# block 1

## config.mk

```make
export PLATFORM = sky130hd
export DESIGN_NAME = alu_serial_ctrl_flat
export DESIGN_NICKNAME = d
export VERILOG_FILES = /design/src/rtl/alu_serial_ctrl_if.sv /design/src/rtl/alu_serial_ctrl.sv /design/src/flat_wrapper.sv
export SDC_FILE = /design/constraint.sdc
export NUM_CORES = 1
export LEC_CHECK = 0
export CAP_MARGIN = 20
export CORE_MARGIN = 5
export CORE_UTILIZATION = 56
export DETAILED_ROUTE_END_ITERATION = 7
export GPL_ROUTABILITY_DRIVEN = 0
export MAX_ROUTING_LAYER = met4
export PLACE_DENSITY = 0.89
export SLEW_MARGIN = 20
export SYNTH_ARGS = -nofsm -noshare
export SYNTH_HDL_FRONTEND = slang
export SYNTH_SLANG_ARGS = --single-unit
```

## constraint.sdc

```tcl
create_clock -name clk -period 2.15 [get_ports clk]
set_input_delay 0.5375 -clock clk [delete_from_list [all_inputs] [get_ports clk]]
set_output_delay 0.5375 -clock clk [all_outputs]
set_load 0.03 [all_outputs]
```

## src/rtl/alu_serial_ctrl_if.sv

```systemverilog
// Handshake and result bus for the bit-serial ALU sequencer.
// The master issues operations; the slave (the sequencer) returns results and flags.
interface alu_serial_ctrl_if #(
    parameter int WIDTH = 8
);
    logic             start;
    logic [1:0]       op;
    logic [WIDTH-1:0] a;
    logic [WIDTH-1:0] b;
    logic             ready;
    logic             done;
    logic [WIDTH-1:0] result;
    logic             carry_out;
    logic             zero;

    modport master (
        output start, op, a, b,
        input  ready, done, result, carry_out, zero
    );

    modport slave (
        input  start, op, a, b,
        output ready, done, result, carry_out, zero
    );
endinterface

```

## src/rtl/alu_serial_ctrl.sv

```systemverilog
// Bit-serial ALU sequencer: one WIDTH-bit op per handshake, computed LSB-first
// through a single full-adder slice, one bit per clock.
module alu_serial_ctrl #(
    parameter int WIDTH = 8
) (
    input logic              clk,
    input logic              rst,
    alu_serial_ctrl_if.slave bus
);
    localparam int CW = $clog2(WIDTH + 1);

    typedef enum logic [1:0] {IDLE, RUN, DONE} state_t;
    typedef enum logic [1:0] {OP_ADD, OP_SUB, OP_AND, OP_OR} op_t;

    state_t           state;
    op_t              op_r;
    logic [WIDTH-1:0] sa;
    logic [WIDTH-1:0] sb;
    logic [WIDTH-1:0] work;
    logic             c;
    logic [CW-1:0]    cnt;

    logic             sum;
    logic             cy;
    logic             bit_sel;
    logic             arith;
    logic [WIDTH-1:0] next_work;

    always_comb begin
        sum     = sa[0] ^ sb[0] ^ c;
        cy      = (sa[0] & sb[0]) | (sa[0] & c) | (sb[0] & c);
        arith   = (op_r == OP_ADD) || (op_r == OP_SUB);
        bit_sel = sum;
        case (op_r)
            OP_AND:  bit_sel = sa[0] & sb[0];
            OP_OR:   bit_sel = sa[0] | sb[0];
            default: bit_sel = sum;
        endcase
        next_work = {bit_sel, work[WIDTH-1:1]};
    end

    always_ff @(posedge clk) begin
        if (rst) begin
            state         <= IDLE;
            op_r          <= OP_ADD;
            sa            <= '0;
            sb            <= '0;
            work          <= '0;
            c             <= 1'b0;
            cnt           <= '0;
            bus.ready     <= 1'b1;
            bus.done      <= 1'b0;
            bus.result    <= '0;
            bus.carry_out <= 1'b0;
            bus.zero      <= 1'b0;
        end else begin
            case (state)
                IDLE: begin
                    if (bus.start) begin
                        op_r      <= op_t'(bus.op);
                        sa        <= bus.a;
                        // SUB runs as a + ~b + 1: invert b here, seed carry with 1
                        sb        <= (op_t'(bus.op) == OP_SUB) ? ~bus.b : bus.b;
                        c         <= (op_t'(bus.op) == OP_SUB);
                        cnt       <= '0;
                        bus.ready <= 1'b0;
                        state     <= RUN;
                    end
                end
                RUN: begin
                    work <= next_work;
                    sa   <= sa >> 1;
                    sb   <= sb >> 1;
                    if (arith) begin
                        c <= cy;
                    end
                    cnt <= cnt + CW'(1);
                    if (cnt == CW'(WIDTH - 1)) begin
                        bus.result    <= next_work;
                        bus.carry_out <= arith & cy;
                        bus.zero      <= (next_work == '0);
                        bus.done      <= 1'b1;
                        state         <= DONE;
                    end
                end
                DONE: begin
                    bus.done  <= 1'b0;
                    bus.ready <= 1'b1;
                    state     <= IDLE;
                end
                default: begin
                    state <= IDLE;
                end
            endcase
        end
    end
endmodule

```

## src/flat_wrapper.sv

```systemverilog
// flat-port wrapper written by rule: the top's interface ports become plain ports
module alu_serial_ctrl_flat 
#(
    parameter int WIDTH = 8
)
  (clk, rst, bus_start, bus_op, bus_a, bus_b, bus_ready, bus_done, bus_result, bus_carry_out, bus_zero);
  alu_serial_ctrl_if #(.WIDTH(WIDTH)) bus_i ();
  input logic clk;
  input logic rst;
  input wire logic [$bits(bus_i.start)-1:0] bus_start;
  input wire logic [$bits(bus_i.op)-1:0] bus_op;
  input wire logic [$bits(bus_i.a)-1:0] bus_a;
  input wire logic [$bits(bus_i.b)-1:0] bus_b;
  output wire logic [$bits(bus_i.ready)-1:0] bus_ready;
  output wire logic [$bits(bus_i.done)-1:0] bus_done;
  output wire logic [$bits(bus_i.result)-1:0] bus_result;
  output wire logic [$bits(bus_i.carry_out)-1:0] bus_carry_out;
  output wire logic [$bits(bus_i.zero)-1:0] bus_zero;
  assign bus_i.start = bus_start;
  assign bus_i.op = bus_op;
  assign bus_i.a = bus_a;
  assign bus_i.b = bus_b;
  assign bus_ready = bus_i.ready;
  assign bus_done = bus_i.done;
  assign bus_result = bus_i.result;
  assign bus_carry_out = bus_i.carry_out;
  assign bus_zero = bus_i.zero;
  alu_serial_ctrl #(.WIDTH(WIDTH)) u_core (.clk(clk), .rst(rst), .bus(bus_i));
endmodule
```

block_1/final_clocks.png
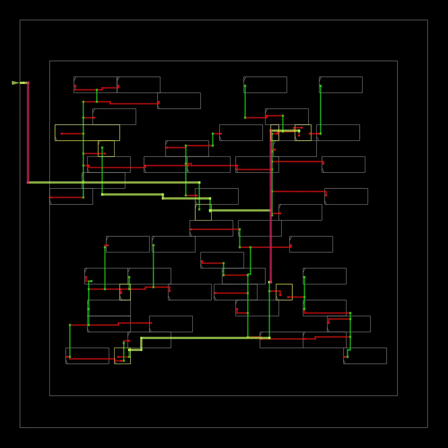
worst-case clock skew: 14.3 ps
TritonCTS buffer count: 5

block_1/cell_classes.png
(6 px per um) Fill, decap, tap and diode cells in grey.
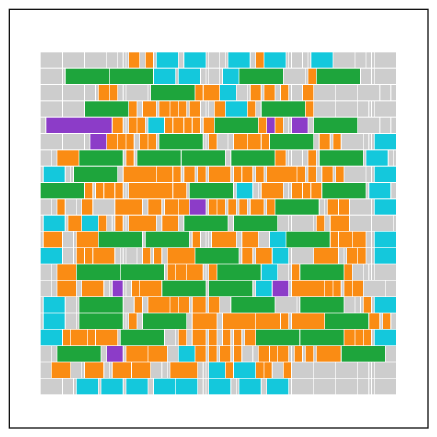
Key: all other logic = orange [cells 175, share of their area 43%]; clock drivers and dummy loads = purple [cells 8, share of their area 3.2%]; other buffers and delay cells = cyan [cells 43, share of their area 17%]; flip-flops = green [cells 44, share of their area 37%]
final instance area: 0.00243 mm2
final core utilization: 0.717

==> run notes <==
fresh numbers from the pnr run: result of the run complete, no violations, post-cts resize count 0, Hold Worst Slack ~460 ps, Non-clock buffers, area share 0.166, kind of critical path reg -> out, capturing point of the worst reg2reg path u_core.work[7]$_SDFFE_PP0P_, clock-cell share of area 0.0314, required arrival time at the worst endpoint roughly 1600 ps, via count 1759, post-place setup slack 102 ps, Slowest-stage cell, CP sky130_fd_sc_hd__clkdlybuf4s50_1, net switching power figure around 420 uW, post-synthesis simple-gate area fraction 0.213, number of buffers on the longest clock path 2, post-DP HPWL 3.03 mm, OpenROAD warning count 28, area of the mapped netlist 0.00199 mm2, number of cells on the worst hold path 2, vias in the first global route 1606, Buf/Inv on CP 1, post-synthesis chip area from yosys 0.00199 mm2, Worst setup SP type register, number of buffers inserted to repair setup after CTS 0, post-synthesis share of cell area spent on and-or and or-and gates 0.199, cell taking the most area after synthesis sky130_fd_sc_hd__dfxtp_1, clock transition time at the flip-flop clock pins of the worst setup and hold paths 130 ps, sort of element at the end of the critical path output pin, RSZ-0062 raised after global routing no, clock sink count 44

# block 2

File: src/rtl/ctrl_bubble_pipe_reg.sv
// ID/EX control-bundle pipeline register with load-use and flush bubble
// sequencing. Holds the front end during load-use stalls, clears IF/ID on
// redirects, and freezes entirely while the downstream stage is stalled.
module ctrl_bubble_pipe_reg #(
  parameter int                 CTRL_W       = 24,
  parameter logic [CTRL_W-1:0]  BUBBLE_VALUE = {CTRL_W{1'b0}},
  parameter int                 LU_BUBBLES   = 1,
  parameter int                 FLUSH_DEPTH  = 1,
  parameter int                 CNT_W        = 16
) (
  input  logic              clk,
  input  logic              reset,
  input  logic [CTRL_W-1:0] id_ctrl_in,
  input  logic              id_valid,
  input  logic [4:0]        id_rd,
  input  logic [4:0]        id_rs1,
  input  logic [4:0]        id_rs2,
  input  logic              id_uses_rs1,
  input  logic              id_uses_rs2,
  input  logic              flush_in,
  input  logic              ext_stall,
  output logic [CTRL_W-1:0] ex_ctrl_out,
  output logic              ex_valid,
  output logic [4:0]        ex_rd,
  output logic              ex_load,
  output logic              front_hold,
  output logic              front_flush,
  output logic [CNT_W-1:0]  bubble_count
);

  typedef enum logic [1:0] {RUN, LU_STALL, FLUSH} state_t;

  // Remaining-bubble reloads; the first bubble is issued on the entry cycle.
  localparam logic [2:0] LU_RELOAD    = 3'(LU_BUBBLES - 1);
  localparam logic [2:0] FLUSH_RELOAD = 3'(FLUSH_DEPTH - 1);

  state_t     state, state_nxt;
  logic [2:0] cnt, cnt_nxt;
  logic       do_load, do_bubble;
  logic       rs1_hit, rs2_hit, lu_hit;

  // Saturating increment so the statistic never wraps back to zero.
  function automatic logic [CNT_W-1:0] sat_inc(input logic [CNT_W-1:0] v);
    return (&v) ? v : v + 1'b1;
  endfunction

  assign rs1_hit = id_uses_rs1 && (id_rs1 == ex_rd);
  assign rs2_hit = id_uses_rs2 && (id_rs2 == ex_rd);
  assign lu_hit  = id_valid && ex_valid && ex_load && (ex_rd != 5'd0) &&
                   (rs1_hit || rs2_hit);

  // Next-state and front-end control; stall outranks flush, flush outranks hazard.
  always_comb begin
    state_nxt   = state;
    cnt_nxt     = cnt;
    do_load     = 1'b0;
    do_bubble   = 1'b0;
    front_hold  = 1'b0;
    front_flush = 1'b0;
    if (reset) begin
      state_nxt = RUN;
      cnt_nxt   = 3'd0;
    end else if (ext_stall) begin
      front_hold = 1'b1;
    end else begin
      case (state)
        RUN, LU_STALL: begin
          if (flush_in) begin
            do_bubble   = 1'b1;
            front_flush = 1'b1;
            if (FLUSH_DEPTH > 1) begin
              state_nxt = FLUSH;
              cnt_nxt   = FLUSH_RELOAD;
            end else begin
              state_nxt = RUN;
              cnt_nxt   = 3'd0;
            end
          end else if (state == LU_STALL) begin
            // Hazard already committed: lu_hit is not re-evaluated here.
            do_bubble  = 1'b1;
            front_hold = 1'b1;
            cnt_nxt    = cnt - 3'd1;
            if (cnt == 3'd1) state_nxt = RUN;
          end else if (lu_hit) begin
            do_bubble  = 1'b1;
            front_hold = 1'b1;
            if (LU_BUBBLES > 1) begin
              state_nxt = LU_STALL;
              cnt_nxt   = LU_RELOAD;
            end
          end else begin
            do_load = 1'b1;
          end
        end
        FLUSH: begin
          do_bubble   = 1'b1;
          front_flush = 1'b1;
          if (flush_in) begin
            cnt_nxt = FLUSH_RELOAD;
            if (FLUSH_DEPTH == 1) state_nxt = RUN;
          end else begin
            cnt_nxt = cnt - 3'd1;
            if (cnt == 3'd1) state_nxt = RUN;
          end
        end
        default: begin
          state_nxt = RUN;
          cnt_nxt   = 3'd0;
        end
      endcase
    end
  end

  // Sequencer state register.
  always_ff @(posedge clk) begin
    if (reset) begin
      state <= RUN;
      cnt   <= 3'd0;
    end else begin
      state <= state_nxt;
      cnt   <= cnt_nxt;
    end
  end

  // ---- ID -> EX boundary: load, bubble or hold the control bundle ----
  always_ff @(posedge clk) begin
    if (reset) begin
      ex_ctrl_out  <= BUBBLE_VALUE;
      ex_valid     <= 1'b0;
      ex_rd        <= 5'd0;
      ex_load      <= 1'b0;
      bubble_count <= '0;
    end else if (do_load) begin
      ex_ctrl_out <= id_ctrl_in;
      ex_valid    <= id_valid;
      ex_rd       <= id_rd;
      ex_load     <= id_ctrl_in[0] & id_valid;
    end else if (do_bubble) begin
      ex_ctrl_out  <= BUBBLE_VALUE;
      ex_valid     <= 1'b0;
      ex_rd        <= 5'd0;
      ex_load      <= 1'b0;
      bubble_count <= sat_inc(bubble_count);
    end
  end

endmodule

File: config.mk
export PLATFORM = sky130hd
export DESIGN_NAME = ctrl_bubble_pipe_reg
export DESIGN_NICKNAME = d
export VERILOG_FILES = /design/src/rtl/ctrl_bubble_pipe_reg.sv
export SDC_FILE = /design/constraint.sdc
export NUM_CORES = 1
export LEC_CHECK = 0
export ABC_CLOCK_PERIOD_IN_PS = 2630
export CAP_MARGIN = 40
export CORE_MARGIN = 4
export CORE_UTILIZATION = 40
export DETAILED_ROUTE_END_ITERATION = 10
export HOLD_SLACK_MARGIN = 0.02
export PLACE_DENSITY = 0.78
export SLEW_MARGIN = 40
export SYNTH_ARGS = -nofsm -noshare
export SYNTH_HDL_FRONTEND = slang
export SYNTH_SLANG_ARGS = --single-unit
File: constraint.sdc
create_clock -name clk -period 2.63 [get_ports clk]
set_input_delay 0.6575 -clock clk [delete_from_list [all_inputs] [get_ports clk]]
set_output_delay 0.6575 -clock clk [all_outputs]
set_load 0.05 [all_outputs]
block_2/zoom.png
Region (27, 27) to (52, 52) um. Cells in grey, sequential cells in the stronger grey; small squares are vias.
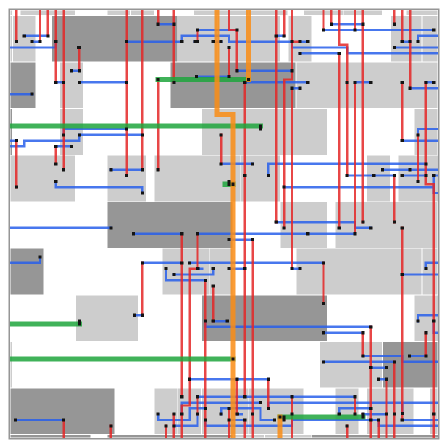
Key: met4 = orange; met2 = red; met3 = green; met1 = blue
35 logic cells have their middle in the window. Sequential cells in the window: 5. Most frequent: nor2_1 (9), dfxtp_1 (5), a22oi_1 (3). Netlist names of flops here include bubble_count (2).

block_2/clock_map.png
(8 px per um)
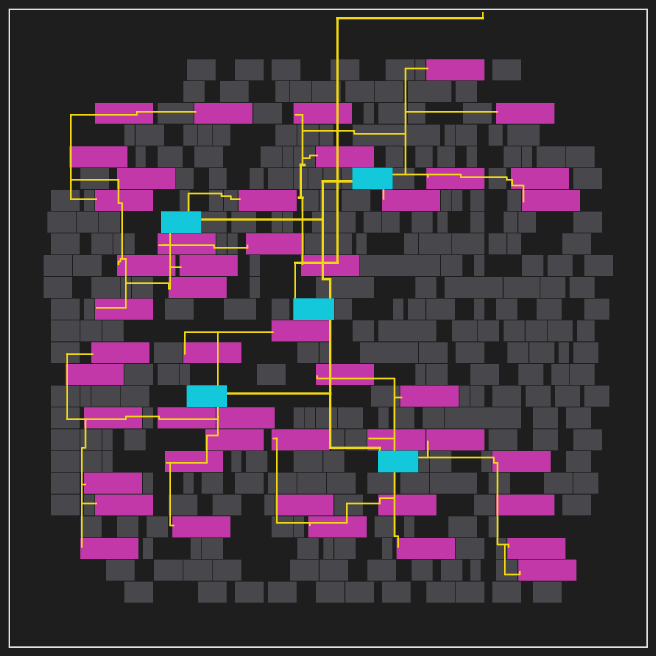
Key: clock wires = yellow [length 527 um]; cells driving clock nets = cyan [count 5]; flip-flops = magenta [count 47]
There are 6 routed clock nets.
clock network power consumption: 503 uW
Late-Pin Clk Latency: 290 ps
worst-case clock skew: 3.92 ps

==> run notes <==
fresh numbers from the pnr run: leakage power figure 1.17 nW, post-synthesis chip area from yosys 0.00205 mm2, FP Core Util 0.422, Comb area 0.00105 mm2, number of buffers inserted to repair setup after CTS 3, Reg2Reg Setup Slack 400 ps, number of different library cells in the post-synthesis netlist 38, worst hold path class reg -> reg, met2 routed wirelength 2.82 mm, iteration count of the initial detailed-routing pass 6, met3 capacity usage during global routing 0.0688, Routed WL a little under 6 mm, post-cts resize count 10, cell types with the highest counts after synthesis sky130_fd_sc_hd__dfxtp_1 (47), sky130_fd_sc_hd__nor2_1 (45), sky130_fd_sc_hd__a22oi_1 (30), global-route wire length before repair 9.34 mm, Sw Ratio 0.241, maximum vdd ir drop 0.292 mV, clock-cell share of area 0.0313, Final Hold Violating Endpoints 0, Setup violations, final 0, number of buffers inserted by hold repair at cts 0, Synth Area in Adders 0.00611, flop count around 47, required arrival time at the worst endpoint 1970 ps, Seq/total area 0.287, post-place setup slack -237 ps, number of cells on the worst hold path 2, top area contributor share 0.459, group drawing the most power registers, Non-clock buffers, area share 0.329, Most Used Layer, Global Route met2, Clk pwr share 0.341, syn_nets 271, Pint 1.12 mW, pwr/cell area 450 mW/mm2, post-synthesis share of cell area spent on and-or and or-and gates 0.199, result of the run complete, no violations, post-synthesis simple-gate area fraction 0.206, H-Tree Level Count 2, Worst Path Max Fanout 3, Crit Reg-Reg Startpoint ex_rd[4]$_SDFFE_PP0P_, Top reg by flops ex_ctrl_out, placement row count 25, remaining antenna violation count 0, cell-by-cell trace of the critical path clkdlybuf4s50_1 > nand3_1 > a21oi_4 > a31oi_1 > nor2_2 > buf_12, power share of the sequential group 0.497, logic gate share of total power 0.162, sort of element at the end of the critical path output pin, Mapped Avg Cell Area 9.14 um2, registers with the most flip-flops ex_ctrl_out x24, bubble_count x16, ex_rd x5, final instance area ~0.0033 mm2, count of clock buffers in the final design 6, Period Utilization, post-route 0.968, Worst Reg-to-Reg Cells 8, Commonest flop sky130_fd_sc_hd__dfxtp_1, post-synth tally of flip-flops with integrated enable 0, number of logic gates approximately 160, Worst setup SP type primary input, FILL cells 393, WL met3 595 um, initial antenna violation count 0, final worst path period need approximately 2500 ps, number of synthesis warnings 0, Non-Clock Inverter Count 4, OpenROAD warning count 26

# block 3

==> config.mk <==
export PLATFORM = sky130hd
export DESIGN_NAME = dro_array
export DESIGN_NICKNAME = d
export VERILOG_FILES = /design/src/rtl/dro_pkg.sv /design/src/rtl/dro_channel.sv /design/src/rtl/dro_array.sv
export SDC_FILE = /design/constraint.sdc
export NUM_CORES = 1
export LEC_CHECK = 0
export CAP_MARGIN = 20
export CORE_MARGIN = 2
export CORE_UTILIZATION = 40
export DETAILED_ROUTE_END_ITERATION = 6
export PLACE_DENSITY = 0.63
export SLEW_MARGIN = 20
export SYNTH_ARGS = -nofsm -noshare
export SYNTH_HDL_FRONTEND = slang
export SYNTH_SLANG_ARGS = --single-unit
export TNS_END_PERCENT = 30
==> constraint.sdc <==
create_clock -name clk -period 15.7 [get_ports clk]
set_input_delay 3.14 -clock clk [delete_from_list [all_inputs] [get_ports clk]]
set_output_delay 3.14 -clock clk [all_outputs]
set_load 0.1 [all_outputs]
==> src/rtl/dro_pkg.sv <==
// Shared definitions for the DRO channel bank.
//   dro_state_e : per-channel storage state (EMPTY, SET, AMBIG)
//   DEF_*       : default timing/size constants used as parameter defaults
//   cnt_width() : bits needed to hold a counter that saturates at max_val
package dro_pkg;

  typedef enum logic [1:0] {
    EMPTY = 2'd0,
    SET   = 2'd1,
    AMBIG = 2'd2
  } dro_state_e;

  localparam int DEF_WIDTH   = 8;
  localparam int DEF_T_HOLD  = 2;
  localparam int DEF_T_SETUP = 3;
  localparam int DEF_DELAY   = 4;
  localparam int DEF_PULSE_W = 2;
  localparam int DEF_CNT_W   = 16;

  // Width of a counter running 0..max_val; never narrower than one bit.
  function automatic int cnt_width(input int max_val);
    return (max_val < 1) ? 1 : $clog2(max_val + 1);
  endfunction

endpackage

==> src/rtl/dro_channel.sv <==
// One destructive-readout cell with timing checks and a delayed, stretched readout.
// Ports:
//   clk, rst   : clock and synchronous active-high reset
//   d          : one-cycle data pulse for this channel
//   clk_pulse  : shared readout strobe
//   hold_open  : high while a d pulse would fall inside the hold window
//   out_pulse  : clean '1' readout, DELAY cycles after the strobe, PULSE_W wide
//   out_err    : ambiguous readout (setup or hold problem), same timing
//   viol_flag  : combinational, this channel violated setup or hold this cycle
module dro_channel
  import dro_pkg::*;
#(
  parameter int T_SETUP = DEF_T_SETUP,
  parameter int DELAY   = DEF_DELAY,
  parameter int PULSE_W = DEF_PULSE_W
) (
  input  logic clk,
  input  logic rst,
  input  logic d,
  input  logic clk_pulse,
  input  logic hold_open,
  output logic out_pulse,
  output logic out_err,
  output logic viol_flag
);

  localparam int AGE_W = cnt_width(T_SETUP);
  localparam logic [AGE_W-1:0] AGE_MAX = AGE_W'(T_SETUP);
  localparam int STR_W = cnt_width(PULSE_W - 1);
  localparam logic [STR_W-1:0] STR_LOAD = STR_W'(PULSE_W - 1);

  dro_state_e       state_reg;
  logic [AGE_W-1:0] age_reg;

  logic launch_val;
  logic launch_err;
  logic setup_viol;
  logic hold_viol;

  // Readout decision and violation detection for the current cycle.
  always_comb begin
    launch_val = 1'b0;
    launch_err = 1'b0;
    setup_viol = 1'b0;
    hold_viol  = 1'b0;
    if (clk_pulse) begin
      // A d pulse coincident with the strobe is always a setup failure.
      if (d)
        setup_viol = 1'b1;
      else if (state_reg == SET && age_reg < AGE_MAX)
        setup_viol = 1'b1;
      launch_err = setup_viol || (state_reg == AMBIG);
      launch_val = (state_reg == SET) && !launch_err;
    end else if (d && hold_open) begin
      hold_viol = 1'b1;
    end
  end

  assign viol_flag = setup_viol | hold_viol;

  // Storage state: the strobe always empties the cell and consumes any
  // coincident d pulse; age only runs while SET and saturates at T_SETUP.
  always_ff @(posedge clk) begin
    if (rst) begin
      state_reg <= EMPTY;
      age_reg   <= '0;
    end else if (clk_pulse) begin
      state_reg <= EMPTY;
      age_reg   <= '0;
    end else begin
      if (d) begin
        if (hold_open) begin
          state_reg <= AMBIG;
        end else if (state_reg == EMPTY) begin
          state_reg <= SET;
          age_reg   <= '0;
        end
      end
      if (state_reg == SET && age_reg != AGE_MAX)
        age_reg <= age_reg + 1'b1;
    end
  end

  // Stretch is applied before the delay line: the waveform entering the
  // pipe is already PULSE_W wide, so the pipe is a plain shift register.
  // A new launch reloads the stretch, replacing whatever was being held.
  logic [1:0]       held_reg;   // {err, val}
  logic [STR_W-1:0] str_cnt_reg;
  logic [1:0]       stretch_now;

  always_comb begin
    stretch_now = 2'b00;
    if (launch_val || launch_err)
      stretch_now = {launch_err, launch_val};
    else if (str_cnt_reg != '0)
      stretch_now = held_reg;
  end

  always_ff @(posedge clk) begin
    if (rst) begin
      held_reg    <= 2'b00;
      str_cnt_reg <= '0;
    end else if (launch_val || launch_err) begin
      held_reg    <= {launch_err, launch_val};
      str_cnt_reg <= STR_LOAD;
    end else if (str_cnt_reg != '0) begin
      str_cnt_reg <= str_cnt_reg - 1'b1;
    end
  end

  // DELAY-deep shift register of {err, val}; its last stage is the output.
  logic [1:0] pipe_reg [DELAY];

  always_ff @(posedge clk) begin
    if (rst) begin
      for (int k = 0; k < DELAY; k++)
        pipe_reg[k] <= 2'b00;
    end else begin
      pipe_reg[0] <= stretch_now;
      for (int k = 1; k < DELAY; k++)
        pipe_reg[k] <= pipe_reg[k-1];
    end
  end

  assign out_pulse = pipe_reg[DELAY-1][0];
  assign out_err   = pipe_reg[DELAY-1][1];

endmodule

==> src/rtl/dro_array.sv <==
// WIDTH-channel bank of RSFQ destructive-readout cells on a shared SFQ clock.
// Ports:
//   clk, rst   : clock and synchronous active-high reset
//   d_pulse    : one-cycle data pulses, one bit per channel
//   clk_pulse  : one-cycle readout strobe shared by all channels
//   out_pulse  : per-channel clean '1' readout pulses
//   out_err    : per-channel ambiguous readout pulses
//   viol       : one-cycle strobe, a violation was detected the previous cycle
//   viol_count : saturating count of violating channel events
module dro_array
  import dro_pkg::*;
#(
  parameter int WIDTH   = DEF_WIDTH,
  parameter int T_HOLD  = DEF_T_HOLD,
  parameter int T_SETUP = DEF_T_SETUP,
  parameter int DELAY   = DEF_DELAY,
  parameter int PULSE_W = DEF_PULSE_W,
  parameter int CNT_W   = DEF_CNT_W
) (
  input  logic             clk,
  input  logic             rst,
  input  logic [WIDTH-1:0] d_pulse,
  input  logic             clk_pulse,
  output logic [WIDTH-1:0] out_pulse,
  output logic [WIDTH-1:0] out_err,
  output logic             viol,
  output logic [CNT_W-1:0] viol_count
);

  // since_clk_reg holds (cycles since the last strobe) - 1 as seen at the
  // current edge, so a d pulse arriving k cycles after the strobe is a hold
  // violation when k < T_HOLD. T_HOLD of 0 or 1 never opens the window.
  localparam int SC_W = cnt_width(T_HOLD);
  localparam logic [SC_W-1:0] SC_MAX   = SC_W'(T_HOLD);
  localparam logic [SC_W-1:0] HOLD_LIM = SC_W'((T_HOLD > 1) ? (T_HOLD - 1) : 0);

  localparam int PC_W  = cnt_width(WIDTH);
  localparam int SUM_W = ((CNT_W > PC_W) ? CNT_W : PC_W) + 1;
  localparam logic [SUM_W-1:0] CNT_SAT = SUM_W'({CNT_W{1'b1}});

  logic [SC_W-1:0]  since_clk_reg;
  logic             hold_open;
  logic [WIDTH-1:0] viol_flag;
  logic [PC_W-1:0]  viol_pop;
  logic [SUM_W-1:0] cnt_sum;
  logic             viol_reg;
  logic [CNT_W-1:0] viol_count_reg;

  always_ff @(posedge clk) begin
    if (rst)
      since_clk_reg <= SC_MAX;
    else if (clk_pulse)
      since_clk_reg <= '0;
    else if (since_clk_reg != SC_MAX)
      since_clk_reg <= since_clk_reg + 1'b1;
  end

  assign hold_open = (since_clk_reg < HOLD_LIM);

  for (genvar gi = 0; gi < WIDTH; gi++) begin : g_chan
    dro_channel #(
      .T_SETUP (T_SETUP),
      .DELAY   (DELAY),
      .PULSE_W (PULSE_W)
    ) u_chan (
      .clk       (clk),
      .rst       (rst),
      .d         (d_pulse[gi]),
      .clk_pulse (clk_pulse),
      .hold_open (hold_open),
      .out_pulse (out_pulse[gi]),
      .out_err   (out_err[gi]),
      .viol_flag (viol_flag[gi])
    );
  end

  always_comb begin
    viol_pop = '0;
    for (int k = 0; k < WIDTH; k++)
      viol_pop = viol_pop + PC_W'(viol_flag[k]);
  end

  // Sum computed one bit wider than either operand so saturation is exact.
  assign cnt_sum = SUM_W'(viol_count_reg) + SUM_W'(viol_pop);

  always_ff @(posedge clk) begin
    if (rst) begin
      viol_reg       <= 1'b0;
      viol_count_reg <= '0;
    end else begin
      viol_reg <= |viol_flag;
      if (cnt_sum > CNT_SAT)
        viol_count_reg <= {CNT_W{1'b1}};
      else
        viol_count_reg <= cnt_sum[CNT_W-1:0];
    end
  end

  assign viol       = viol_reg;
  assign viol_count = viol_count_reg;

endmodule

block_3/cell_classes.png
(3 px per um) Fill, decap, tap and diode cells in grey.
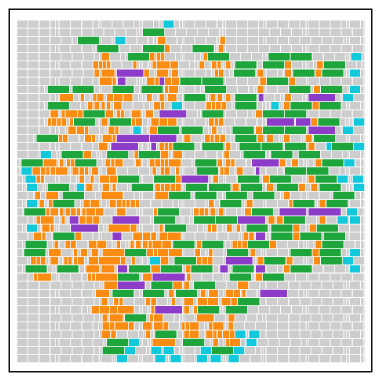
Key: other buffers and delay cells = cyan [cells 46, share of their area 7.2%]; all other logic = orange [cells 381, share of their area 38%]; flip-flops = green [cells 139, share of their area 45%]; clock drivers and dummy loads = purple [cells 32, share of their area 9.8%]
core outline area: 0.0132 mm2
final core utilization: 0.486

==> run notes <==
fresh numbers from the pnr run: Hold Worst Slack approximately 430 ps, Layout Nets 615, Late-Pin Clk Latency 410 ps, Largest cells by area sky130_fd_sc_hd__dfxtp_1 (51%), sky130_fd_sc_hd__nor2b_1 (6.7%), sky130_fd_sc_hd__a21oi_1 (6.2%), sky130_fd_sc_hd__nor2_1 (3.8%), sky130_fd_sc_hd__ha_1 (3.2%), cell count in the Yosys report 565, post-place setup slack 7970 ps, clock transition time at the flip-flop clock pins of the worst setup and hold paths 60 ps, post-cts resize count 0, cell types with the highest counts after synthesis sky130_fd_sc_hd__dfxtp_1 (139), sky130_fd_sc_hd__a21oi_1 (67), sky130_fd_sc_hd__nor2b_1 (58), buffers outside the clock class 46, result of the run complete, no violations, syn_nets just under 600, number of buffers inserted by hold repair at cts 0, number of buffers on the longest clock path 2, Worst setup SP type primary input, Buf/Inv on CP 3, Period Utilization, post-route 0.467, CP Data Arrival Time approximately 7600 ps, Synth Area in Adders 0.0509, power in combinational cells around 130 uW, vias in the first global route ~3600, met3 capacity usage during global routing 0.0439, maximum number of pins on one net before global-route repair 96, Non-Clock Inverter Count 12, routability-driven placement congestion ratio roughly 0.79, top layer in use met4, iteration count of the initial detailed-routing pass 4, number of synthesis warnings 0, area-dominant cell class after layout registers, kind of critical path in -> reg, required arrival time at the worst endpoint 15960 ps, worst hold path class reg -> reg, final worst path period need 7330 ps, cell repeated most along the worst path sky130_fd_sc_hd__fa_1, top area contributor share 0.514, global-route wire length before repair approximately 17 mm, leakage power figure 2.41 nW, Worst Slack Setup Final 8370 ps, initial antenna violation count 0, RSZ-0062 raised after global routing no, io pins approximately 44, FP Core Util 0.409, group drawing the most power the clock network, wire length on met1 roughly 4.7 mm, detail-routed net length per standard cell 12.7 um, post-synth tally of flip-flops with integrated enable 0, count of buffers from port buffering between 40 and 50, Layout area overhead 18.9%, sort of element at the end of the critical path register, final instance area 0.00643 mm2, OpenROAD warning count 26
block_3/final_clocks.png
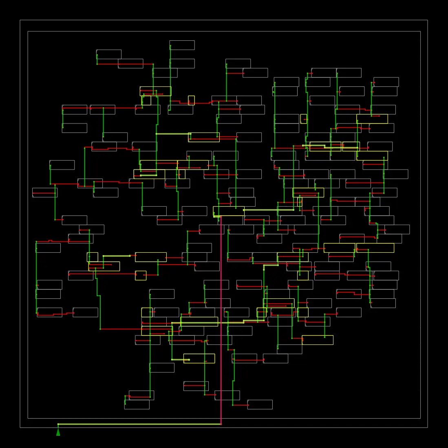
clock sink count: 139
flop count: 139
TritonCTS buffer count: 17
count of clock buffers in the final design: 19


# block 4

block_4/density.png
(1.5 px per um) 19 x 19 tiles, from black (low) to pale yellow (high), 0 to 100% covered.
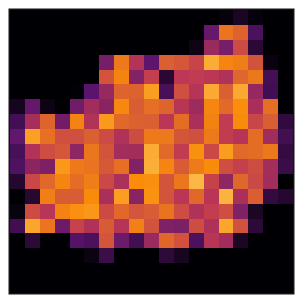
block_4/zoom.png
Region (82, 82) to (107, 107) um. Cells in grey, sequential cells in the stronger grey; small squares are vias.
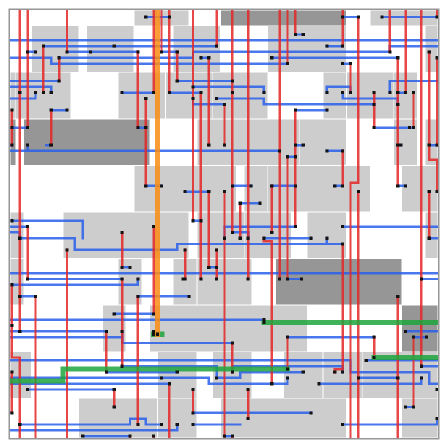
block_4/clock_map.png
(3 px per um)
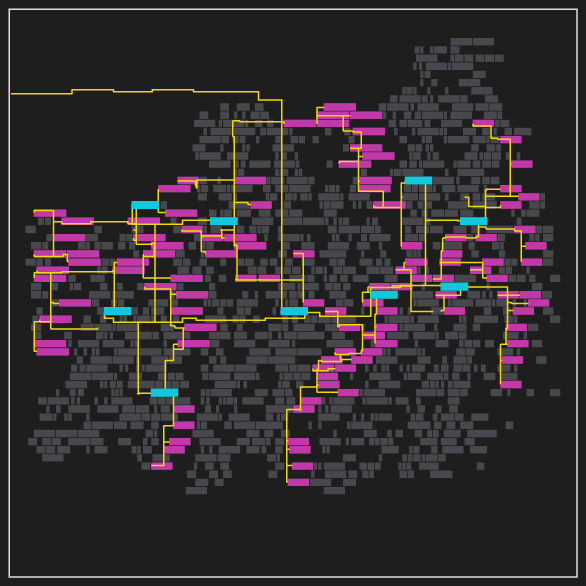
--- src/rtl/fir_pkg.sv ---
`default_nettype none
// ---------------------------------------------------------------------------
// fir_pkg : shared FIR state encoding and width/saturation helpers. Rev 1.0
// ---------------------------------------------------------------------------
package fir_pkg;

   typedef enum logic [0:0] {
      LOAD = 1'b0,
      RUN  = 1'b1
   } state_t;

   // Product width plus enough guard bits to sum every tap without overflow
   function automatic int acc_width(input int bw_in, input int n_taps);
      return 2 * bw_in + $clog2(n_taps);
   endfunction

   function automatic longint sat_max(input int bw);
      return (longint'(1) <<< (bw - 1)) - longint'(1);
   endfunction

   function automatic longint sat_min(input int bw);
      return -(longint'(1) <<< (bw - 1));
   endfunction

endpackage
`default_nettype wire

--- src/rtl/fir_sat.sv ---
`default_nettype none
// ---------------------------------------------------------------------------
// fir_sat : arithmetic right shift then saturate or wrap to BW_OUT. Rev 1.0
// ---------------------------------------------------------------------------
module fir_sat
   import fir_pkg::*;
#(
   parameter int IN_W   = 14,
   parameter int BW_OUT = 8,
   parameter int SHIFT  = 0,
   parameter int SAT    = 1
) (
   input  logic signed [IN_W-1:0]   sum,
   output logic signed [BW_OUT-1:0] result
);

   logic signed [IN_W-1:0] w_shifted;

   assign w_shifted = sum >>> SHIFT;

   generate
      if (SAT != 0) begin : g_sat
         localparam longint c_MAX = sat_max(BW_OUT);
         localparam longint c_MIN = sat_min(BW_OUT);

         always_comb begin
            result = BW_OUT'(w_shifted);
            if (longint'(w_shifted) > c_MAX) begin
               result = BW_OUT'(c_MAX);
            end else if (longint'(w_shifted) < c_MIN) begin
               result = BW_OUT'(c_MIN);
            end
         end
      end else begin : g_wrap
         // Signed size cast keeps the low bits (or sign-extends a narrow sum)
         assign result = BW_OUT'(w_shifted);
      end
   endgenerate

endmodule
`default_nettype wire

--- src/rtl/fir_stream.sv ---
`default_nettype none
// ---------------------------------------------------------------------------
// fir_stream : streaming FIR with serial coefficient load and 2-stage output. Rev 1.0
// ---------------------------------------------------------------------------
module fir_stream
   import fir_pkg::*;
#(
   parameter int N_TAPS = 4,
   parameter int BW_IN  = 6,
   parameter int BW_OUT = 8,
   parameter int SHIFT  = 0,
   parameter int SAT    = 1
) (
   input  logic                     clk,
   input  logic                     reset,
   input  logic                     load_req,
   input  logic                     in_valid,
   input  logic signed [BW_IN-1:0]  in_data,
   output logic                     coef_loaded,
   output logic                     out_valid,
   output logic signed [BW_OUT-1:0] out_data
);

   localparam int c_PROD_W = 2 * BW_IN;
   localparam int c_ACC_W  = acc_width(BW_IN, N_TAPS);
   localparam int c_CNT_W  = $clog2(N_TAPS);

   state_t                    r_state, w_state_next;
   logic [c_CNT_W-1:0]        r_cnt;
   logic signed [BW_IN-1:0]   r_coef [N_TAPS];
   logic signed [BW_IN-1:0]   r_samp [N_TAPS];
   logic signed [c_PROD_W-1:0] r_prod [N_TAPS];
   logic                      r_samp_v, r_prod_v, r_out_v;
   logic signed [BW_OUT-1:0]  r_out;
   logic signed [c_ACC_W-1:0] w_sum;
   logic signed [BW_OUT-1:0]  w_sat;
   logic                      w_coef_we, w_samp_we, w_last_coef;

   // load_req wins over in_valid, so the coincident data word is dropped
   assign w_coef_we   = (r_state == LOAD) && in_valid && !load_req;
   assign w_samp_we   = (r_state == RUN)  && in_valid && !load_req;
   assign w_last_coef = w_coef_we && (r_cnt == c_CNT_W'(N_TAPS - 1));

   always_ff @(posedge clk) begin
      if (reset) begin
         r_state <= LOAD;
      end else begin
         r_state <= w_state_next;
      end
   end

   always_comb begin
      w_state_next = r_state;
      case (r_state)
         LOAD:    if (w_last_coef) w_state_next = RUN;
         RUN:     if (load_req)    w_state_next = LOAD;
         default: w_state_next = LOAD;
      endcase
   end

   always_ff @(posedge clk) begin
      if (reset) begin
         r_cnt <= '0;
         for (int k = 0; k < N_TAPS; k++) begin
            r_coef[k] <= '0;
            r_samp[k] <= '0;
         end
      end else if (load_req) begin
         r_cnt <= '0;
         for (int k = 0; k < N_TAPS; k++) begin
            r_samp[k] <= '0;
         end
      end else if (w_coef_we) begin
         r_cnt     <= w_last_coef ? '0 : r_cnt + 1'b1;
         r_coef[0] <= in_data;
         for (int k = 1; k < N_TAPS; k++) begin
            r_coef[k] <= r_coef[k-1];
         end
      end else if (w_samp_we) begin
         r_samp[0] <= in_data;
         for (int k = 1; k < N_TAPS; k++) begin
            r_samp[k] <= r_samp[k-1];
         end
      end
   end

   generate
      for (genvar k = 0; k < N_TAPS; k++) begin : g_prod
         always_ff @(posedge clk) begin
            r_prod[k] <= c_PROD_W'(r_coef[k]) * c_PROD_W'(r_samp[k]);
         end
      end
   endgenerate

   always_comb begin
      w_sum = '0;
      for (int k = 0; k < N_TAPS; k++) begin
         w_sum = w_sum + c_ACC_W'(r_prod[k]);
      end
   end

   fir_sat #(
      .IN_W   (c_ACC_W),
      .BW_OUT (BW_OUT),
      .SHIFT  (SHIFT),
      .SAT    (SAT)
   ) u_sat (
      .sum    (w_sum),
      .result (w_sat)
   );

   // Valid pipeline; a reload request kills anything still in flight
   always_ff @(posedge clk) begin
      if (reset) begin
         r_samp_v <= 1'b0;
         r_prod_v <= 1'b0;
         r_out_v  <= 1'b0;
         r_out    <= '0;
      end else begin
         r_samp_v <= w_samp_we;
         r_prod_v <= r_samp_v && !load_req;
         r_out_v  <= r_prod_v && !load_req;
         if (r_prod_v && !load_req) begin
            r_out <= w_sat;
         end
      end
   end

   assign coef_loaded = (r_state == RUN);
   assign out_valid   = r_out_v;
   assign out_data    = r_out;

endmodule
`default_nettype wire

--- config.mk ---
export PLATFORM = sky130hd
export DESIGN_NAME = fir_stream
export DESIGN_NICKNAME = d
export VERILOG_FILES = /design/src/rtl/fir_pkg.sv /design/src/rtl/fir_sat.sv /design/src/rtl/fir_stream.sv
export SDC_FILE = /design/constraint.sdc
export NUM_CORES = 1
export LEC_CHECK = 0
export CORE_MARGIN = 5
export CORE_UTILIZATION = 30
export DETAILED_ROUTE_END_ITERATION = 12
export GPL_ROUTABILITY_DRIVEN = 0
export PLACE_DENSITY = 0.54
export REMOVE_ABC_BUFFERS = 1
export SYNTH_ARGS = -nofsm -noshare
export SYNTH_HDL_FRONTEND = slang
export SYNTH_SLANG_ARGS = --single-unit
--- constraint.sdc ---
create_clock -name clk -period 3.9 [get_ports clk]
set_clock_uncertainty 0.2 [all_clocks]
set_input_delay 0.78 -clock clk [delete_from_list [all_inputs] [get_ports clk]]
set_output_delay 0.78 -clock clk [all_outputs]
set_load 0.02 [all_outputs]
==> run notes <==
fresh numbers from the pnr run: result of the run finished with violations, violated checks negative setup slack, Setup violations, final 11, top area contributor share 0.269, registers with the most flip-flops r_prod x48, r_coef x24, r_samp x24, Flop+latch power 1.35 mW, post-detailed-route via-to-cell ratio 4.36, ys async rst share 0, Slowest-stage cell, CP sky130_fd_sc_hd__fa_1, cell count in the Yosys report between 900 and 1000, met2 routed wirelength approximately 10 mm, buffers outside the clock class ~130, Worst Slack Setup Final -50.0 ps, TritonCTS buffer count 9, clock-cell share of area 0.0267, Top reg by flops r_prod, worst hold path class reg -> reg, Non-clock buffers, area share 0.0908, Layout area overhead 23.6%, met2 GRT Util 0.204, Synth Area in Adders 0.397, slowest stage delay, CP 510 ps, Worst Reg-to-Reg Cells 13, flop count 110, final instance area 0.0119 mm2, post-synthesis cell count 902, Non-Clock Inverter Count 158, number of cells on the worst hold path 1, net switching power figure 2.07 mW, sequential fraction of the synthesis area 0.274, post-place setup slack -447 ps, io pins 20, clock tree from TritonCTS built, remaining antenna violation count 0, placed cell areas around 0.011 mm2, count of antenna diodes in the layout 0, cell type group with the largest total delay on the critical path adder cells, detail-routed net length per standard cell 14.2 um, number of buffers inserted by hold repair at cts 0, Buf/Inv on CP 1, area of the die 0.0356 mm2, most frequently placed logic cells in the final layout sky130_fd_sc_hd__inv_1 (153), sky130_fd_sc_hd__fa_1 (124), sky130_fd_sc_hd__buf_4 (106), sky130_fd_sc_hd__and2_1 (101), sky130_fd_sc_hd__ha_1 (86), cell-by-cell trace of the critical path nand2b_4 > fa_1 > fa_1 > fa_1 > inv_1 > fa_1 > fa_2 > a21oi_2 > nor2_1 > nor2_1 > o21bai_1 > a21oi_2 > xnor2_2, via count 6283, logic gate share of total power 0.540, width of the die 189 um, Pint 2.98 mW, OpenROAD warning count 27, H-Tree Level Count 3, post-DP HPWL ~17 mm, number of synthesis warnings 0, WL met3 roughly 660 um, most numerous cell in the Yosys netlist sky130_fd_sc_hd__inv_1, number of buffers inserted to repair setup after CTS 9, leakage power figure around 5.6 nW
About block_4/density.png:
The emptiest ninth of the die: top left. The mean over all tiles is 32%. 6.1% of the tiles are over 75% full. The densest ninth of the die: middle. 37% of the tiles are nearly empty. The fullest tile reaches 85%.
core outline area: 0.0316 mm2
final core utilization: 0.376
FP Core Util: 0.304

About block_4/zoom.png:
Key: met2 = red; met1 = blue; met4 = orange; met3 = green
Most frequent: buf_4 (8), and2_1 (7). 39 logic cells have their middle in the window. Netlist names of flops here include r_prod (1), r_samp (1). Sequential cells in the window: 2.

About block_4/clock_map.png:
Key: cells driving clock nets = cyan [count 9]; flip-flops = magenta [count 110]; clock wires = yellow [length 1510 um]
There are 10 routed clock nets.
clock network power consumption: 976 uW
Clk pwr share: 0.193
Late-Pin Clk Latency: 370 ps


# block 5

block_5/density.png
(3 px per um) 8 x 10 tiles, from black (low) to pale yellow (high), 0 to 100% covered.
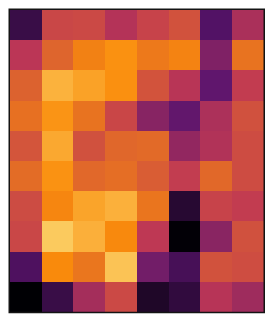
block_5/clock_map.png
(6 px per um)
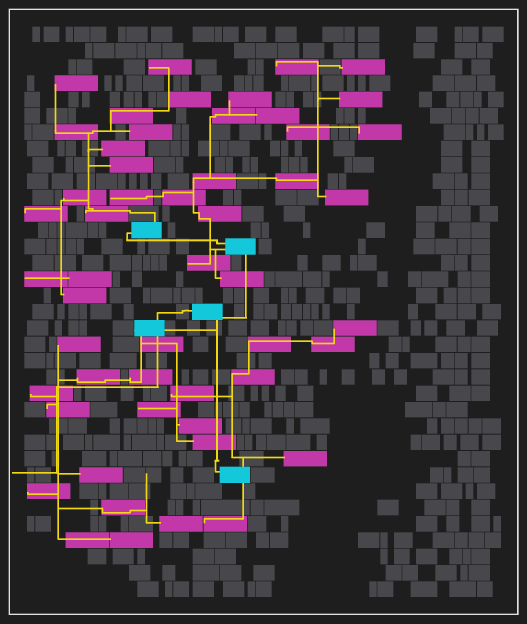
block_5/cell_classes.png
(4 px per um) Fill, decap, tap and diode cells in grey.
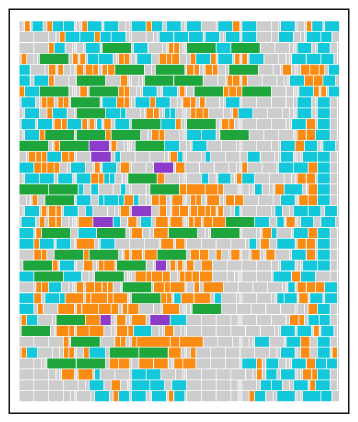
[config.mk]
export PLATFORM = sky130hd
export DESIGN_NAME = window_spill_fill_ctrl
export DESIGN_NICKNAME = d
export VERILOG_FILES = /design/src/rtl/window_spill_fill_ctrl.sv
export SDC_FILE = /design/constraint.sdc
export NUM_CORES = 1
export LEC_CHECK = 0
export CAP_MARGIN = 25
export CORE_ASPECT_RATIO = 1.2
export CORE_MARGIN = 2
export CORE_UTILIZATION = 36
export DETAILED_ROUTE_END_ITERATION = 7
export GPL_TIMING_DRIVEN = 0
export HOLD_SLACK_MARGIN = 0.15
export PLACE_DENSITY = 0.81
export SLEW_MARGIN = 15
export SYNTH_ARGS = -nofsm -noshare
export SYNTH_HDL_FRONTEND = slang
export SYNTH_SLANG_ARGS = --single-unit
[constraint.sdc]
create_clock -name Clk -period 2.9 [get_ports Clk]
set_clock_uncertainty 0.15 [all_clocks]
set_input_delay 0.58 -clock Clk [delete_from_list [all_inputs] [get_ports Clk]]
set_output_delay 0.58 -clock Clk [all_outputs]
set_load 0.03 [all_outputs]
[src/rtl/window_spill_fill_ctrl.sv]
// Window sequencer for a 4-window SPARC register file: owns CWP/WIM, runs SAVE/RESTORE,
// and spills/fills the 16 windowed registers (r16-r31) through a handshaked memory port.
module window_spill_fill_ctrl #(
  parameter logic [31:0] SPILL_BASE = 32'h0000_1000
) (
  input  logic        Clk,
  input  logic        Reset,
  input  logic        Save,
  input  logic        Restore,
  output logic [1:0]  CWP,
  output logic [3:0]  WIM,
  output logic        Busy,
  output logic        Ovf,
  output logic        Unf,
  output logic [1:0]  RF_CWP,
  output logic [4:0]  RF_RA,
  output logic [4:0]  RF_RC,
  output logic        RF_RFE,
  output logic [31:0] RF_Rin,
  input  logic [31:0] RF_Aout,
  output logic        Mem_Req,
  output logic        Mem_WE,
  output logic [31:0] Mem_Addr,
  output logic [31:0] Mem_WData,
  input  logic [31:0] Mem_RData,
  input  logic        Mem_Ack
);

  typedef enum logic [2:0] {
    IDLE    = 3'd0,
    SPILL   = 3'd1,
    FILL_RD = 3'd2,
    FILL_WR = 3'd3,
    COMMIT  = 3'd4
  } state_t;

  state_t      state_q, state_d;
  logic [1:0]  cwp_q, cwp_d;
  logic [3:0]  wim_q, wim_d;
  logic [1:0]  w_q, w_d;
  logic [1:0]  n_q, n_d;
  logic [3:0]  i_q, i_d;
  logic        spill_q, spill_d;
  logic        ovf_q, ovf_d;
  logic        unf_q, unf_d;
  logic [31:0] rin_q, rin_d;

  logic [1:0]  save_n;
  logic [1:0]  restore_n;
  logic [31:0] slot_addr;

  assign save_n    = cwp_q - 2'd1;
  assign restore_n = cwp_q + 2'd1;
  // Each window owns a 64-byte slot; word i of the slot holds r(16+i).
  assign slot_addr = SPILL_BASE + {24'd0, w_q, 6'd0} + {26'd0, i_q, 2'd0};

  always_ff @(posedge Clk) begin
    if (Reset) begin
      state_q <= IDLE;
      cwp_q   <= 2'd0;
      wim_q   <= 4'b0010;
      w_q     <= 2'd0;
      n_q     <= 2'd0;
      i_q     <= 4'd0;
      spill_q <= 1'b0;
      ovf_q   <= 1'b0;
      unf_q   <= 1'b0;
      rin_q   <= 32'd0;
    end else begin
      state_q <= state_d;
      cwp_q   <= cwp_d;
      wim_q   <= wim_d;
      w_q     <= w_d;
      n_q     <= n_d;
      i_q     <= i_d;
      spill_q <= spill_d;
      ovf_q   <= ovf_d;
      unf_q   <= unf_d;
      rin_q   <= rin_d;
    end
  end

  always_comb begin
    state_d = state_q;
    cwp_d   = cwp_q;
    wim_d   = wim_q;
    w_d     = w_q;
    n_d     = n_q;
    i_d     = i_q;
    spill_d = spill_q;
    ovf_d   = 1'b0;
    unf_d   = 1'b0;
    rin_d   = rin_q;
    case (state_q)
      IDLE: begin
        if (Save) begin
          if (wim_q[save_n]) begin
            n_d     = save_n;
            w_d     = save_n - 2'd1;
            spill_d = 1'b1;
            ovf_d   = 1'b1;
            i_d     = 4'd0;
            state_d = SPILL;
          end else begin
            cwp_d = save_n;
          end
        end else if (Restore) begin
          if (wim_q[restore_n]) begin
            n_d     = restore_n;
            w_d     = restore_n;
            spill_d = 1'b0;
            unf_d   = 1'b1;
            i_d     = 4'd0;
            state_d = FILL_RD;
          end else begin
            cwp_d = restore_n;
          end
        end
      end
      SPILL: begin
        if (Mem_Ack) begin
          if (i_q == 4'd15) begin
            state_d = COMMIT;
          end else begin
            i_d = i_q + 4'd1;
          end
        end
      end
      FILL_RD: begin
        if (Mem_Ack) begin
          rin_d   = Mem_RData;
          state_d = FILL_WR;
        end
      end
      FILL_WR: begin
        if (i_q == 4'd15) begin
          state_d = COMMIT;
        end else begin
          i_d     = i_q + 4'd1;
          state_d = FILL_RD;
        end
      end
      COMMIT: begin
        // CWP/WIM change only here, so an aborted transfer leaves them untouched.
        cwp_d   = n_q;
        wim_d   = spill_q ? (4'b0001 << w_q) : (4'b0001 << (n_q + 2'd1));
        i_d     = 4'd0;
        state_d = IDLE;
      end
      default: state_d = IDLE;
    endcase
  end

  always_comb begin
    Busy      = (state_q != IDLE);
    RF_CWP    = cwp_q;
    RF_RA     = 5'd0;
    RF_RC     = 5'd0;
    RF_RFE    = 1'b1;
    Mem_Req   = 1'b0;
    Mem_WE    = 1'b0;
    Mem_Addr  = 32'd0;
    Mem_WData = 32'd0;
    case (state_q)
      SPILL: begin
        RF_CWP    = w_q;
        RF_RA     = {1'b1, i_q};
        Mem_Req   = 1'b1;
        Mem_WE    = 1'b1;
        Mem_Addr  = slot_addr;
        Mem_WData = RF_Aout;
      end
      FILL_RD: begin
        RF_CWP   = w_q;
        Mem_Req  = 1'b1;
        Mem_Addr = slot_addr;
      end
      FILL_WR: begin
        RF_CWP = w_q;
        RF_RC  = {1'b1, i_q};
        RF_RFE = 1'b0;
      end
      default: ;
    endcase
  end

  assign CWP    = cwp_q;
  assign WIM    = wim_q;
  assign Ovf    = ovf_q;
  assign Unf    = unf_q;
  assign RF_Rin = rin_q;

endmodule
==> run notes <==
fresh numbers from the pnr run: Synth Area in Adders 0.0134, Commonest Layout Cell sky130_fd_sc_hd__clkdlybuf4s50_1, vias in the first global route about 3000, result of the run complete, no violations, Non-clock buffers, area share 0.407, Hold Worst Slack between 300 and 400 ps, placed cell areas 0.00462 mm2, kind of critical path reg -> out, buffers outside the clock class between 200 and 250, wire length on met1 3.44 mm, cell count in the Yosys report 365, most frequently placed logic cells in the final layout sky130_fd_sc_hd__clkdlybuf4s50_1 (109), sky130_fd_sc_hd__nand2_1 (72), sky130_fd_sc_hd__dfxtp_1 (52), sky130_fd_sc_hd__and3_1 (41), sky130_fd_sc_hd__a21oi_1 (36), net switching power figure 1.41 mW, post-synthesis simple-gate area fraction 0.282, top layer in use met4, area of the mapped netlist 0.00280 mm2, met3 capacity usage during global routing 0.0721, Setup violations, final 0, number of buffers on the longest clock path 2, post-synthesis chip area from yosys 0.00280 mm2, maximum vdd ir drop 0.424 mV, Largest logic family simple AND/OR/NAND/NOR gates, Post-Layout Cell Count 648, Clk pwr share 0.141, Crit Reg-Reg Startpoint CWP[0]$_SDFFE_PP0P_, iteration count of the initial detailed-routing pass 4, max-slew violation count 0, post-synthesis share of cell area spent on and-or and or-and gates 0.142, post-place setup slack -358 ps, cell type group with the largest total delay on the critical path buffers and inverters, post-synth tally of flip-flops with integrated enable 0, capturing point of the worst reg2reg path CWP[1]$_SDFFE_PP0P_, slew margin rel. 0.644, required arrival time at the worst endpoint 2170 ps, multi-input gate share of total cell area 0.321, clock transition time at the flip-flop clock pins of the worst setup and hold paths 90 ps, most numerous cell in the Yosys netlist sky130_fd_sc_hd__nand2_1, flip-flop count of the largest register, all copies and words added 32, number of design rule violations left after detail routing 0, cell taking the most area after synthesis sky130_fd_sc_hd__dfxtp_1, logic gate share of total power 0.570, count of clock buffers in the final design 6, Pint 1.72 mW
## Picture notes: block_5/density.png
The fullest tile reaches 89%. The emptiest ninth of the die: bottom right. The mean over all tiles is 54%. 15% of the tiles are over 75% full. 2.5% of the tiles are nearly empty.
final core utilization: 0.617
FP Core Util: 0.367
core outline area: 0.00762 mm2

## Picture notes: block_5/clock_map.png
Key: cells driving clock nets = cyan [count 5]; flip-flops = magenta [count 52]; clock wires = yellow [length 614 um]
There are 6 routed clock nets.
Late-Pin Clk Latency: 310 ps
clock network power consumption: 442 uW

## Picture notes: block_5/cell_classes.png
Key: flip-flops = green [cells 52, share of their area 23%]; other buffers and delay cells = cyan [cells 217, share of their area 42%]; clock drivers and dummy loads = purple [cells 8, share of their area 2.1%]; all other logic = orange [cells 279, share of their area 33%]
Seq/total area: 0.221
final instance area: 0.00470 mm2
placement row count: 35


# block 6

$ cat src/rtl/sr_bank_pkg.sv
// Shared encodings for the SR storage bank: conflict policies and per-channel commands.
package sr_bank_pkg;

  localparam logic [1:0] MODE_HOLD    = 2'd0;
  localparam logic [1:0] MODE_SET_DOM = 2'd1;
  localparam logic [1:0] MODE_RST_DOM = 2'd2;
  localparam logic [1:0] MODE_TOGGLE  = 2'd3;

  // Command is {s, r}
  localparam logic [1:0] CMD_IDLE = 2'b00;
  localparam logic [1:0] CMD_RST  = 2'b01;
  localparam logic [1:0] CMD_SET  = 2'b10;
  localparam logic [1:0] CMD_BOTH = 2'b11;

endpackage

$ cat src/rtl/sr_chan.sv
// One filtered set/reset storage channel with a policy-resolved S=R=1 case
// and a sticky conflict flag.
module sr_chan
  import sr_bank_pkg::*;
#(
  parameter int FILTER = 2
) (
  input  logic       clk,
  input  logic       rst,
  input  logic       s,
  input  logic       r,
  input  logic [1:0] mode,
  input  logic       err_clr,
  output logic       q,
  output logic       err_flag,
  output logic       fire_conflict
);

  localparam int FW = $clog2(FILTER + 1);
  localparam logic [FW-1:0] FILT = FW'(FILTER);

  logic [FW-1:0] cnt_p0, cnt_nxt;
  logic [1:0]    prev_cmd_p0;
  logic [1:0]    cmd;
  logic          armed_p0, armed_nxt, arm_eff;
  logic          q_p0, q_nxt;
  logic          err_flag_p0;
  logic          fire;

  function automatic logic resolve_conflict(input logic q_cur, input logic [1:0] pol);
    case (pol)
      MODE_SET_DOM: resolve_conflict = 1'b1;
      MODE_RST_DOM: resolve_conflict = 1'b0;
      MODE_TOGGLE:  resolve_conflict = ~q_cur;
      default:      resolve_conflict = q_cur;
    endcase
  endfunction

  always_comb begin
    cmd     = {s, r};
    cnt_nxt = cnt_p0;
    arm_eff = armed_p0;
    // A new or idle command re-arms; a held one only advances toward FILTER.
    if (cmd == CMD_IDLE) begin
      cnt_nxt = '0;
      arm_eff = 1'b1;
    end else if (cmd != prev_cmd_p0) begin
      cnt_nxt = FW'(1);
      arm_eff = 1'b1;
    end else if (cnt_p0 != FILT) begin
      cnt_nxt = cnt_p0 + FW'(1);
    end
    fire          = (cmd != CMD_IDLE) && arm_eff && (cnt_nxt == FILT);
    armed_nxt     = arm_eff && !fire;
    fire_conflict = fire && (cmd == CMD_BOTH);
    q_nxt         = q_p0;
    if (fire) begin
      case (cmd)
        CMD_SET: q_nxt = 1'b1;
        CMD_RST: q_nxt = 1'b0;
        default: q_nxt = resolve_conflict(q_p0, mode);
      endcase
    end
  end

  // ---- stage p0: channel state registers ----
  always_ff @(posedge clk) begin
    if (rst) begin
      cnt_p0      <= '0;
      prev_cmd_p0 <= CMD_IDLE;
      armed_p0    <= 1'b1;
      q_p0        <= 1'b0;
      err_flag_p0 <= 1'b0;
    end else begin
      cnt_p0      <= cnt_nxt;
      prev_cmd_p0 <= cmd;
      armed_p0    <= armed_nxt;
      q_p0        <= q_nxt;
      if (fire_conflict)
        err_flag_p0 <= 1'b1;
      else if (err_clr)
        err_flag_p0 <= 1'b0;
    end
  end

  assign q        = q_p0;
  assign err_flag = err_flag_p0;

endmodule

$ cat src/rtl/sr_latch_bank.sv
// Bank of N filtered SR storage channels with a bank-wide saturating count
// of qualified S=R=1 conflict events.
module sr_latch_bank
  import sr_bank_pkg::*;
#(
  parameter int N      = 4,
  parameter int FILTER = 2,
  parameter int CW     = 4
) (
  input  logic          clk,
  input  logic          rst,
  input  logic [N-1:0]  s,
  input  logic [N-1:0]  r,
  input  logic [1:0]    mode,
  input  logic          err_clr,
  output logic [N-1:0]  q,
  output logic [N-1:0]  q_n,
  output logic [N-1:0]  err_flag,
  output logic [CW-1:0] err_count
);

  localparam int CNT_MAX = (1 << CW) - 1;

  logic [N-1:0]  fire_conflict;
  logic [CW-1:0] err_count_p1;
  logic [3:0]    conf_k;

  function automatic logic [3:0] popcount(input logic [N-1:0] bits);
    popcount = '0;
    for (int i = 0; i < N; i++)
      popcount = popcount + {3'b000, bits[i]};
  endfunction

  function automatic logic [CW-1:0] sat_add(input logic [CW-1:0] base, input logic [3:0] k);
    int sum;
    sum = int'(base) + int'(k);
    sat_add = (sum > CNT_MAX) ? CW'(CNT_MAX) : CW'(sum);
  endfunction

  for (genvar i = 0; i < N; i++) begin : g_chan
    sr_chan #(.FILTER(FILTER)) u_chan (
      .clk           (clk),
      .rst           (rst),
      .s             (s[i]),
      .r             (r[i]),
      .mode          (mode),
      .err_clr       (err_clr),
      .q             (q[i]),
      .err_flag      (err_flag[i]),
      .fire_conflict (fire_conflict[i])
    );
  end

  assign conf_k = popcount(fire_conflict);

  // ---- stage p1: bank conflict counter; same-edge events survive a clear ----
  always_ff @(posedge clk) begin
    if (rst)
      err_count_p1 <= '0;
    else
      err_count_p1 <= sat_add(err_clr ? '0 : err_count_p1, conf_k);
  end

  assign err_count = err_count_p1;
  assign q_n       = ~q;

endmodule
$ cat config.mk
export PLATFORM = sky130hd
export DESIGN_NAME = sr_latch_bank
export DESIGN_NICKNAME = d
export VERILOG_FILES = /design/src/rtl/sr_bank_pkg.sv /design/src/rtl/sr_chan.sv /design/src/rtl/sr_latch_bank.sv
export SDC_FILE = /design/constraint.sdc
export NUM_CORES = 1
export LEC_CHECK = 0
export CAP_MARGIN = 0
export CORE_MARGIN = 4
export CORE_UTILIZATION = 48
export DETAILED_ROUTE_END_ITERATION = 10
export PLACE_DENSITY_LB_ADDON = 0.15
export SLEW_MARGIN = 20
export SYNTH_ARGS = -nofsm -noshare
export SYNTH_HDL_FRONTEND = slang
export SYNTH_HIERARCHICAL = 1
export SYNTH_SLANG_ARGS = --single-unit
export TNS_END_PERCENT = 5
$ cat constraint.sdc
create_clock -name clk -period 4.15 [get_ports clk]
set_input_delay 0.83 -clock clk [delete_from_list [all_inputs] [get_ports clk]]
set_output_delay 0.83 -clock clk [all_outputs]
set_load 0.03 [all_outputs]
block_6/cell_classes.png
(6 px per um) Fill, decap, tap and diode cells in grey.
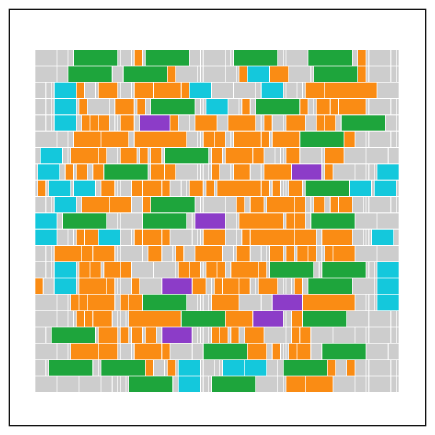
Key: other buffers and delay cells = cyan [cells 28, share of their area 13%]; clock drivers and dummy loads = purple [cells 7, share of their area 4.4%]; all other logic = orange [cells 164, share of their area 53%]; flip-flops = green [cells 32, share of their area 29%]
Seq/total area: 0.287
core outline area: 0.00347 mm2
final instance area: 0.00223 mm2
placement row count: 21

block_6/density.png
(4 px per um) 7 x 7 tiles, from black (low) to pale yellow (high), 0 to 100% covered.
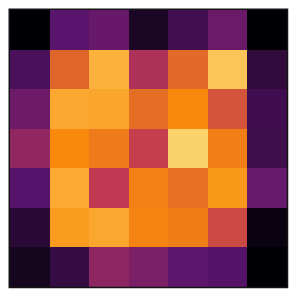
18% of the tiles are over 75% full. The emptiest ninth of the die: bottom right. 6.1% of the tiles are nearly empty. The densest ninth of the die: middle. The fullest tile reaches 91%.
FP Core Util: 0.518
final core utilization: 0.643

==> run notes <==
fresh numbers from the pnr run: worst-case clock skew 7.76 ps, registers with the most flip-flops g_chan.u_chan/cnt_p0 x8, g_chan.u_chan/prev_cmd_p0 x8, register bit count reported by yosys 32, highest clock frequency the design can meet 0.273 GHz, clock transition time at the flip-flop clock pins of the worst setup and hold paths 60 ps, cell count in the Yosys report 196, Largest cells by area sky130_fd_sc_hd__dfxtp_1 (36%), sky130_fd_sc_hd__ha_1 (15%), sky130_fd_sc_hd__inv_1 (8.6%), sky130_fd_sc_hd__nor4b_4 (5.3%), sky130_fd_sc_hd__nor2_1 (4.6%), critical path capture point err_count[2]$_SDFF_PP0_, post-synth tally of flip-flops with integrated enable 0, final worst path period need 3660 ps, Worst Path Max Fanout 4, met3 capacity usage during global routing 0.0494, Worst Slack Setup Final 488 ps, Multiplexer share 0.0279, power in combinational cells 104 uW, width of the die 69.2 um, top layer in use met4, sort of element at the end of the critical path register, post-synthesis chip area from yosys about 0.0018 mm2, via count 1392, capturing point of the worst reg2reg path err_count[2]$_SDFF_PP0_, number of synthesis warnings 6, Period Utilization, post-route 0.882, count of clock buffers in the final design 7, leakage power figure between 1 and 1.5 nW, synthesized-area fraction occupied by xor and xnor cells 0.0390, Setup violations, final 0, transition time at the pin with the least slew margin 969 ps, number of instances in the placed design 270, post-synthesis share of cell area spent on and-or and or-and gates 0.102, result of the run complete, no violations, Crit Reg-Reg Startpoint g_chan[3].u_chan/cnt_p0[1]$_SDFF_PP0_, iteration-0 DRC count of the detailed router 64, ys async rst share 0, net switching power figure 170 uW, count of antenna diodes in the layout 0, Clk pwr share 0.375, area of the die 0.00478 mm2, multi-input gate share of total cell area 0.449, Hold Worst Slack 493 ps, logic depth of the worst path, buffers included 12, slowest stage delay, CP between 500 and 600 ps, clock tree from TritonCTS built, post-synthesis cell count 196, power after layout 680 uW, Largest logic family simple AND/OR/NAND/NOR gates, Commonest Layout Cell sky130_fd_sc_hd__inv_1, cell type group with the largest total delay on the critical path adder cells, iteration count of the initial detailed-routing pass 4

# block 7

block_7/density.png
(1.5 px per um) 20 x 20 tiles, from black (low) to pale yellow (high), 0 to 100% covered.
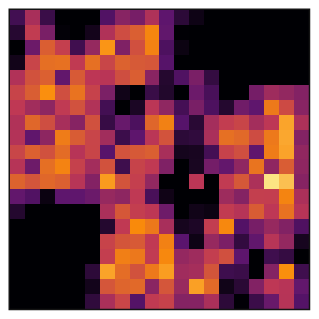
==> src/rtl/mem_arbiter_pkg.sv <==
// Shared types and constants for the byte-serial instruction/data memory arbiter.
package mem_arbiter_pkg;

  localparam int unsigned INST_ADDR_W = 32;
  localparam int unsigned WORD_W      = 32;
  localparam int unsigned BYTE_W      = 8;
  localparam int unsigned CNT_W       = 3;

  localparam logic [WORD_W-1:0] ZERO_WORD = '0;

  typedef enum logic [2:0] {
    ST_IDLE,
    ST_IF_RD,
    ST_MEM_RD,
    ST_MEM_WR,
    ST_DONE
  } state_e;

  typedef enum logic [1:0] {
    LEN_BYTE     = 2'b00,
    LEN_HALF     = 2'b01,
    LEN_WORD     = 2'b10,
    LEN_WORD_ALT = 2'b11
  } len_e;

  typedef enum logic {
    REQ_IF  = 1'b0,
    REQ_MEM = 1'b1
  } req_e;

  // Transaction context captured at grant time.
  typedef struct packed {
    logic [WORD_W-1:0] wdata;
    logic [CNT_W-1:0]  nbytes;
    req_e              who;
  } txn_t;

  function automatic logic [CNT_W-1:0] len_to_bytes(input logic [1:0] len);
    case (len_e'(len))
      LEN_BYTE: return CNT_W'(1);
      LEN_HALF: return CNT_W'(2);
      default:  return CNT_W'(4);
    endcase
  endfunction

endpackage

==> src/rtl/mem_arbiter_if.sv <==
// Fetch, load/store and byte-RAM signal bundle around the memory arbiter.
interface mem_arbiter_if #(
  parameter int unsigned ADDR_W = mem_arbiter_pkg::INST_ADDR_W
);
  import mem_arbiter_pkg::*;

  logic                if_req_i;
  logic [ADDR_W-1:0]   if_addr_i;
  logic                if_flush_i;
  logic [WORD_W-1:0]   if_inst_o;
  logic                if_done_o;

  logic                mem_req_i;
  logic                mem_we_i;
  logic [1:0]          mem_len_i;
  logic [ADDR_W-1:0]   mem_addr_i;
  logic [WORD_W-1:0]   mem_wdata_i;
  logic [WORD_W-1:0]   mem_rdata_o;
  logic                mem_done_o;

  logic [ADDR_W-1:0]   ram_addr_o;
  logic                ram_wr_o;
  logic [BYTE_W-1:0]   ram_wdata_o;
  logic [BYTE_W-1:0]   ram_rdata_i;

  logic                stall_req_o;

  modport slave (
    input  if_req_i, if_addr_i, if_flush_i,
    output if_inst_o, if_done_o,
    input  mem_req_i, mem_we_i, mem_len_i, mem_addr_i, mem_wdata_i,
    output mem_rdata_o, mem_done_o,
    output ram_addr_o, ram_wr_o, ram_wdata_o,
    input  ram_rdata_i,
    output stall_req_o
  );

  modport master (
    output if_req_i, if_addr_i, if_flush_i,
    input  if_inst_o, if_done_o,
    output mem_req_i, mem_we_i, mem_len_i, mem_addr_i, mem_wdata_i,
    input  mem_rdata_o, mem_done_o,
    input  ram_addr_o, ram_wr_o, ram_wdata_o,
    output ram_rdata_i,
    input  stall_req_o
  );

endinterface

==> src/rtl/mem_arbiter.sv <==
// Shares one byte-wide synchronous RAM port between instruction fetch and the
// memory stage, sequencing each access as little-endian byte transfers.
module mem_arbiter
  import mem_arbiter_pkg::*;
#(
  parameter int unsigned ADDR_W = INST_ADDR_W
) (
  input  logic         clk,
  input  logic         rst,
  mem_arbiter_if.slave bus
);

  state_e             state_q, state_d;
  logic [CNT_W-1:0]   cnt_q, cnt_d;
  logic [ADDR_W-1:0]  base_q, base_d;
  txn_t               txn_q, txn_d;
  logic               kill_q, kill_d;
  logic [WORD_W-1:0]  asm_q, asm_d;

  logic [ADDR_W-1:0]  ram_addr_q, ram_addr_d;
  logic               ram_wr_q, ram_wr_d;
  logic [BYTE_W-1:0]  ram_wdata_q, ram_wdata_d;
  logic [WORD_W-1:0]  if_inst_q, if_inst_d;
  logic               if_done_q, if_done_d;
  logic [WORD_W-1:0]  mem_rdata_q, mem_rdata_d;
  logic               mem_done_q, mem_done_d;

  logic [CNT_W-1:0]   cnt_inc;
  logic [1:0]         rd_lane;
  logic [1:0]         wr_lane;
  logic [WORD_W-1:0]  asm_ins;

  // In read states the byte on ram_rdata_i belongs to the address issued one cycle earlier.
  assign cnt_inc = cnt_q + CNT_W'(1);
  assign rd_lane = cnt_q[1:0] - 2'd1;
  assign wr_lane = cnt_inc[1:0];

  always_comb begin
    asm_ins = asm_q;
    asm_ins[{rd_lane, 3'b000} +: BYTE_W] = bus.ram_rdata_i;
  end

  // Next-state and next-output logic.
  always_comb begin
    state_d     = state_q;
    cnt_d       = cnt_q;
    base_d      = base_q;
    txn_d       = txn_q;
    kill_d      = kill_q;
    asm_d       = asm_q;
    ram_addr_d  = ram_addr_q;
    ram_wr_d    = 1'b0;
    ram_wdata_d = ram_wdata_q;
    if_inst_d   = ZERO_WORD;
    if_done_d   = 1'b0;
    mem_rdata_d = ZERO_WORD;
    mem_done_d  = 1'b0;

    case (state_q)
      ST_IDLE: begin
        kill_d = 1'b0;
        cnt_d  = '0;
        asm_d  = ZERO_WORD;
        if (bus.mem_req_i) begin
          base_d     = bus.mem_addr_i;
          ram_addr_d = bus.mem_addr_i;
          txn_d      = '{wdata: bus.mem_wdata_i, nbytes: len_to_bytes(bus.mem_len_i), who: REQ_MEM};
          if (bus.mem_we_i) begin
            state_d     = ST_MEM_WR;
            ram_wr_d    = 1'b1;
            ram_wdata_d = bus.mem_wdata_i[BYTE_W-1:0];
          end else begin
            state_d = ST_MEM_RD;
          end
        end else if (bus.if_req_i) begin
          base_d     = bus.if_addr_i;
          ram_addr_d = bus.if_addr_i;
          txn_d      = '{wdata: ZERO_WORD, nbytes: CNT_W'(4), who: REQ_IF};
          state_d    = ST_IF_RD;
        end
      end

      ST_IF_RD, ST_MEM_RD: begin
        if ((state_q == ST_IF_RD) && bus.if_flush_i) kill_d = 1'b1;
        if (cnt_q != '0) asm_d = asm_ins;
        if (cnt_q == txn_q.nbytes) begin
          state_d = ST_DONE;
          if (txn_q.who == REQ_IF) begin
            if_done_d = ~kill_d;
            if_inst_d = kill_d ? ZERO_WORD : asm_ins;
          end else begin
            mem_done_d  = 1'b1;
            mem_rdata_d = asm_ins;
          end
        end else begin
          cnt_d = cnt_inc;
          if (cnt_inc < txn_q.nbytes) ram_addr_d = base_q + ADDR_W'(cnt_inc);
        end
      end

      ST_MEM_WR: begin
        if (cnt_inc < txn_q.nbytes) begin
          cnt_d       = cnt_inc;
          ram_addr_d  = base_q + ADDR_W'(cnt_inc);
          ram_wr_d    = 1'b1;
          ram_wdata_d = txn_q.wdata[{wr_lane, 3'b000} +: BYTE_W];
        end else begin
          state_d    = ST_DONE;
          mem_done_d = 1'b1;
        end
      end

      ST_DONE: begin
        if ((txn_q.who == REQ_IF) && bus.if_flush_i) kill_d = 1'b1;
        state_d = ST_IDLE;
      end

      default: state_d = ST_IDLE;
    endcase
  end

  always_ff @(posedge clk or posedge rst) begin
    if (rst) begin
      state_q     <= ST_IDLE;
      cnt_q       <= '0;
      base_q      <= '0;
      txn_q       <= '{wdata: ZERO_WORD, nbytes: '0, who: REQ_IF};
      kill_q      <= 1'b0;
      asm_q       <= ZERO_WORD;
      ram_addr_q  <= '0;
      ram_wr_q    <= 1'b0;
      ram_wdata_q <= '0;
      if_inst_q   <= ZERO_WORD;
      if_done_q   <= 1'b0;
      mem_rdata_q <= ZERO_WORD;
      mem_done_q  <= 1'b0;
    end else begin
      state_q     <= state_d;
      cnt_q       <= cnt_d;
      base_q      <= base_d;
      txn_q       <= txn_d;
      kill_q      <= kill_d;
      asm_q       <= asm_d;
      ram_addr_q  <= ram_addr_d;
      ram_wr_q    <= ram_wr_d;
      ram_wdata_q <= ram_wdata_d;
      if_inst_q   <= if_inst_d;
      if_done_q   <= if_done_d;
      mem_rdata_q <= mem_rdata_d;
      mem_done_q  <= mem_done_d;
    end
  end

  assign bus.ram_addr_o  = ram_addr_q;
  assign bus.ram_wr_o    = ram_wr_q;
  assign bus.ram_wdata_o = ram_wdata_q;
  assign bus.if_inst_o   = if_inst_q;
  assign bus.if_done_o   = if_done_q;
  assign bus.mem_rdata_o = mem_rdata_q;
  assign bus.mem_done_o  = mem_done_q;

  // Stall follows the requests directly so the pipeline freezes in the request cycle.
  assign bus.stall_req_o = (bus.if_req_i & ~if_done_q) | (bus.mem_req_i & ~mem_done_q);

endmodule
==> src/flat_wrapper.sv <==
// flat-port wrapper written by rule: the top's interface ports become plain ports
module mem_arbiter_flat import mem_arbiter_pkg::*;
#(
  parameter int unsigned ADDR_W = INST_ADDR_W
)
  (clk, rst, bus_if_req_i, bus_if_addr_i, bus_if_flush_i, bus_if_inst_o, bus_if_done_o, bus_mem_req_i, bus_mem_we_i, bus_mem_len_i, bus_mem_addr_i, bus_mem_wdata_i, bus_mem_rdata_o, bus_mem_done_o, bus_ram_addr_o, bus_ram_wr_o, bus_ram_wdata_o, bus_ram_rdata_i, bus_stall_req_o);
  mem_arbiter_if #(.ADDR_W(ADDR_W)) bus_i ();
  input  logic clk;
  input  logic rst;
  input wire logic [$bits(bus_i.if_req_i)-1:0] bus_if_req_i;
  input wire logic [$bits(bus_i.if_addr_i)-1:0] bus_if_addr_i;
  input wire logic [$bits(bus_i.if_flush_i)-1:0] bus_if_flush_i;
  output wire logic [$bits(bus_i.if_inst_o)-1:0] bus_if_inst_o;
  output wire logic [$bits(bus_i.if_done_o)-1:0] bus_if_done_o;
  input wire logic [$bits(bus_i.mem_req_i)-1:0] bus_mem_req_i;
  input wire logic [$bits(bus_i.mem_we_i)-1:0] bus_mem_we_i;
  input wire logic [$bits(bus_i.mem_len_i)-1:0] bus_mem_len_i;
  input wire logic [$bits(bus_i.mem_addr_i)-1:0] bus_mem_addr_i;
  input wire logic [$bits(bus_i.mem_wdata_i)-1:0] bus_mem_wdata_i;
  output wire logic [$bits(bus_i.mem_rdata_o)-1:0] bus_mem_rdata_o;
  output wire logic [$bits(bus_i.mem_done_o)-1:0] bus_mem_done_o;
  output wire logic [$bits(bus_i.ram_addr_o)-1:0] bus_ram_addr_o;
  output wire logic [$bits(bus_i.ram_wr_o)-1:0] bus_ram_wr_o;
  output wire logic [$bits(bus_i.ram_wdata_o)-1:0] bus_ram_wdata_o;
  input wire logic [$bits(bus_i.ram_rdata_i)-1:0] bus_ram_rdata_i;
  output wire logic [$bits(bus_i.stall_req_o)-1:0] bus_stall_req_o;
  assign bus_i.if_req_i = bus_if_req_i;
  assign bus_i.if_addr_i = bus_if_addr_i;
  assign bus_i.if_flush_i = bus_if_flush_i;
  assign bus_if_inst_o = bus_i.if_inst_o;
  assign bus_if_done_o = bus_i.if_done_o;
  assign bus_i.mem_req_i = bus_mem_req_i;
  assign bus_i.mem_we_i = bus_mem_we_i;
  assign bus_i.mem_len_i = bus_mem_len_i;
  assign bus_i.mem_addr_i = bus_mem_addr_i;
  assign bus_i.mem_wdata_i = bus_mem_wdata_i;
  assign bus_mem_rdata_o = bus_i.mem_rdata_o;
  assign bus_mem_done_o = bus_i.mem_done_o;
  assign bus_ram_addr_o = bus_i.ram_addr_o;
  assign bus_ram_wr_o = bus_i.ram_wr_o;
  assign bus_ram_wdata_o = bus_i.ram_wdata_o;
  assign bus_i.ram_rdata_i = bus_ram_rdata_i;
  assign bus_stall_req_o = bus_i.stall_req_o;
  mem_arbiter #(.ADDR_W(ADDR_W)) u_core (.clk(clk), .rst(rst), .bus(bus_i));
endmodule
==> config.mk <==
export PLATFORM = sky130hd
export DESIGN_NAME = mem_arbiter_flat
export DESIGN_NICKNAME = d
export VERILOG_FILES = /design/src/rtl/mem_arbiter_pkg.sv /design/src/rtl/mem_arbiter_if.sv /design/src/rtl/mem_arbiter.sv /design/src/flat_wrapper.sv
export SDC_FILE = /design/constraint.sdc
export NUM_CORES = 1
export LEC_CHECK = 0
export CAP_MARGIN = 20
export CORE_UTILIZATION = 25
export DETAILED_ROUTE_END_ITERATION = 12
export GPL_ROUTABILITY_DRIVEN = 0
export HOLD_SLACK_MARGIN = 0.06
export PLACE_DENSITY = 0.58
export SYNTH_ARGS = -nofsm -noshare
export SYNTH_HDL_FRONTEND = slang
export SYNTH_SLANG_ARGS = --single-unit
==> constraint.sdc <==
create_clock -name clk -period 8.5 [get_ports clk]
set_input_delay 1.7 -clock clk [delete_from_list [all_inputs] [get_ports clk]]
set_output_delay 1.7 -clock clk [all_outputs]
set_load 0.01 [all_outputs]
==> run notes <==
fresh numbers from the pnr run: area used by sequential logic in the layout 0.00536 mm2, WL met3 1.53 mm, cell repeated most along the worst path sky130_fd_sc_hd__clkdlybuf4s50_1, area-dominant cell class after layout registers, cell types with the highest counts after synthesis sky130_fd_sc_hd__dfrtp_1 (214), sky130_fd_sc_hd__nor2_1 (91), sky130_fd_sc_hd__nand2_1 (80), Synth Area in Adders 0.0174, Hold Worst Slack 467 ps, clock tree from TritonCTS built, number of design rule violations left after detail routing 0, net switching power figure approximately 1.8 mW, Commonest flop sky130_fd_sc_hd__dfrtp_1, io pins 220, Pint 2.98 mW, synthesized-area fraction occupied by xor and xnor cells 0.0252, leakage power figure 5.85 nW, sequential fraction of the synthesis area 0.551, detail-routed net length per standard cell 16.8 um, Seq/total area 0.401, Multiplexer share 0.101, CP Data Arrival Time 3060 ps, Routed WL 27.2 mm, power share of the sequential group 0.329, post-synthesis simple-gate area fraction 0.127, logic depth of the worst path, buffers included 4, cell type group with the largest total delay on the critical path buffers and inverters, final worst path period need 4760 ps, H-Tree Level Count 1, iteration count of the initial detailed-routing pass 4, post-synthesis share of cell area spent on and-or and or-and gates 0.146, most frequently placed logic cells in the final layout sky130_fd_sc_hd__clkdlybuf4s50_1 (218), sky130_fd_sc_hd__dfrtp_1 (214), sky130_fd_sc_hd__nor2_1 (90), sky130_fd_sc_hd__nand2_1 (80), sky130_fd_sc_hd__mux2i_1 (51), via count 7365, post-DP HPWL 19.3 mm, area of the mapped netlist about 0.0097 mm2, initial antenna violation count 3, clock sink count 214, result of the run complete, no violations, Top reg by flops u_core.txn_q, Largest logic family AND-OR/OR-AND gates, remaining antenna violation count 0, syn_nets 1010, Reg2Reg Setup Slack ~4200 ps, cell-by-cell trace of the critical path clkdlybuf4s50_1 > inv_1 > o22ai_1 > clkdlybuf4s50_1, power after layout about 4.7 mW, critical path startpoint bus_if_req_i, Worst Slack Setup Final 3740 ps, Flop+latch power 1.56 mW, met2 routed wirelength 12.9 mm, Sw Ratio 0.371, slowest stage delay, CP around 560 ps, post-place setup slack ~3400 ps, wire length on met1 roughly 12 mm, power in combinational cells 2.04 mW, Final Hold Violating Endpoints 0, number of cells on the worst hold path 2
Notes on block_7/density.png above:
25% of the tiles are nearly empty. 3.0% of the tiles are over 75% full. The emptiest ninth of the die: bottom left. The mean over all tiles is 32%. The fullest tile reaches 95%.
final core utilization: 0.352
FP Core Util: 0.256
core outline area: 0.0379 mm2


# block 8

block_8/clock_map.png
(6 px per um)
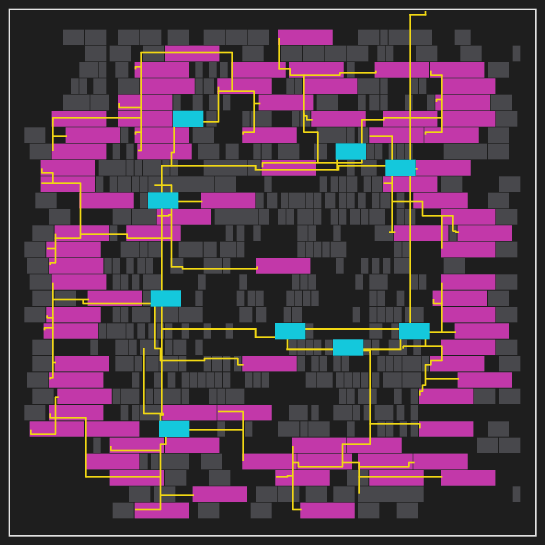
block_8/final_clocks.png
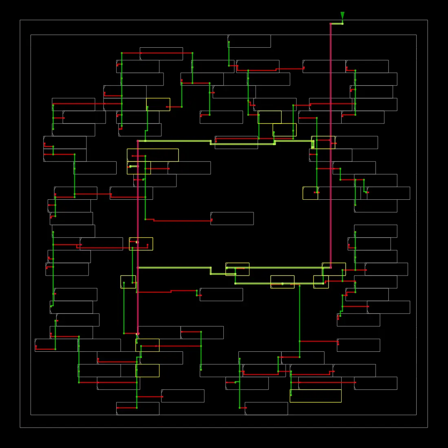
File: config.mk
export PLATFORM = sky130hd
export DESIGN_NAME = floating_point_rounder
export DESIGN_NICKNAME = d
export VERILOG_FILES = /design/src/rtl/floating_point_rounder.sv
export SDC_FILE = /design/constraint.sdc
export NUM_CORES = 1
export LEC_CHECK = 0
export ABC_AREA = 1
export CAP_MARGIN = 30
export CORE_MARGIN = 2
export CORE_UTILIZATION = 49
export DETAILED_ROUTE_END_ITERATION = 10
export PLACE_DENSITY = 0.8
export SLEW_MARGIN = 20
export SYNTH_ARGS = -nofsm -noshare
export SYNTH_HDL_FRONTEND = slang
export SYNTH_SLANG_ARGS = --single-unit
export TNS_END_PERCENT = 50
File: constraint.sdc
create_clock -name clk_i -period 2.79 [get_ports clk_i]
set_input_delay 0.558 -clock clk_i [delete_from_list [all_inputs] [get_ports clk_i]]
set_output_delay 0.558 -clock clk_i [all_outputs]
set_load 0.005 [all_outputs]
File: src/rtl/floating_point_rounder.sv
// floating_point_rounder: two-stage rounding and exception-finalization stage
// for float32 multiplier results. Stage 1 captures the operation and decides
// the rounding increment; stage 2 adds it, resolves exceptions and drives the
// outputs. Accrued flags are kept alongside stage 2 for the CSR unit.

package floating_point_rounder_pkg;
   typedef struct packed {
      logic        sign;
      logic [7:0]  exponent;
      logic [22:0] mantissa;
   } float32_t;

   typedef struct packed {
      logic guard;
      logic round;
      logic sticky;
   } round_bits_t;
endpackage

module floating_point_rounder
   import floating_point_rounder_pkg::*;
(
   input  logic        clk_i,
   input  logic        rst_n_i,
   input  logic        data_valid_i,
   input  float32_t    result_i,
   input  round_bits_t round_bits_i,
   input  logic        invalid_operation_i,
   input  logic        overflow_i,
   input  logic        underflow_i,
   input  logic [2:0]  rounding_mode_i,
   input  logic        clear_flags_i,
   output logic        data_valid_o,
   output float32_t    result_o,
   output logic [4:0]  flags_o,
   output logic [4:0]  accrued_flags_o
);

   localparam logic [2:0]  RM_RNE = 3'b000;
   localparam logic [2:0]  RM_RTZ = 3'b001;
   localparam logic [2:0]  RM_RDN = 3'b010;
   localparam logic [2:0]  RM_RUP = 3'b011;
   localparam logic [2:0]  RM_RMM = 3'b100;

   localparam logic [30:0] MAG_INF     = 31'h7F80_0000;
   localparam logic [30:0] MAG_MAX     = 31'h7F7F_FFFF;
   localparam logic [31:0] CANONICAL_NAN = 32'h7FC0_0000;

   // flag bit order {NV,DZ,OF,UF,NX}
   localparam logic [4:0]  FLAGS_NV    = 5'b10000;
   localparam logic [4:0]  FLAGS_OF_NX = 5'b00101;
   localparam logic [4:0]  FLAGS_UF_NX = 5'b00011;

   logic       inexact_next;
   logic       increment_next;

   logic       s1_valid_reg;
   float32_t   s1_result_reg;
   logic       s1_inexact_reg;
   logic       s1_increment_reg;
   logic [2:0] s1_mode_reg;
   logic       s1_invalid_reg;
   logic       s1_overflow_reg;
   logic       s1_underflow_reg;

   logic [31:0] sum;
   logic        round_overflow;
   float32_t    s2_result_next;
   logic [4:0]  s2_flags_next;
   logic [4:0]  accrued_next;

   // Stage 1: inexact detection and rounding increment for the incoming mode
   always_comb begin
      inexact_next   = round_bits_i.guard | round_bits_i.round | round_bits_i.sticky;
      increment_next = 1'b0;
      case (rounding_mode_i)
         RM_RNE:  increment_next = round_bits_i.guard &
                                   (round_bits_i.round | round_bits_i.sticky | result_i.mantissa[0]);
         RM_RTZ:  increment_next = 1'b0;
         RM_RDN:  increment_next = result_i.sign & inexact_next;
         RM_RUP:  increment_next = ~result_i.sign & inexact_next;
         RM_RMM:  increment_next = round_bits_i.guard;
         default: increment_next = 1'b0;
      endcase
   end

   // Stage 1 register: capture the operation together with its own mode
   always_ff @(posedge clk_i or negedge rst_n_i) begin
      if (!rst_n_i) begin
         s1_valid_reg     <= 1'b0;
         s1_result_reg    <= '0;
         s1_inexact_reg   <= 1'b0;
         s1_increment_reg <= 1'b0;
         s1_mode_reg      <= 3'b000;
         s1_invalid_reg   <= 1'b0;
         s1_overflow_reg  <= 1'b0;
         s1_underflow_reg <= 1'b0;
      end else begin
         s1_valid_reg     <= data_valid_i;
         s1_result_reg    <= result_i;
         s1_inexact_reg   <= inexact_next;
         s1_increment_reg <= increment_next;
         s1_mode_reg      <= rounding_mode_i;
         s1_invalid_reg   <= invalid_operation_i;
         s1_overflow_reg  <= overflow_i;
         s1_underflow_reg <= underflow_i;
      end
   end

   // Stage 2: apply increment, then resolve exceptions in priority order
   always_comb begin
      // extra top bit catches the wrap of an all-ones magnitude
      sum            = {1'b0, s1_result_reg.exponent, s1_result_reg.mantissa} +
                       {31'd0, s1_increment_reg};
      round_overflow = sum[31] | (&sum[30:23]);
      s2_result_next = {s1_result_reg.sign, sum[30:0]};
      s2_flags_next  = {3'b000, s1_inexact_reg & (sum[30:23] == 8'h00), s1_inexact_reg};

      if ((s1_mode_reg > RM_RMM) || s1_invalid_reg) begin
         s2_result_next = CANONICAL_NAN;
         s2_flags_next  = FLAGS_NV;
      end else if (s1_overflow_reg || round_overflow) begin
         s2_flags_next = FLAGS_OF_NX;
         case (s1_mode_reg)
            RM_RTZ:  s2_result_next = {s1_result_reg.sign, MAG_MAX};
            RM_RDN:  s2_result_next = {s1_result_reg.sign,
                                       s1_result_reg.sign ? MAG_INF : MAG_MAX};
            RM_RUP:  s2_result_next = {s1_result_reg.sign,
                                       s1_result_reg.sign ? MAG_MAX : MAG_INF};
            default: s2_result_next = {s1_result_reg.sign, MAG_INF};
         endcase
      end else if (s1_underflow_reg) begin
         s2_flags_next = FLAGS_UF_NX;
      end

      // bubbles must not report or accrue flags
      if (!s1_valid_reg) begin
         s2_flags_next = 5'b00000;
      end

      // a simultaneous clear keeps only the flags of the arriving operation
      accrued_next = (clear_flags_i ? 5'b00000 : accrued_flags_o) | s2_flags_next;
   end

   // Stage 2 register: outputs and accrued flags
   always_ff @(posedge clk_i or negedge rst_n_i) begin
      if (!rst_n_i) begin
         data_valid_o    <= 1'b0;
         result_o        <= '0;
         flags_o         <= 5'b00000;
         accrued_flags_o <= 5'b00000;
      end else begin
         data_valid_o    <= s1_valid_reg;
         result_o        <= s2_result_next;
         flags_o         <= s2_flags_next;
         accrued_flags_o <= accrued_next;
      end
   end

endmodule
==> run notes <==
fresh numbers from the pnr run: Largest cells by area sky130_fd_sc_hd__dfrtp_1 (60%), sky130_fd_sc_hd__nand2_1 (10%), sky130_fd_sc_hd__nor2_1 (9.2%), sky130_fd_sc_hd__xor2_1 (3.6%), sky130_fd_sc_hd__inv_1 (3.1%), capturing point of the worst reg2reg path result_o[6]$_DFF_PN0_, Commonest flop sky130_fd_sc_hd__dfrtp_1, max capacitance violation total 0, critical path startpoint s1_result_reg[0]$_DFF_PN0_, Reg2Reg Setup Slack 320 ps, post-detailed-route via-to-cell ratio 4.77, cell-by-cell trace of the critical path ha_1 > ha_1 > nand2_1 > nor2_4 > nand2_2 > nor2_2 > nand3b_1 > nand2_1 > nand2_1 > nor2_1 > nand2_2 > nand2_8 > nand2_2 > nand2_8 > nor2_1, result of the run complete, no violations, top area contributor share 0.601, placed cell areas 0.00432 mm2, count of clock buffers in the final design 11, Comb area 0.00123 mm2, core outline area 0.00676 mm2, Seq/total area 0.447, RSZ-0062 raised after global routing no, power after layout 2.54 mW, required arrival time at the worst endpoint 3030 ps, Post-Layout Cell Count 543, wire length on met1 ~3.3 mm, logic depth of the worst path, buffers included 15
Notes on block_8/clock_map.png above:
Key: clock wires = yellow [length 865 um]; flip-flops = magenta [count 82]; cells driving clock nets = cyan [count 9]
Position of the flops: spread over the die. There are 10 routed clock nets.
worst-case clock skew: 14.5 ps
Clk pwr share: 0.383
clock network power consumption: 974 uW
Late-Pin Clk Latency: 350 ps

Notes on block_8/final_clocks.png above:
flop count: 82
clock sink count: 82


# block 9

block_9/zoom.png
Region (68, 68) to (93, 93) um. Cells in grey, sequential cells in the stronger grey; small squares are vias.
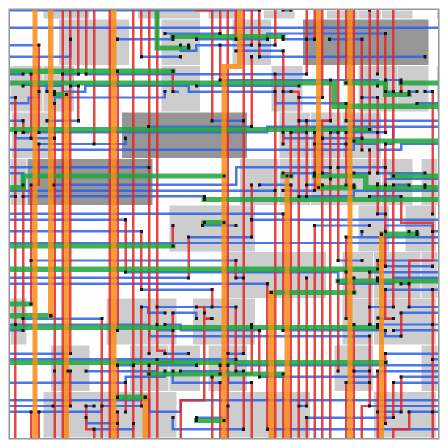
`config.mk`:
```
export PLATFORM = sky130hd
export DESIGN_NAME = wb_stage
export DESIGN_NICKNAME = d
export VERILOG_FILES = /design/src/rtl/wb_stage.sv
export SDC_FILE = /design/constraint.sdc
export NUM_CORES = 1
export LEC_CHECK = 0
export CAP_MARGIN = 20
export CORE_MARGIN = 10
export CORE_UTILIZATION = 47
export CTS_BUF_LIST = sky130_fd_sc_hd__clkbuf_4 sky130_fd_sc_hd__clkbuf_8
export CTS_CLUSTER_DIAMETER = 40
export DETAILED_ROUTE_END_ITERATION = 12
export PLACE_DENSITY = 0.84
export SLEW_MARGIN = 20
export SYNTH_ARGS = -nofsm -noshare
export SYNTH_HDL_FRONTEND = slang
export SYNTH_SLANG_ARGS = --single-unit
```
`constraint.sdc`:
```
create_clock -name clk -period 3.45 [get_ports clk]
set_clock_uncertainty 0.15 [all_clocks]
set_input_delay 0.69 -clock clk [delete_from_list [all_inputs] [get_ports clk]]
set_output_delay 0.69 -clock clk [all_outputs]
set_load 0.02 [all_outputs]
```
`src/rtl/wb_stage.sv`:
```
// RV64 write-back stage: result select, load align, load-latency FSM.
// Optional retire counter enabled by defining WB_RETIRE_CNT_EN.
module wb_stage #(
  parameter int          XLEN   = 64,
  parameter logic [6:0]  NOP_OP = 7'b0010011
) (
  input  logic            clk,
  input  logic            rst,
  input  logic            in_valid,
  input  logic [6:0]      in_opcode,
  input  logic [2:0]      in_func3,
  input  logic [4:0]      in_rd,
  input  logic [XLEN-1:0] in_alu_result,
  input  logic [XLEN-1:0] in_pc,
  input  logic [XLEN-1:0] in_imm,
  input  logic [XLEN-1:0] mem_rdata,
  input  logic            mem_rvalid,
  output logic            stall,
  output logic [XLEN-1:0] wdata,
  output logic [4:0]      wrd,
  output logic [6:0]      wopcode,
  output logic            wb_valid
`ifdef WB_RETIRE_CNT_EN
  ,
  output logic [63:0]     retire_count
`endif
);

  localparam logic [6:0] OP_LOAD   = 7'b0000011;
  localparam logic [6:0] OP_JAL    = 7'b1101111;
  localparam logic [6:0] OP_JALR   = 7'b1100111;
  localparam logic [6:0] OP_LUI    = 7'b0110111;
  localparam logic [6:0] OP_STORE  = 7'b0100011;
  localparam logic [6:0] OP_BRANCH = 7'b1100011;

  localparam logic [0:0] RUN       = 1'b0;
  localparam logic [0:0] LOAD_WAIT = 1'b1;

  logic [0:0] state, nxt_state;
  logic [2:0] hold_f3, hold_off;
  logic [4:0] hold_rd;
  logic [6:0] hold_op;

  logic            capture, retire;
  logic [6:0]      r_op;
  logic [4:0]      r_rd;
  logic [XLEN-1:0] r_data, sel;
  logic            is_load, is_link, is_lui, no_rd;

  function automatic logic [XLEN-1:0] align(
    input logic [XLEN-1:0] d,
    input logic [2:0]      off,
    input logic [2:0]      f3
  );
    logic [XLEN-1:0] v;
    v = d >> {off, 3'b000};
    case (f3)
      3'b000:  align = {{(XLEN-8){v[7]}}, v[7:0]};
      3'b001:  align = {{(XLEN-16){v[15]}}, v[15:0]};
      3'b010:  align = {{(XLEN-32){v[31]}}, v[31:0]};
      3'b011:  align = v;
      3'b100:  align = {{(XLEN-8){1'b0}}, v[7:0]};
      3'b101:  align = {{(XLEN-16){1'b0}}, v[15:0]};
      3'b110:  align = {{(XLEN-32){1'b0}}, v[31:0]};
      default: align = '0;
    endcase
  endfunction

  assign is_load = (in_opcode == OP_LOAD);
  assign is_link = (in_opcode == OP_JAL) || (in_opcode == OP_JALR);
  assign is_lui  = (in_opcode == OP_LUI);
  assign no_rd   = (in_opcode == OP_STORE) || (in_opcode == OP_BRANCH);

  always_comb begin
    sel = in_alu_result;
    unique case (1'b1)
      is_load: sel = align(mem_rdata, in_alu_result[2:0], in_func3);
      is_link: sel = in_pc + 64'd4;
      is_lui:  sel = in_imm;
      default: sel = in_alu_result;
    endcase
  end

  always_comb begin
    nxt_state = state;
    capture   = 1'b0;
    retire    = 1'b0;
    r_op      = NOP_OP;
    r_rd      = 5'd0;
    r_data    = '0;
    case (state)
      RUN: begin
        if (in_valid) begin
          if (is_load && !mem_rvalid) begin
            capture   = 1'b1;
            nxt_state = LOAD_WAIT;
          end else begin
            retire = 1'b1;
            r_op   = in_opcode;
            r_rd   = no_rd ? 5'd0 : in_rd;
            r_data = sel;
          end
        end
      end
      LOAD_WAIT: begin
        if (mem_rvalid) begin
          retire    = 1'b1;
          r_op      = hold_op;
          r_rd      = hold_rd;
          r_data    = align(mem_rdata, hold_off, hold_f3);
          nxt_state = RUN;
        end
      end
      default: nxt_state = RUN;
    endcase
  end

  always_ff @(posedge clk) begin
    if (rst) begin
      state    <= RUN;
      stall    <= 1'b0;
      wdata    <= '0;
      wrd      <= 5'd0;
      wopcode  <= NOP_OP;
      wb_valid <= 1'b0;
      hold_f3  <= 3'd0;
      hold_off <= 3'd0;
      hold_rd  <= 5'd0;
      hold_op  <= 7'd0;
    end else begin
      state    <= nxt_state;
      stall    <= (nxt_state == LOAD_WAIT);
      // x0 must never see a non-zero value, even on the forward path
      wdata    <= (retire && r_rd != 5'd0) ? r_data : '0;
      wrd      <= retire ? r_rd : 5'd0;
      wopcode  <= retire ? r_op : NOP_OP;
      wb_valid <= retire;
      if (capture) begin
        hold_f3  <= in_func3;
        hold_off <= in_alu_result[2:0];
        hold_rd  <= in_rd;
        hold_op  <= in_opcode;
      end
    end
  end

`ifdef WB_RETIRE_CNT_EN
  always_ff @(posedge clk) begin
    if (rst)
      retire_count <= 64'd0;
    else if (retire)
      retire_count <= retire_count + 64'd1;
  end
`endif

endmodule

```
==> run notes <==
fresh numbers from the pnr run: width of the die 162 um, count of antenna diodes in the layout 0, pwr/cell area 231 mW/mm2, WL met3 6.80 mm, global-route usage over all layers 0.378, final total negative setup slack 0 ps, clock network power consumption 809 uW, Multiplexer share 0.167, number of design rule violations left after detail routing 0, clock transition time at the flip-flop clock pins of the worst setup and hold paths about 110 ps, Buf/Inv on CP 2, area of the mapped netlist 0.00945 mm2, Most Used Layer, Global Route met2, Worst Slack Setup Final 226 ps, slew margin rel. 0.304, placed cell areas 0.0138 mm2, number of different library cells in the post-synthesis netlist about 70, area used by sequential logic in the layout 0.00192 mm2, OpenROAD warning count 26, Non-clock buffers, area share 0.322, final worst path period need 3220 ps, area-dominant cell class after layout logic gates, max-slew violation count 0, sort of element at the end of the critical path register, met2 GRT Util 0.598, result of the run complete, no violations, flop count approximately 96, detail-routed net length per standard cell roughly 27 um, registers with the most flip-flops wdata x64, hold_op x7, wopcode x7, Top reg by flops wdata, synthesized-area fraction occupied by xor and xnor cells 0.0547, flip-flop count of the largest register, all copies and words added 64, maximum vdd ir drop 0.199 mV, Hold Worst Slack 326 ps, area of the die roughly 0.026 mm2, net switching power figure 1.17 mW, cell taking the most area after synthesis sky130_fd_sc_hd__dfxtp_1, global-route wire length before repair 76.7 mm, number of buffers inserted to repair setup after CTS 0, post-synthesis share of cell area spent on and-or and or-and gates 0.305, group drawing the most power combinational logic, Clk pwr share 0.250, Flop+latch power 1.16 mW, Synth Area in Adders 0.00132, initial antenna violation count 1, placement row count 51, kind of critical path in -> reg, iteration-0 DRC count of the detailed router 1887, worst hold path class reg -> reg
## Picture notes: block_9/zoom.png
Key: met2 = red; met3 = green; met4 = orange; met1 = blue
42 logic cells have their middle in the window. Netlist names of flops here include wdata (3). Most frequent: o22ai_1 (8), o21ai_0 (7), a21oi_1 (7). Sequential cells in the window: 3.


# block 10

block_10/cell_classes.png
(3 px per um) Fill, decap, tap and diode cells in grey.
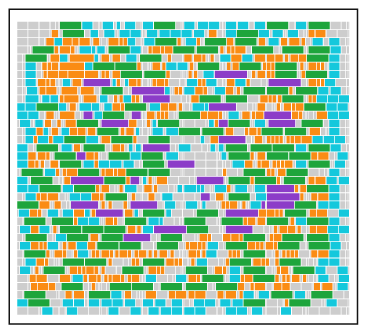
block_10/clock_map.png
(4 px per um)
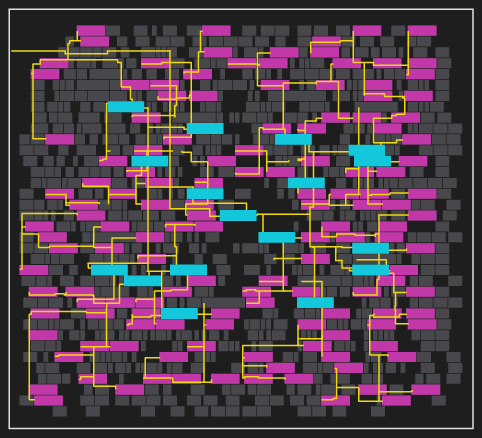
block_10/final_clocks.png
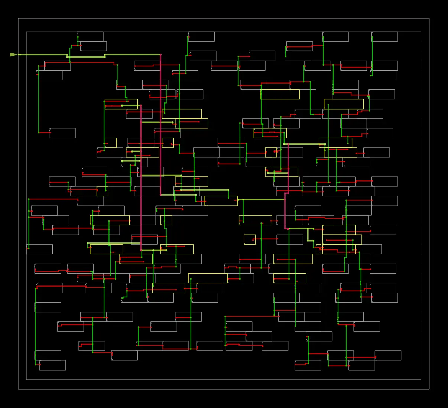
File: src/rtl/oneto4demux_stream_pkg.sv
// Shared types for the 1-to-4 stream demux: channel count, channel index
// and the packet-lock state encoding.
package oneto4demux_pkg;
    localparam int NCH = 4;

    typedef logic [1:0] ch_t;

    typedef enum logic {
        IDLE   = 1'b0,
        LOCKED = 1'b1
    } state_t;
endpackage

File: src/rtl/oneto4demux_stream_if.sv
// Producer stream plus four per-channel consumer ports of the demux.
// The master modport is the producer/consumer side and the slave modport is the demux.
interface oneto4demux_stream_if #(parameter int n = 32);
    import oneto4demux_pkg::*;

    ch_t            sel;
    logic [n-1:0]   D;
    logic           in_valid;
    logic           in_last;
    logic           in_ready;
    logic [n-1:0]   out0;
    logic [n-1:0]   out1;
    logic [n-1:0]   out2;
    logic [n-1:0]   out3;
    logic [NCH-1:0] out_last;
    logic [NCH-1:0] out_valid;
    logic [NCH-1:0] out_ready;
    logic           busy;
    ch_t            route;

    modport master (
        output sel, D, in_valid, in_last, out_ready,
        input  in_ready, out0, out1, out2, out3, out_last, out_valid, busy, route
    );

    modport slave (
        input  sel, D, in_valid, in_last, out_ready,
        output in_ready, out0, out1, out2, out3, out_last, out_valid, busy, route
    );
endinterface

File: src/rtl/oneto4demux_stream_slot.sv
// One output channel: a single-entry holding register with last and valid.
// A load in the same cycle as a drain wins, so valid stays high with new data.
module demux_slot #(
    parameter int n = 32
) (
    input  logic         clk,
    input  logic         rst_n,
    input  logic         load,
    input  logic         ready,
    input  logic [n-1:0] d,
    input  logic         last,
    output logic [n-1:0] q,
    output logic         q_last,
    output logic         q_valid
);
    always_ff @(posedge clk) begin
        if (!rst_n) begin
            q       <= '0;
            q_last  <= 1'b0;
            q_valid <= 1'b0;
        end else if (load) begin
            q       <= d;
            q_last  <= last;
            q_valid <= 1'b1;
        end else if (q_valid && ready) begin
            q_valid <= 1'b0;
        end
    end
endmodule

File: src/rtl/oneto4demux_stream.sv
// Registered 1-to-4 stream demux. With PKT_MODE=1 the route is locked from the
// first beat of a packet until its last beat so packets never split.
module oneto4demux_stream
    import oneto4demux_pkg::*;
#(
    parameter int n        = 32,
    parameter bit PKT_MODE = 1'b1
) (
    input  logic                  clk,
    input  logic                  rst_n,
    oneto4demux_stream_if.slave   bus
);
    state_t                  state, state_nx;
    ch_t                     route_q, route_nx;
    ch_t                     tgt;
    logic                    rdy;
    logic                    acc;
    logic [NCH-1:0]          load;
    logic [NCH-1:0]          vld;
    logic [NCH-1:0]          lst;
    logic [NCH-1:0][n-1:0]   q;

    // sel is only honoured when no packet holds the route
    assign tgt = (PKT_MODE && state == LOCKED) ? route_q : bus.sel;
    assign rdy = ~vld[tgt] | bus.out_ready[tgt];
    assign acc = bus.in_valid & rdy;

    generate
        for (genvar i = 0; i < NCH; i++) begin : g_slot
            assign load[i] = acc && (tgt == ch_t'(i));
            demux_slot #(.n(n)) u_slot (
                .clk     (clk),
                .rst_n   (rst_n),
                .load    (load[i]),
                .ready   (bus.out_ready[i]),
                .d       (bus.D),
                .last    (bus.in_last),
                .q       (q[i]),
                .q_last  (lst[i]),
                .q_valid (vld[i])
            );
        end
    endgenerate

    always_ff @(posedge clk) begin
        if (!rst_n) begin
            state   <= IDLE;
            route_q <= '0;
        end else begin
            state   <= state_nx;
            route_q <= route_nx;
        end
    end

    always_comb begin
        state_nx = state;
        route_nx = route_q;
        if (PKT_MODE) begin
            case (state)
                IDLE: begin
                    // single-beat packets never take the lock
                    if (acc && !bus.in_last) begin
                        state_nx = LOCKED;
                        route_nx = bus.sel;
                    end
                end
                LOCKED: begin
                    if (acc && bus.in_last) begin
                        state_nx = IDLE;
                        route_nx = '0;
                    end
                end
                default: begin
                    state_nx = IDLE;
                    route_nx = '0;
                end
            endcase
        end
    end

    assign bus.in_ready  = rdy;
    assign bus.out_valid = vld;
    assign bus.out_last  = lst;
    assign bus.out0      = q[0];
    assign bus.out1      = q[1];
    assign bus.out2      = q[2];
    assign bus.out3      = q[3];
    assign bus.busy      = (state == LOCKED);
    assign bus.route     = route_q;
endmodule
File: src/flat_wrapper.sv
// flat-port wrapper written by rule: the top's interface ports become plain ports
module oneto4demux_stream_flat import oneto4demux_pkg::*;
#(
    parameter int n        = 32,
    parameter bit PKT_MODE = 1'b1
)
  (clk, rst_n, bus_sel, bus_D, bus_in_valid, bus_in_last, bus_out_ready, bus_in_ready, bus_out0, bus_out1, bus_out2, bus_out3, bus_out_last, bus_out_valid, bus_busy, bus_route);
  oneto4demux_stream_if #(.n(n)) bus_i ();
  input  logic clk;
  input  logic rst_n;
  input wire logic [$bits(bus_i.sel)-1:0] bus_sel;
  input wire logic [$bits(bus_i.D)-1:0] bus_D;
  input wire logic [$bits(bus_i.in_valid)-1:0] bus_in_valid;
  input wire logic [$bits(bus_i.in_last)-1:0] bus_in_last;
  input wire logic [$bits(bus_i.out_ready)-1:0] bus_out_ready;
  output wire logic [$bits(bus_i.in_ready)-1:0] bus_in_ready;
  output wire logic [$bits(bus_i.out0)-1:0] bus_out0;
  output wire logic [$bits(bus_i.out1)-1:0] bus_out1;
  output wire logic [$bits(bus_i.out2)-1:0] bus_out2;
  output wire logic [$bits(bus_i.out3)-1:0] bus_out3;
  output wire logic [$bits(bus_i.out_last)-1:0] bus_out_last;
  output wire logic [$bits(bus_i.out_valid)-1:0] bus_out_valid;
  output wire logic [$bits(bus_i.busy)-1:0] bus_busy;
  output wire logic [$bits(bus_i.route)-1:0] bus_route;
  assign bus_i.sel = bus_sel;
  assign bus_i.D = bus_D;
  assign bus_i.in_valid = bus_in_valid;
  assign bus_i.in_last = bus_in_last;
  assign bus_i.out_ready = bus_out_ready;
  assign bus_in_ready = bus_i.in_ready;
  assign bus_out0 = bus_i.out0;
  assign bus_out1 = bus_i.out1;
  assign bus_out2 = bus_i.out2;
  assign bus_out3 = bus_i.out3;
  assign bus_out_last = bus_i.out_last;
  assign bus_out_valid = bus_i.out_valid;
  assign bus_busy = bus_i.busy;
  assign bus_route = bus_i.route;
  oneto4demux_stream #(.n(n), .PKT_MODE(PKT_MODE)) u_core (.clk(clk), .rst_n(rst_n), .bus(bus_i));
endmodule
File: config.mk
export PLATFORM = sky130hd
export DESIGN_NAME = oneto4demux_stream_flat
export DESIGN_NICKNAME = d
export VERILOG_FILES = /design/src/rtl/oneto4demux_stream_pkg.sv /design/src/rtl/oneto4demux_stream_if.sv /design/src/rtl/oneto4demux_stream_slot.sv /design/src/rtl/oneto4demux_stream.sv /design/src/flat_wrapper.sv
export SDC_FILE = /design/constraint.sdc
export NUM_CORES = 1
export LEC_CHECK = 0
export ABC_AREA = 0
export ABC_CLOCK_PERIOD_IN_PS = 2800
export CORE_ASPECT_RATIO = 0.9
export CORE_MARGIN = 2
export CORE_UTILIZATION = 49
export DETAILED_ROUTE_END_ITERATION = 12
export GPL_TIMING_DRIVEN = 0
export PLACE_DENSITY_LB_ADDON = 0.25
export SLEW_MARGIN = 20
export SYNTH_ARGS = -nofsm -noshare
export SYNTH_HDL_FRONTEND = slang
export SYNTH_SLANG_ARGS = --single-unit
File: constraint.sdc
create_clock -name clk -period 2.8 [get_ports clk]
set_clock_uncertainty 0.05 [all_clocks]
set_input_delay 0.56 -clock clk [delete_from_list [all_inputs] [get_ports clk]]
set_output_delay 0.56 -clock clk [all_outputs]
set_load 0.01 [all_outputs]
==> run notes <==
fresh numbers from the pnr run: number of buffers on the longest clock path 2, worst hold path startpoint u_core.g_slot[1].u_slot.q[17]$_SDFFE_PN0P_, Synth Area in Adders 0, Layout area overhead 50.0%, post-detailed-route via-to-cell ratio 5.10, net switching power figure 1.26 mW, global-route wire length before repair approximately 26 mm, placed cell areas approximately 0.0075 mm2, transition time at the pin with the least slew margin 484 ps, kind of critical path in -> out, register bit count reported by yosys 139, number of synthesis warnings 0, count of buffers from port buffering ~180, Multiplexer share 0.0811, FILL cells 764, share of final-layout standard cells stronger than drive strength 1 0.101, leakage power figure 3.16 nW, Mapped Avg Cell Area roughly 9 um2, number of well taps 152, maximum vdd ir drop approximately 0.46 mV, slowest stage delay, CP 490 ps, iteration-0 DRC count of the detailed router 265, post-cts resize count 1, io pins 182, met2 GRT Util 0.456, Flop+latch power 2.12 mW, clock transition time at the flip-flop clock pins of the worst setup and hold paths approximately 50 ps, flop count approximately 140, routability-driven placement congestion ratio 0.832, Largest cells by area sky130_fd_sc_hd__dfxtp_1 (51%), sky130_fd_sc_hd__nand2_1 (14%), sky130_fd_sc_hd__a21boi_1 (12%), sky130_fd_sc_hd__mux2i_1 (6.7%), sky130_fd_sc_hd__nor2b_1 (3.8%), cell-by-cell trace of the critical path clkdlybuf4s50_1 > mux2i_4 > mux2i_2 > mux2i_1 > dlymetal6s2s_1, Buf/Inv on CP 2, Seq/total area 0.338, clock tree from TritonCTS built, buffers outside the clock class 238, Commonest flop sky130_fd_sc_hd__dfxtp_1, OpenROAD warning count 26, top layer in use met4, result of the run complete, no violations, maximum number of pins on one net before global-route repair 17, Layout Nets approximately 840, GR Util met1 0.332, iteration count of the initial detailed-routing pass 5, logic depth of the worst path, buffers included 5, number of instances in the placed design 924, cell taking the most area after synthesis sky130_fd_sc_hd__dfxtp_1, count of antenna diodes in the layout 0, post-synthesis simple-gate area fraction 0.199, most numerous cell in the Yosys netlist sky130_fd_sc_hd__nand2_1, CP Data Arrival Time 1880 ps, wire length on met1 6.81 mm, vertical extent of the die 104 um, post-synthesis chip area from yosys 0.00549 mm2, Setup violations, final 0, final worst path period need 2490 ps, detail-routed net length per standard cell about 17 um, clock-cell share of area 0.0840, registers with the most flip-flops u_core.g_slot.u_slot.q x128, u_core.g_slot.u_slot.q_last x4, u_core.g_slot.u_slot.q_valid x4
## Picture notes: block_10/cell_classes.png
Key: flip-flops = green [cells 139, share of their area 35%]; other buffers and delay cells = cyan [cells 238, share of their area 27%]; all other logic = orange [cells 403, share of their area 29%]; clock drivers and dummy loads = purple [cells 31, share of their area 8.6%]
core outline area: 0.0109 mm2
placement row count: 36
final instance area: 0.00824 mm2

## Picture notes: block_10/clock_map.png
Key: cells driving clock nets = cyan [count 17]; flip-flops = magenta [count 139]; clock wires = yellow [length 1650 um]
There are 18 routed clock nets. Position of the flops: spread over the die.
clock network power consumption: 2.65 mW
Late-Pin Clk Latency: 410 ps
Clk pwr share: 0.486

## Picture notes: block_10/final_clocks.png
count of clock buffers in the final design: 18
clock sink count: 139


# block 11

block_11/zoom.png
Region (85, 85) to (110, 110) um. Cells in grey, sequential cells in the stronger grey; small squares are vias.
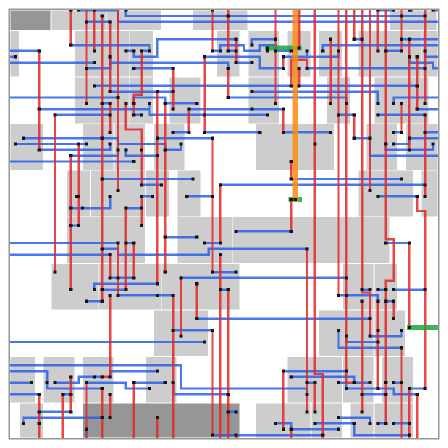
**src/rtl/seq_booth_multiplier_if.sv**
```systemverilog
// Handshake bundle for the sequential Booth multiplier: operand side and product side.
interface seq_booth_multiplier_if #(
    parameter int N = 32
);
    logic           in_valid;
    logic           in_ready;
    logic           is_signed;
    logic [N-1:0]   a;
    logic [N-1:0]   b;
    logic           out_valid;
    logic           out_ready;
    logic [2*N-1:0] out;

    modport master (
        output in_valid, is_signed, a, b, out_ready,
        input  in_ready, out_valid, out
    );

    modport slave (
        input  in_valid, is_signed, a, b, out_ready,
        output in_ready, out_valid, out
    );
endinterface

```
**src/rtl/seq_booth_multiplier.sv**
```systemverilog
// Multi-cycle radix-2 Booth multiplier, one add/sub + shift per clock, signed or unsigned per op.
module seq_booth_multiplier #(
    parameter int N = 32
) (
    input logic                  clk,
    input logic                  rst,
    seq_booth_multiplier_if.slave bus
);
    localparam int M  = N + 1;
    localparam int CW = $clog2(M + 1);

    typedef enum logic [1:0] {IDLE, CALC, DONE} state_t;

    state_t         state;
    state_t         state_next;
    logic [M-1:0]   mcand;
    logic [M-1:0]   acc_a;
    logic [M-1:0]   acc_q;
    logic           q_m1;
    logic [CW-1:0]  cnt;
    logic [2*N-1:0] product;

    logic [M-1:0]   a_ext;
    logic [M-1:0]   b_ext;
    logic [M-1:0]   sum;
    logic [M-1:0]   a_shift;
    logic [M-1:0]   q_shift;
    logic           last_step;

    // One extra bit lets unsigned operands ride the signed Booth datapath unchanged.
    assign a_ext     = {bus.is_signed & bus.a[N-1], bus.a};
    assign b_ext     = {bus.is_signed & bus.b[N-1], bus.b};
    assign last_step = (cnt == CW'(M - 1));

    always_comb begin
        sum = acc_a;
        unique case ({acc_q[0], q_m1})
            2'b01:   sum = acc_a + mcand;
            2'b10:   sum = acc_a - mcand;
            default: sum = acc_a;
        endcase
        a_shift = {sum[M-1], sum[M-1:1]};
        q_shift = {sum[0], acc_q[M-1:1]};
    end

    always_ff @(posedge clk or posedge rst) begin
        if (rst) begin
            state <= IDLE;
        end else begin
            state <= state_next;
        end
    end

    always_comb begin
        state_next = state;
        unique case (state)
            IDLE:    if (bus.in_valid)  state_next = CALC;
            CALC:    if (last_step)     state_next = DONE;
            DONE:    if (bus.out_ready) state_next = IDLE;
            default: state_next = IDLE;
        endcase
    end

    // The product register is separate from the work registers so out stays put after DONE.
    always_ff @(posedge clk or posedge rst) begin
        if (rst) begin
            mcand   <= '0;
            acc_a   <= '0;
            acc_q   <= '0;
            q_m1    <= 1'b0;
            cnt     <= '0;
            product <= '0;
        end else begin
            unique case (state)
                IDLE: begin
                    if (bus.in_valid) begin
                        mcand <= a_ext;
                        acc_a <= '0;
                        acc_q <= b_ext;
                        q_m1  <= 1'b0;
                        cnt   <= '0;
                    end
                end
                CALC: begin
                    acc_a <= a_shift;
                    acc_q <= q_shift;
                    q_m1  <= acc_q[0];
                    cnt   <= cnt + CW'(1);
                    if (last_step) begin
                        product <= {a_shift[N-2:0], q_shift};
                    end
                end
                default: begin
                end
            endcase
        end
    end

    assign bus.in_ready  = (state == IDLE);
    assign bus.out_valid = (state == DONE);
    assign bus.out       = product;
endmodule

```
**src/flat_wrapper.sv**
```systemverilog
// flat-port wrapper written by rule: the top's interface ports become plain ports
module seq_booth_multiplier_flat 
#(
    parameter int N = 32
)
  (clk, rst, bus_in_valid, bus_is_signed, bus_a, bus_b, bus_out_ready, bus_in_ready, bus_out_valid, bus_out);
  seq_booth_multiplier_if #(.N(N)) bus_i ();
  input logic clk;
  input logic rst;
  input wire logic [$bits(bus_i.in_valid)-1:0] bus_in_valid;
  input wire logic [$bits(bus_i.is_signed)-1:0] bus_is_signed;
  input wire logic [$bits(bus_i.a)-1:0] bus_a;
  input wire logic [$bits(bus_i.b)-1:0] bus_b;
  input wire logic [$bits(bus_i.out_ready)-1:0] bus_out_ready;
  output wire logic [$bits(bus_i.in_ready)-1:0] bus_in_ready;
  output wire logic [$bits(bus_i.out_valid)-1:0] bus_out_valid;
  output wire logic [$bits(bus_i.out)-1:0] bus_out;
  assign bus_i.in_valid = bus_in_valid;
  assign bus_i.is_signed = bus_is_signed;
  assign bus_i.a = bus_a;
  assign bus_i.b = bus_b;
  assign bus_i.out_ready = bus_out_ready;
  assign bus_in_ready = bus_i.in_ready;
  assign bus_out_valid = bus_i.out_valid;
  assign bus_out = bus_i.out;
  seq_booth_multiplier #(.N(N)) u_core (.clk(clk), .rst(rst), .bus(bus_i));
endmodule
```
**config.mk**
```make
export PLATFORM = sky130hd
export DESIGN_NAME = seq_booth_multiplier_flat
export DESIGN_NICKNAME = d
export VERILOG_FILES = /design/src/rtl/seq_booth_multiplier_if.sv /design/src/rtl/seq_booth_multiplier.sv /design/src/flat_wrapper.sv
export SDC_FILE = /design/constraint.sdc
export NUM_CORES = 1
export LEC_CHECK = 0
export CORE_MARGIN = 4
export CORE_UTILIZATION = 26
export CTS_CLUSTER_SIZE = 8
export DETAILED_ROUTE_END_ITERATION = 12
export PLACE_DENSITY = 0.51
export SLEW_MARGIN = 20
export SYNTH_ARGS = -nofsm -noshare
export SYNTH_HDL_FRONTEND = slang
export SYNTH_SLANG_ARGS = --single-unit
```
**constraint.sdc**
```tcl
create_clock -name clk -period 12.7 [get_ports clk]
set_clock_uncertainty 0.05 [all_clocks]
set_input_delay 2.54 -clock clk [delete_from_list [all_inputs] [get_ports clk]]
set_output_delay 2.54 -clock clk [all_outputs]
set_load 0.02 [all_outputs]
```
==> run notes <==
fresh numbers from the pnr run: result of the run complete, no violations, met2 GRT Util 0.216, final worst path period need about 4700 ps, FILL cells 3655, maximum number of pins on one net before global-route repair 108, CP Data Arrival Time roughly 5000 ps, transition time at the pin with the least slew margin between 1000 and 1500 ps, Hold Worst Slack 429 ps, flop count ~170, post-cts resize count 0, cell type group with the largest total delay on the critical path simple AND/OR/NAND/NOR gates, remaining antenna violation count 0, vertical extent of the die 196 um, most frequently placed logic cells in the final layout sky130_fd_sc_hd__nand2_1 (239), sky130_fd_sc_hd__dfrtp_1 (171), sky130_fd_sc_hd__clkdlybuf4s50_1 (134), sky130_fd_sc_hd__nor2_1 (114), sky130_fd_sc_hd__o21ai_0 (88), global-route usage over all layers 0.137, Post-Layout Cell Count ~1600, Mapped Avg Cell Area 8.57 um2, Largest logic family simple AND/OR/NAND/NOR gates, Reg2Reg Setup Slack 7980 ps, max-slew violation count 0, OpenROAD warning count 29, top area contributor share 0.466, met2 routed wirelength ~12 mm, H-Tree Level Count 4, post-synthesis simple-gate area fraction 0.210, number of cells on the worst hold path 2, Worst setup SP type register, Buf/Inv on CP 0, routability-driven placement congestion ratio between 0.8 and 0.9, number of well taps between 400 and 500, count of antenna diodes in the layout 0, post-synthesis share of cell area spent on and-or and or-and gates 0.165, number of buffers inserted to repair setup after CTS 0, vias in the first global route 7847, iteration count of the initial detailed-routing pass 5, flip-flop count of the largest register, all copies and words added around 64, clock tree from TritonCTS built, area of the mapped netlist 0.00918 mm2, width of the die 196 um, final core utilization 0.334, clock root buffer sky130_fd_sc_hd__clkbuf_16, Non-Clock Inverter Count 27
Notes on block_11/zoom.png above:
Key: met2 = red; met3 = green; met1 = blue; met4 = orange
Most frequent: a21oi_1 (9), xnor2_1 (6), nand2_1 (5). 50 logic cells have their middle in the window. Netlist names of flops here include u_core.acc_a (1). Sequential cells in the window: 1.



==> layout pictures side by side <==
Clock distribution.
image #1
(4 px per um)
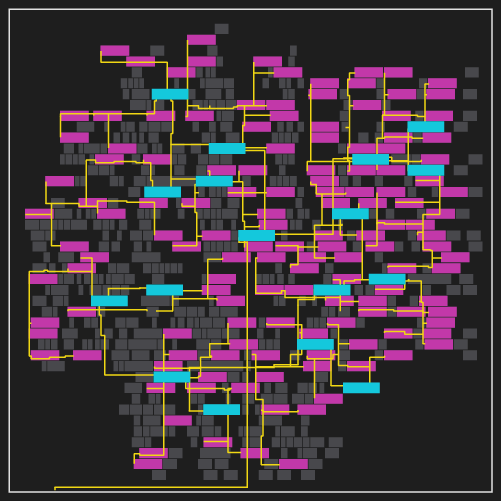
image #2
(3 px per um)
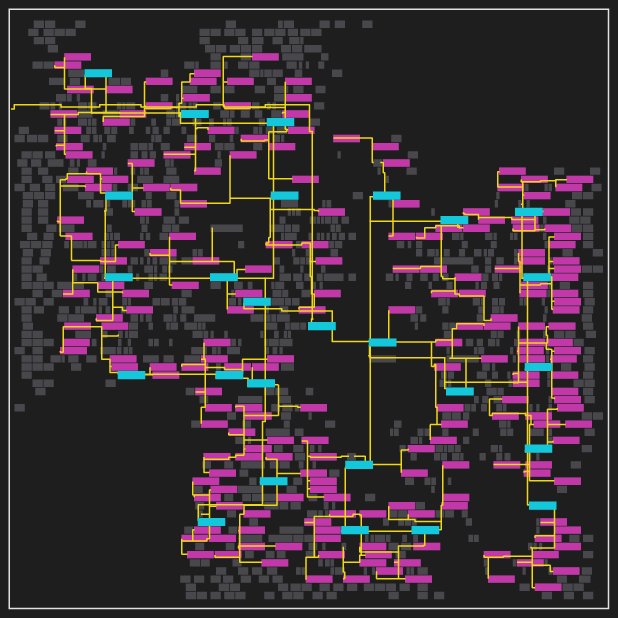
image #3
(8 px per um)
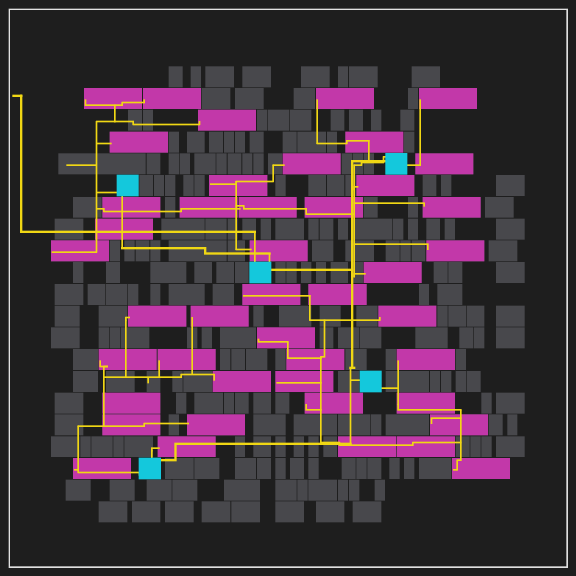
image #4
(8 px per um)
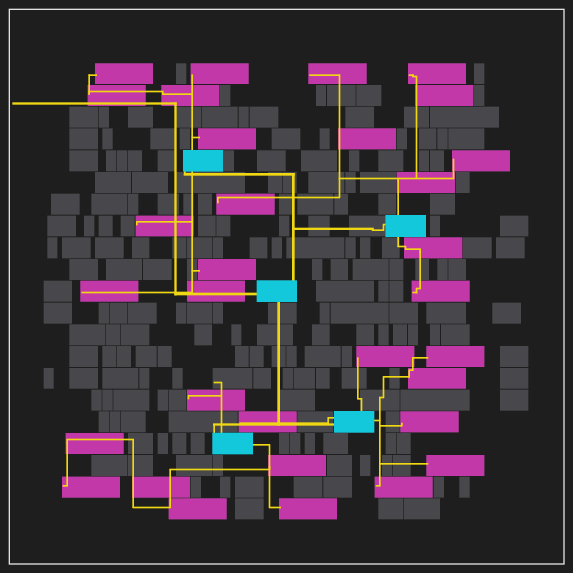
image #5
(3 px per um)
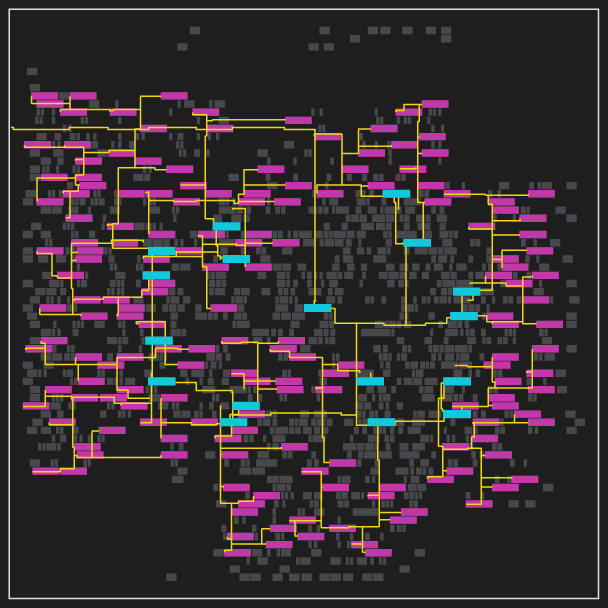
image #6
(4 px per um)
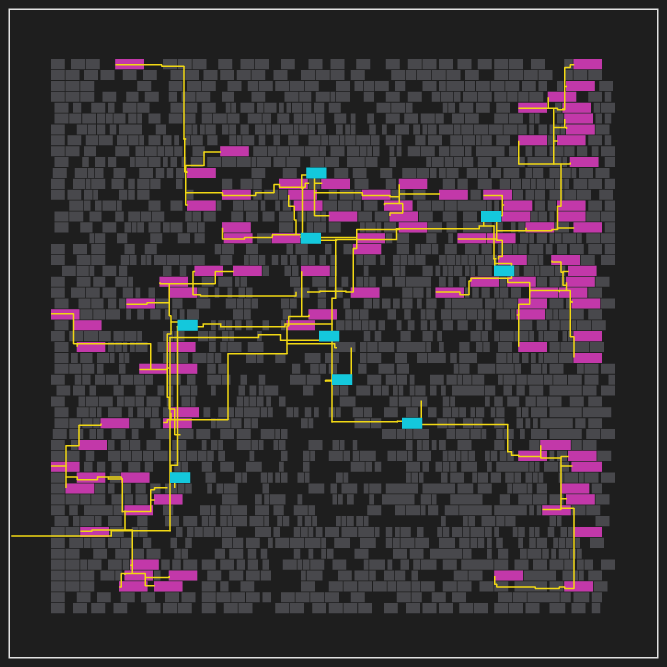
- block 7 = image #2
- block 9 = image #6
- block 11 = image #5
- block 6 = image #4
- block 1 = image #3
- block 3 = image #1

Key to image #5:
Key: flip-flops = magenta [count 171]; clock wires = yellow [length 2490 um]; cells driving clock nets = cyan [count 17]
There are 18 routed clock nets.


==> screenshots <==
Clock routing.
Plate I
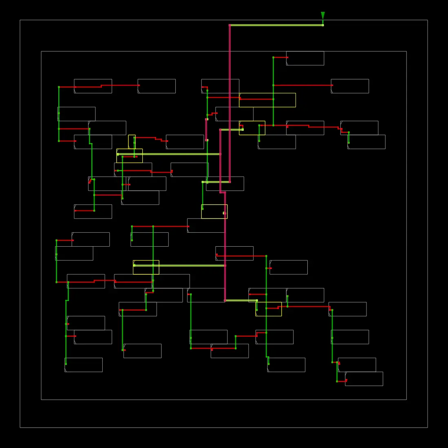
Plate II
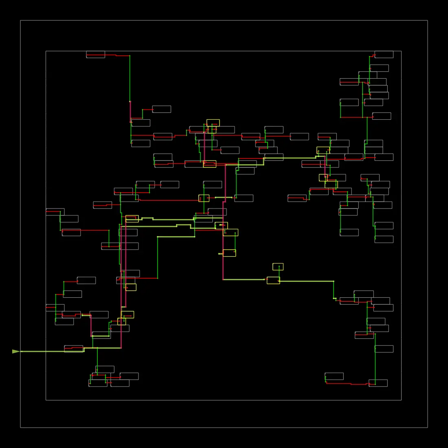
Plate III
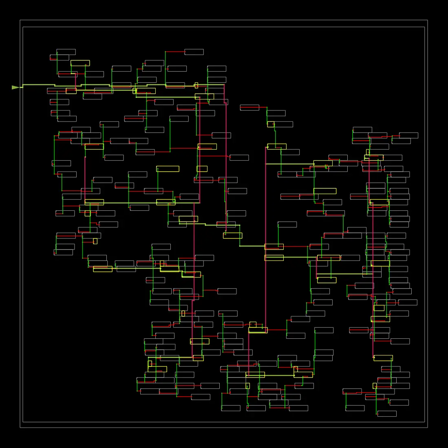
Plate IV
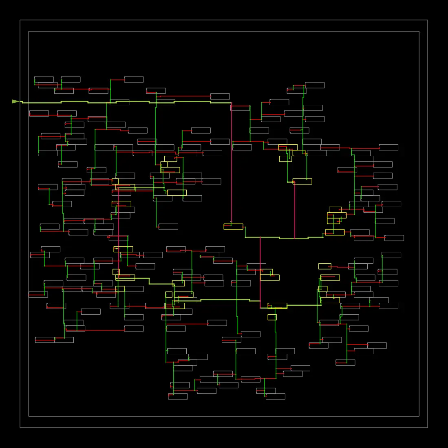
Plate V
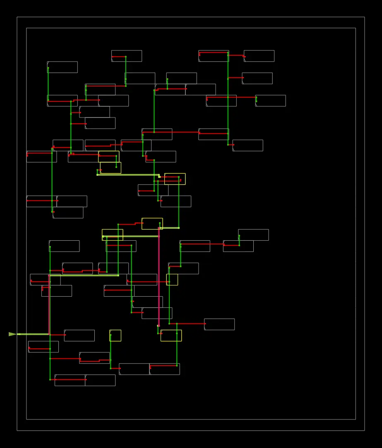
Plate VI
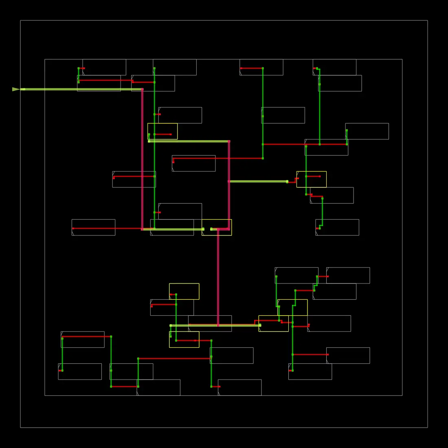
- most sequential cells: Plate III
- most clock buffers: Plate III
Block 5 is Plate V.
Block 2 is Plate I.
Block 11 is Plate IV.
Block 9 is Plate II.
Block 6 is Plate VI.
Block 7 is Plate III.

Power figures rest on the tool's default switching activity, not on a simulated workload.
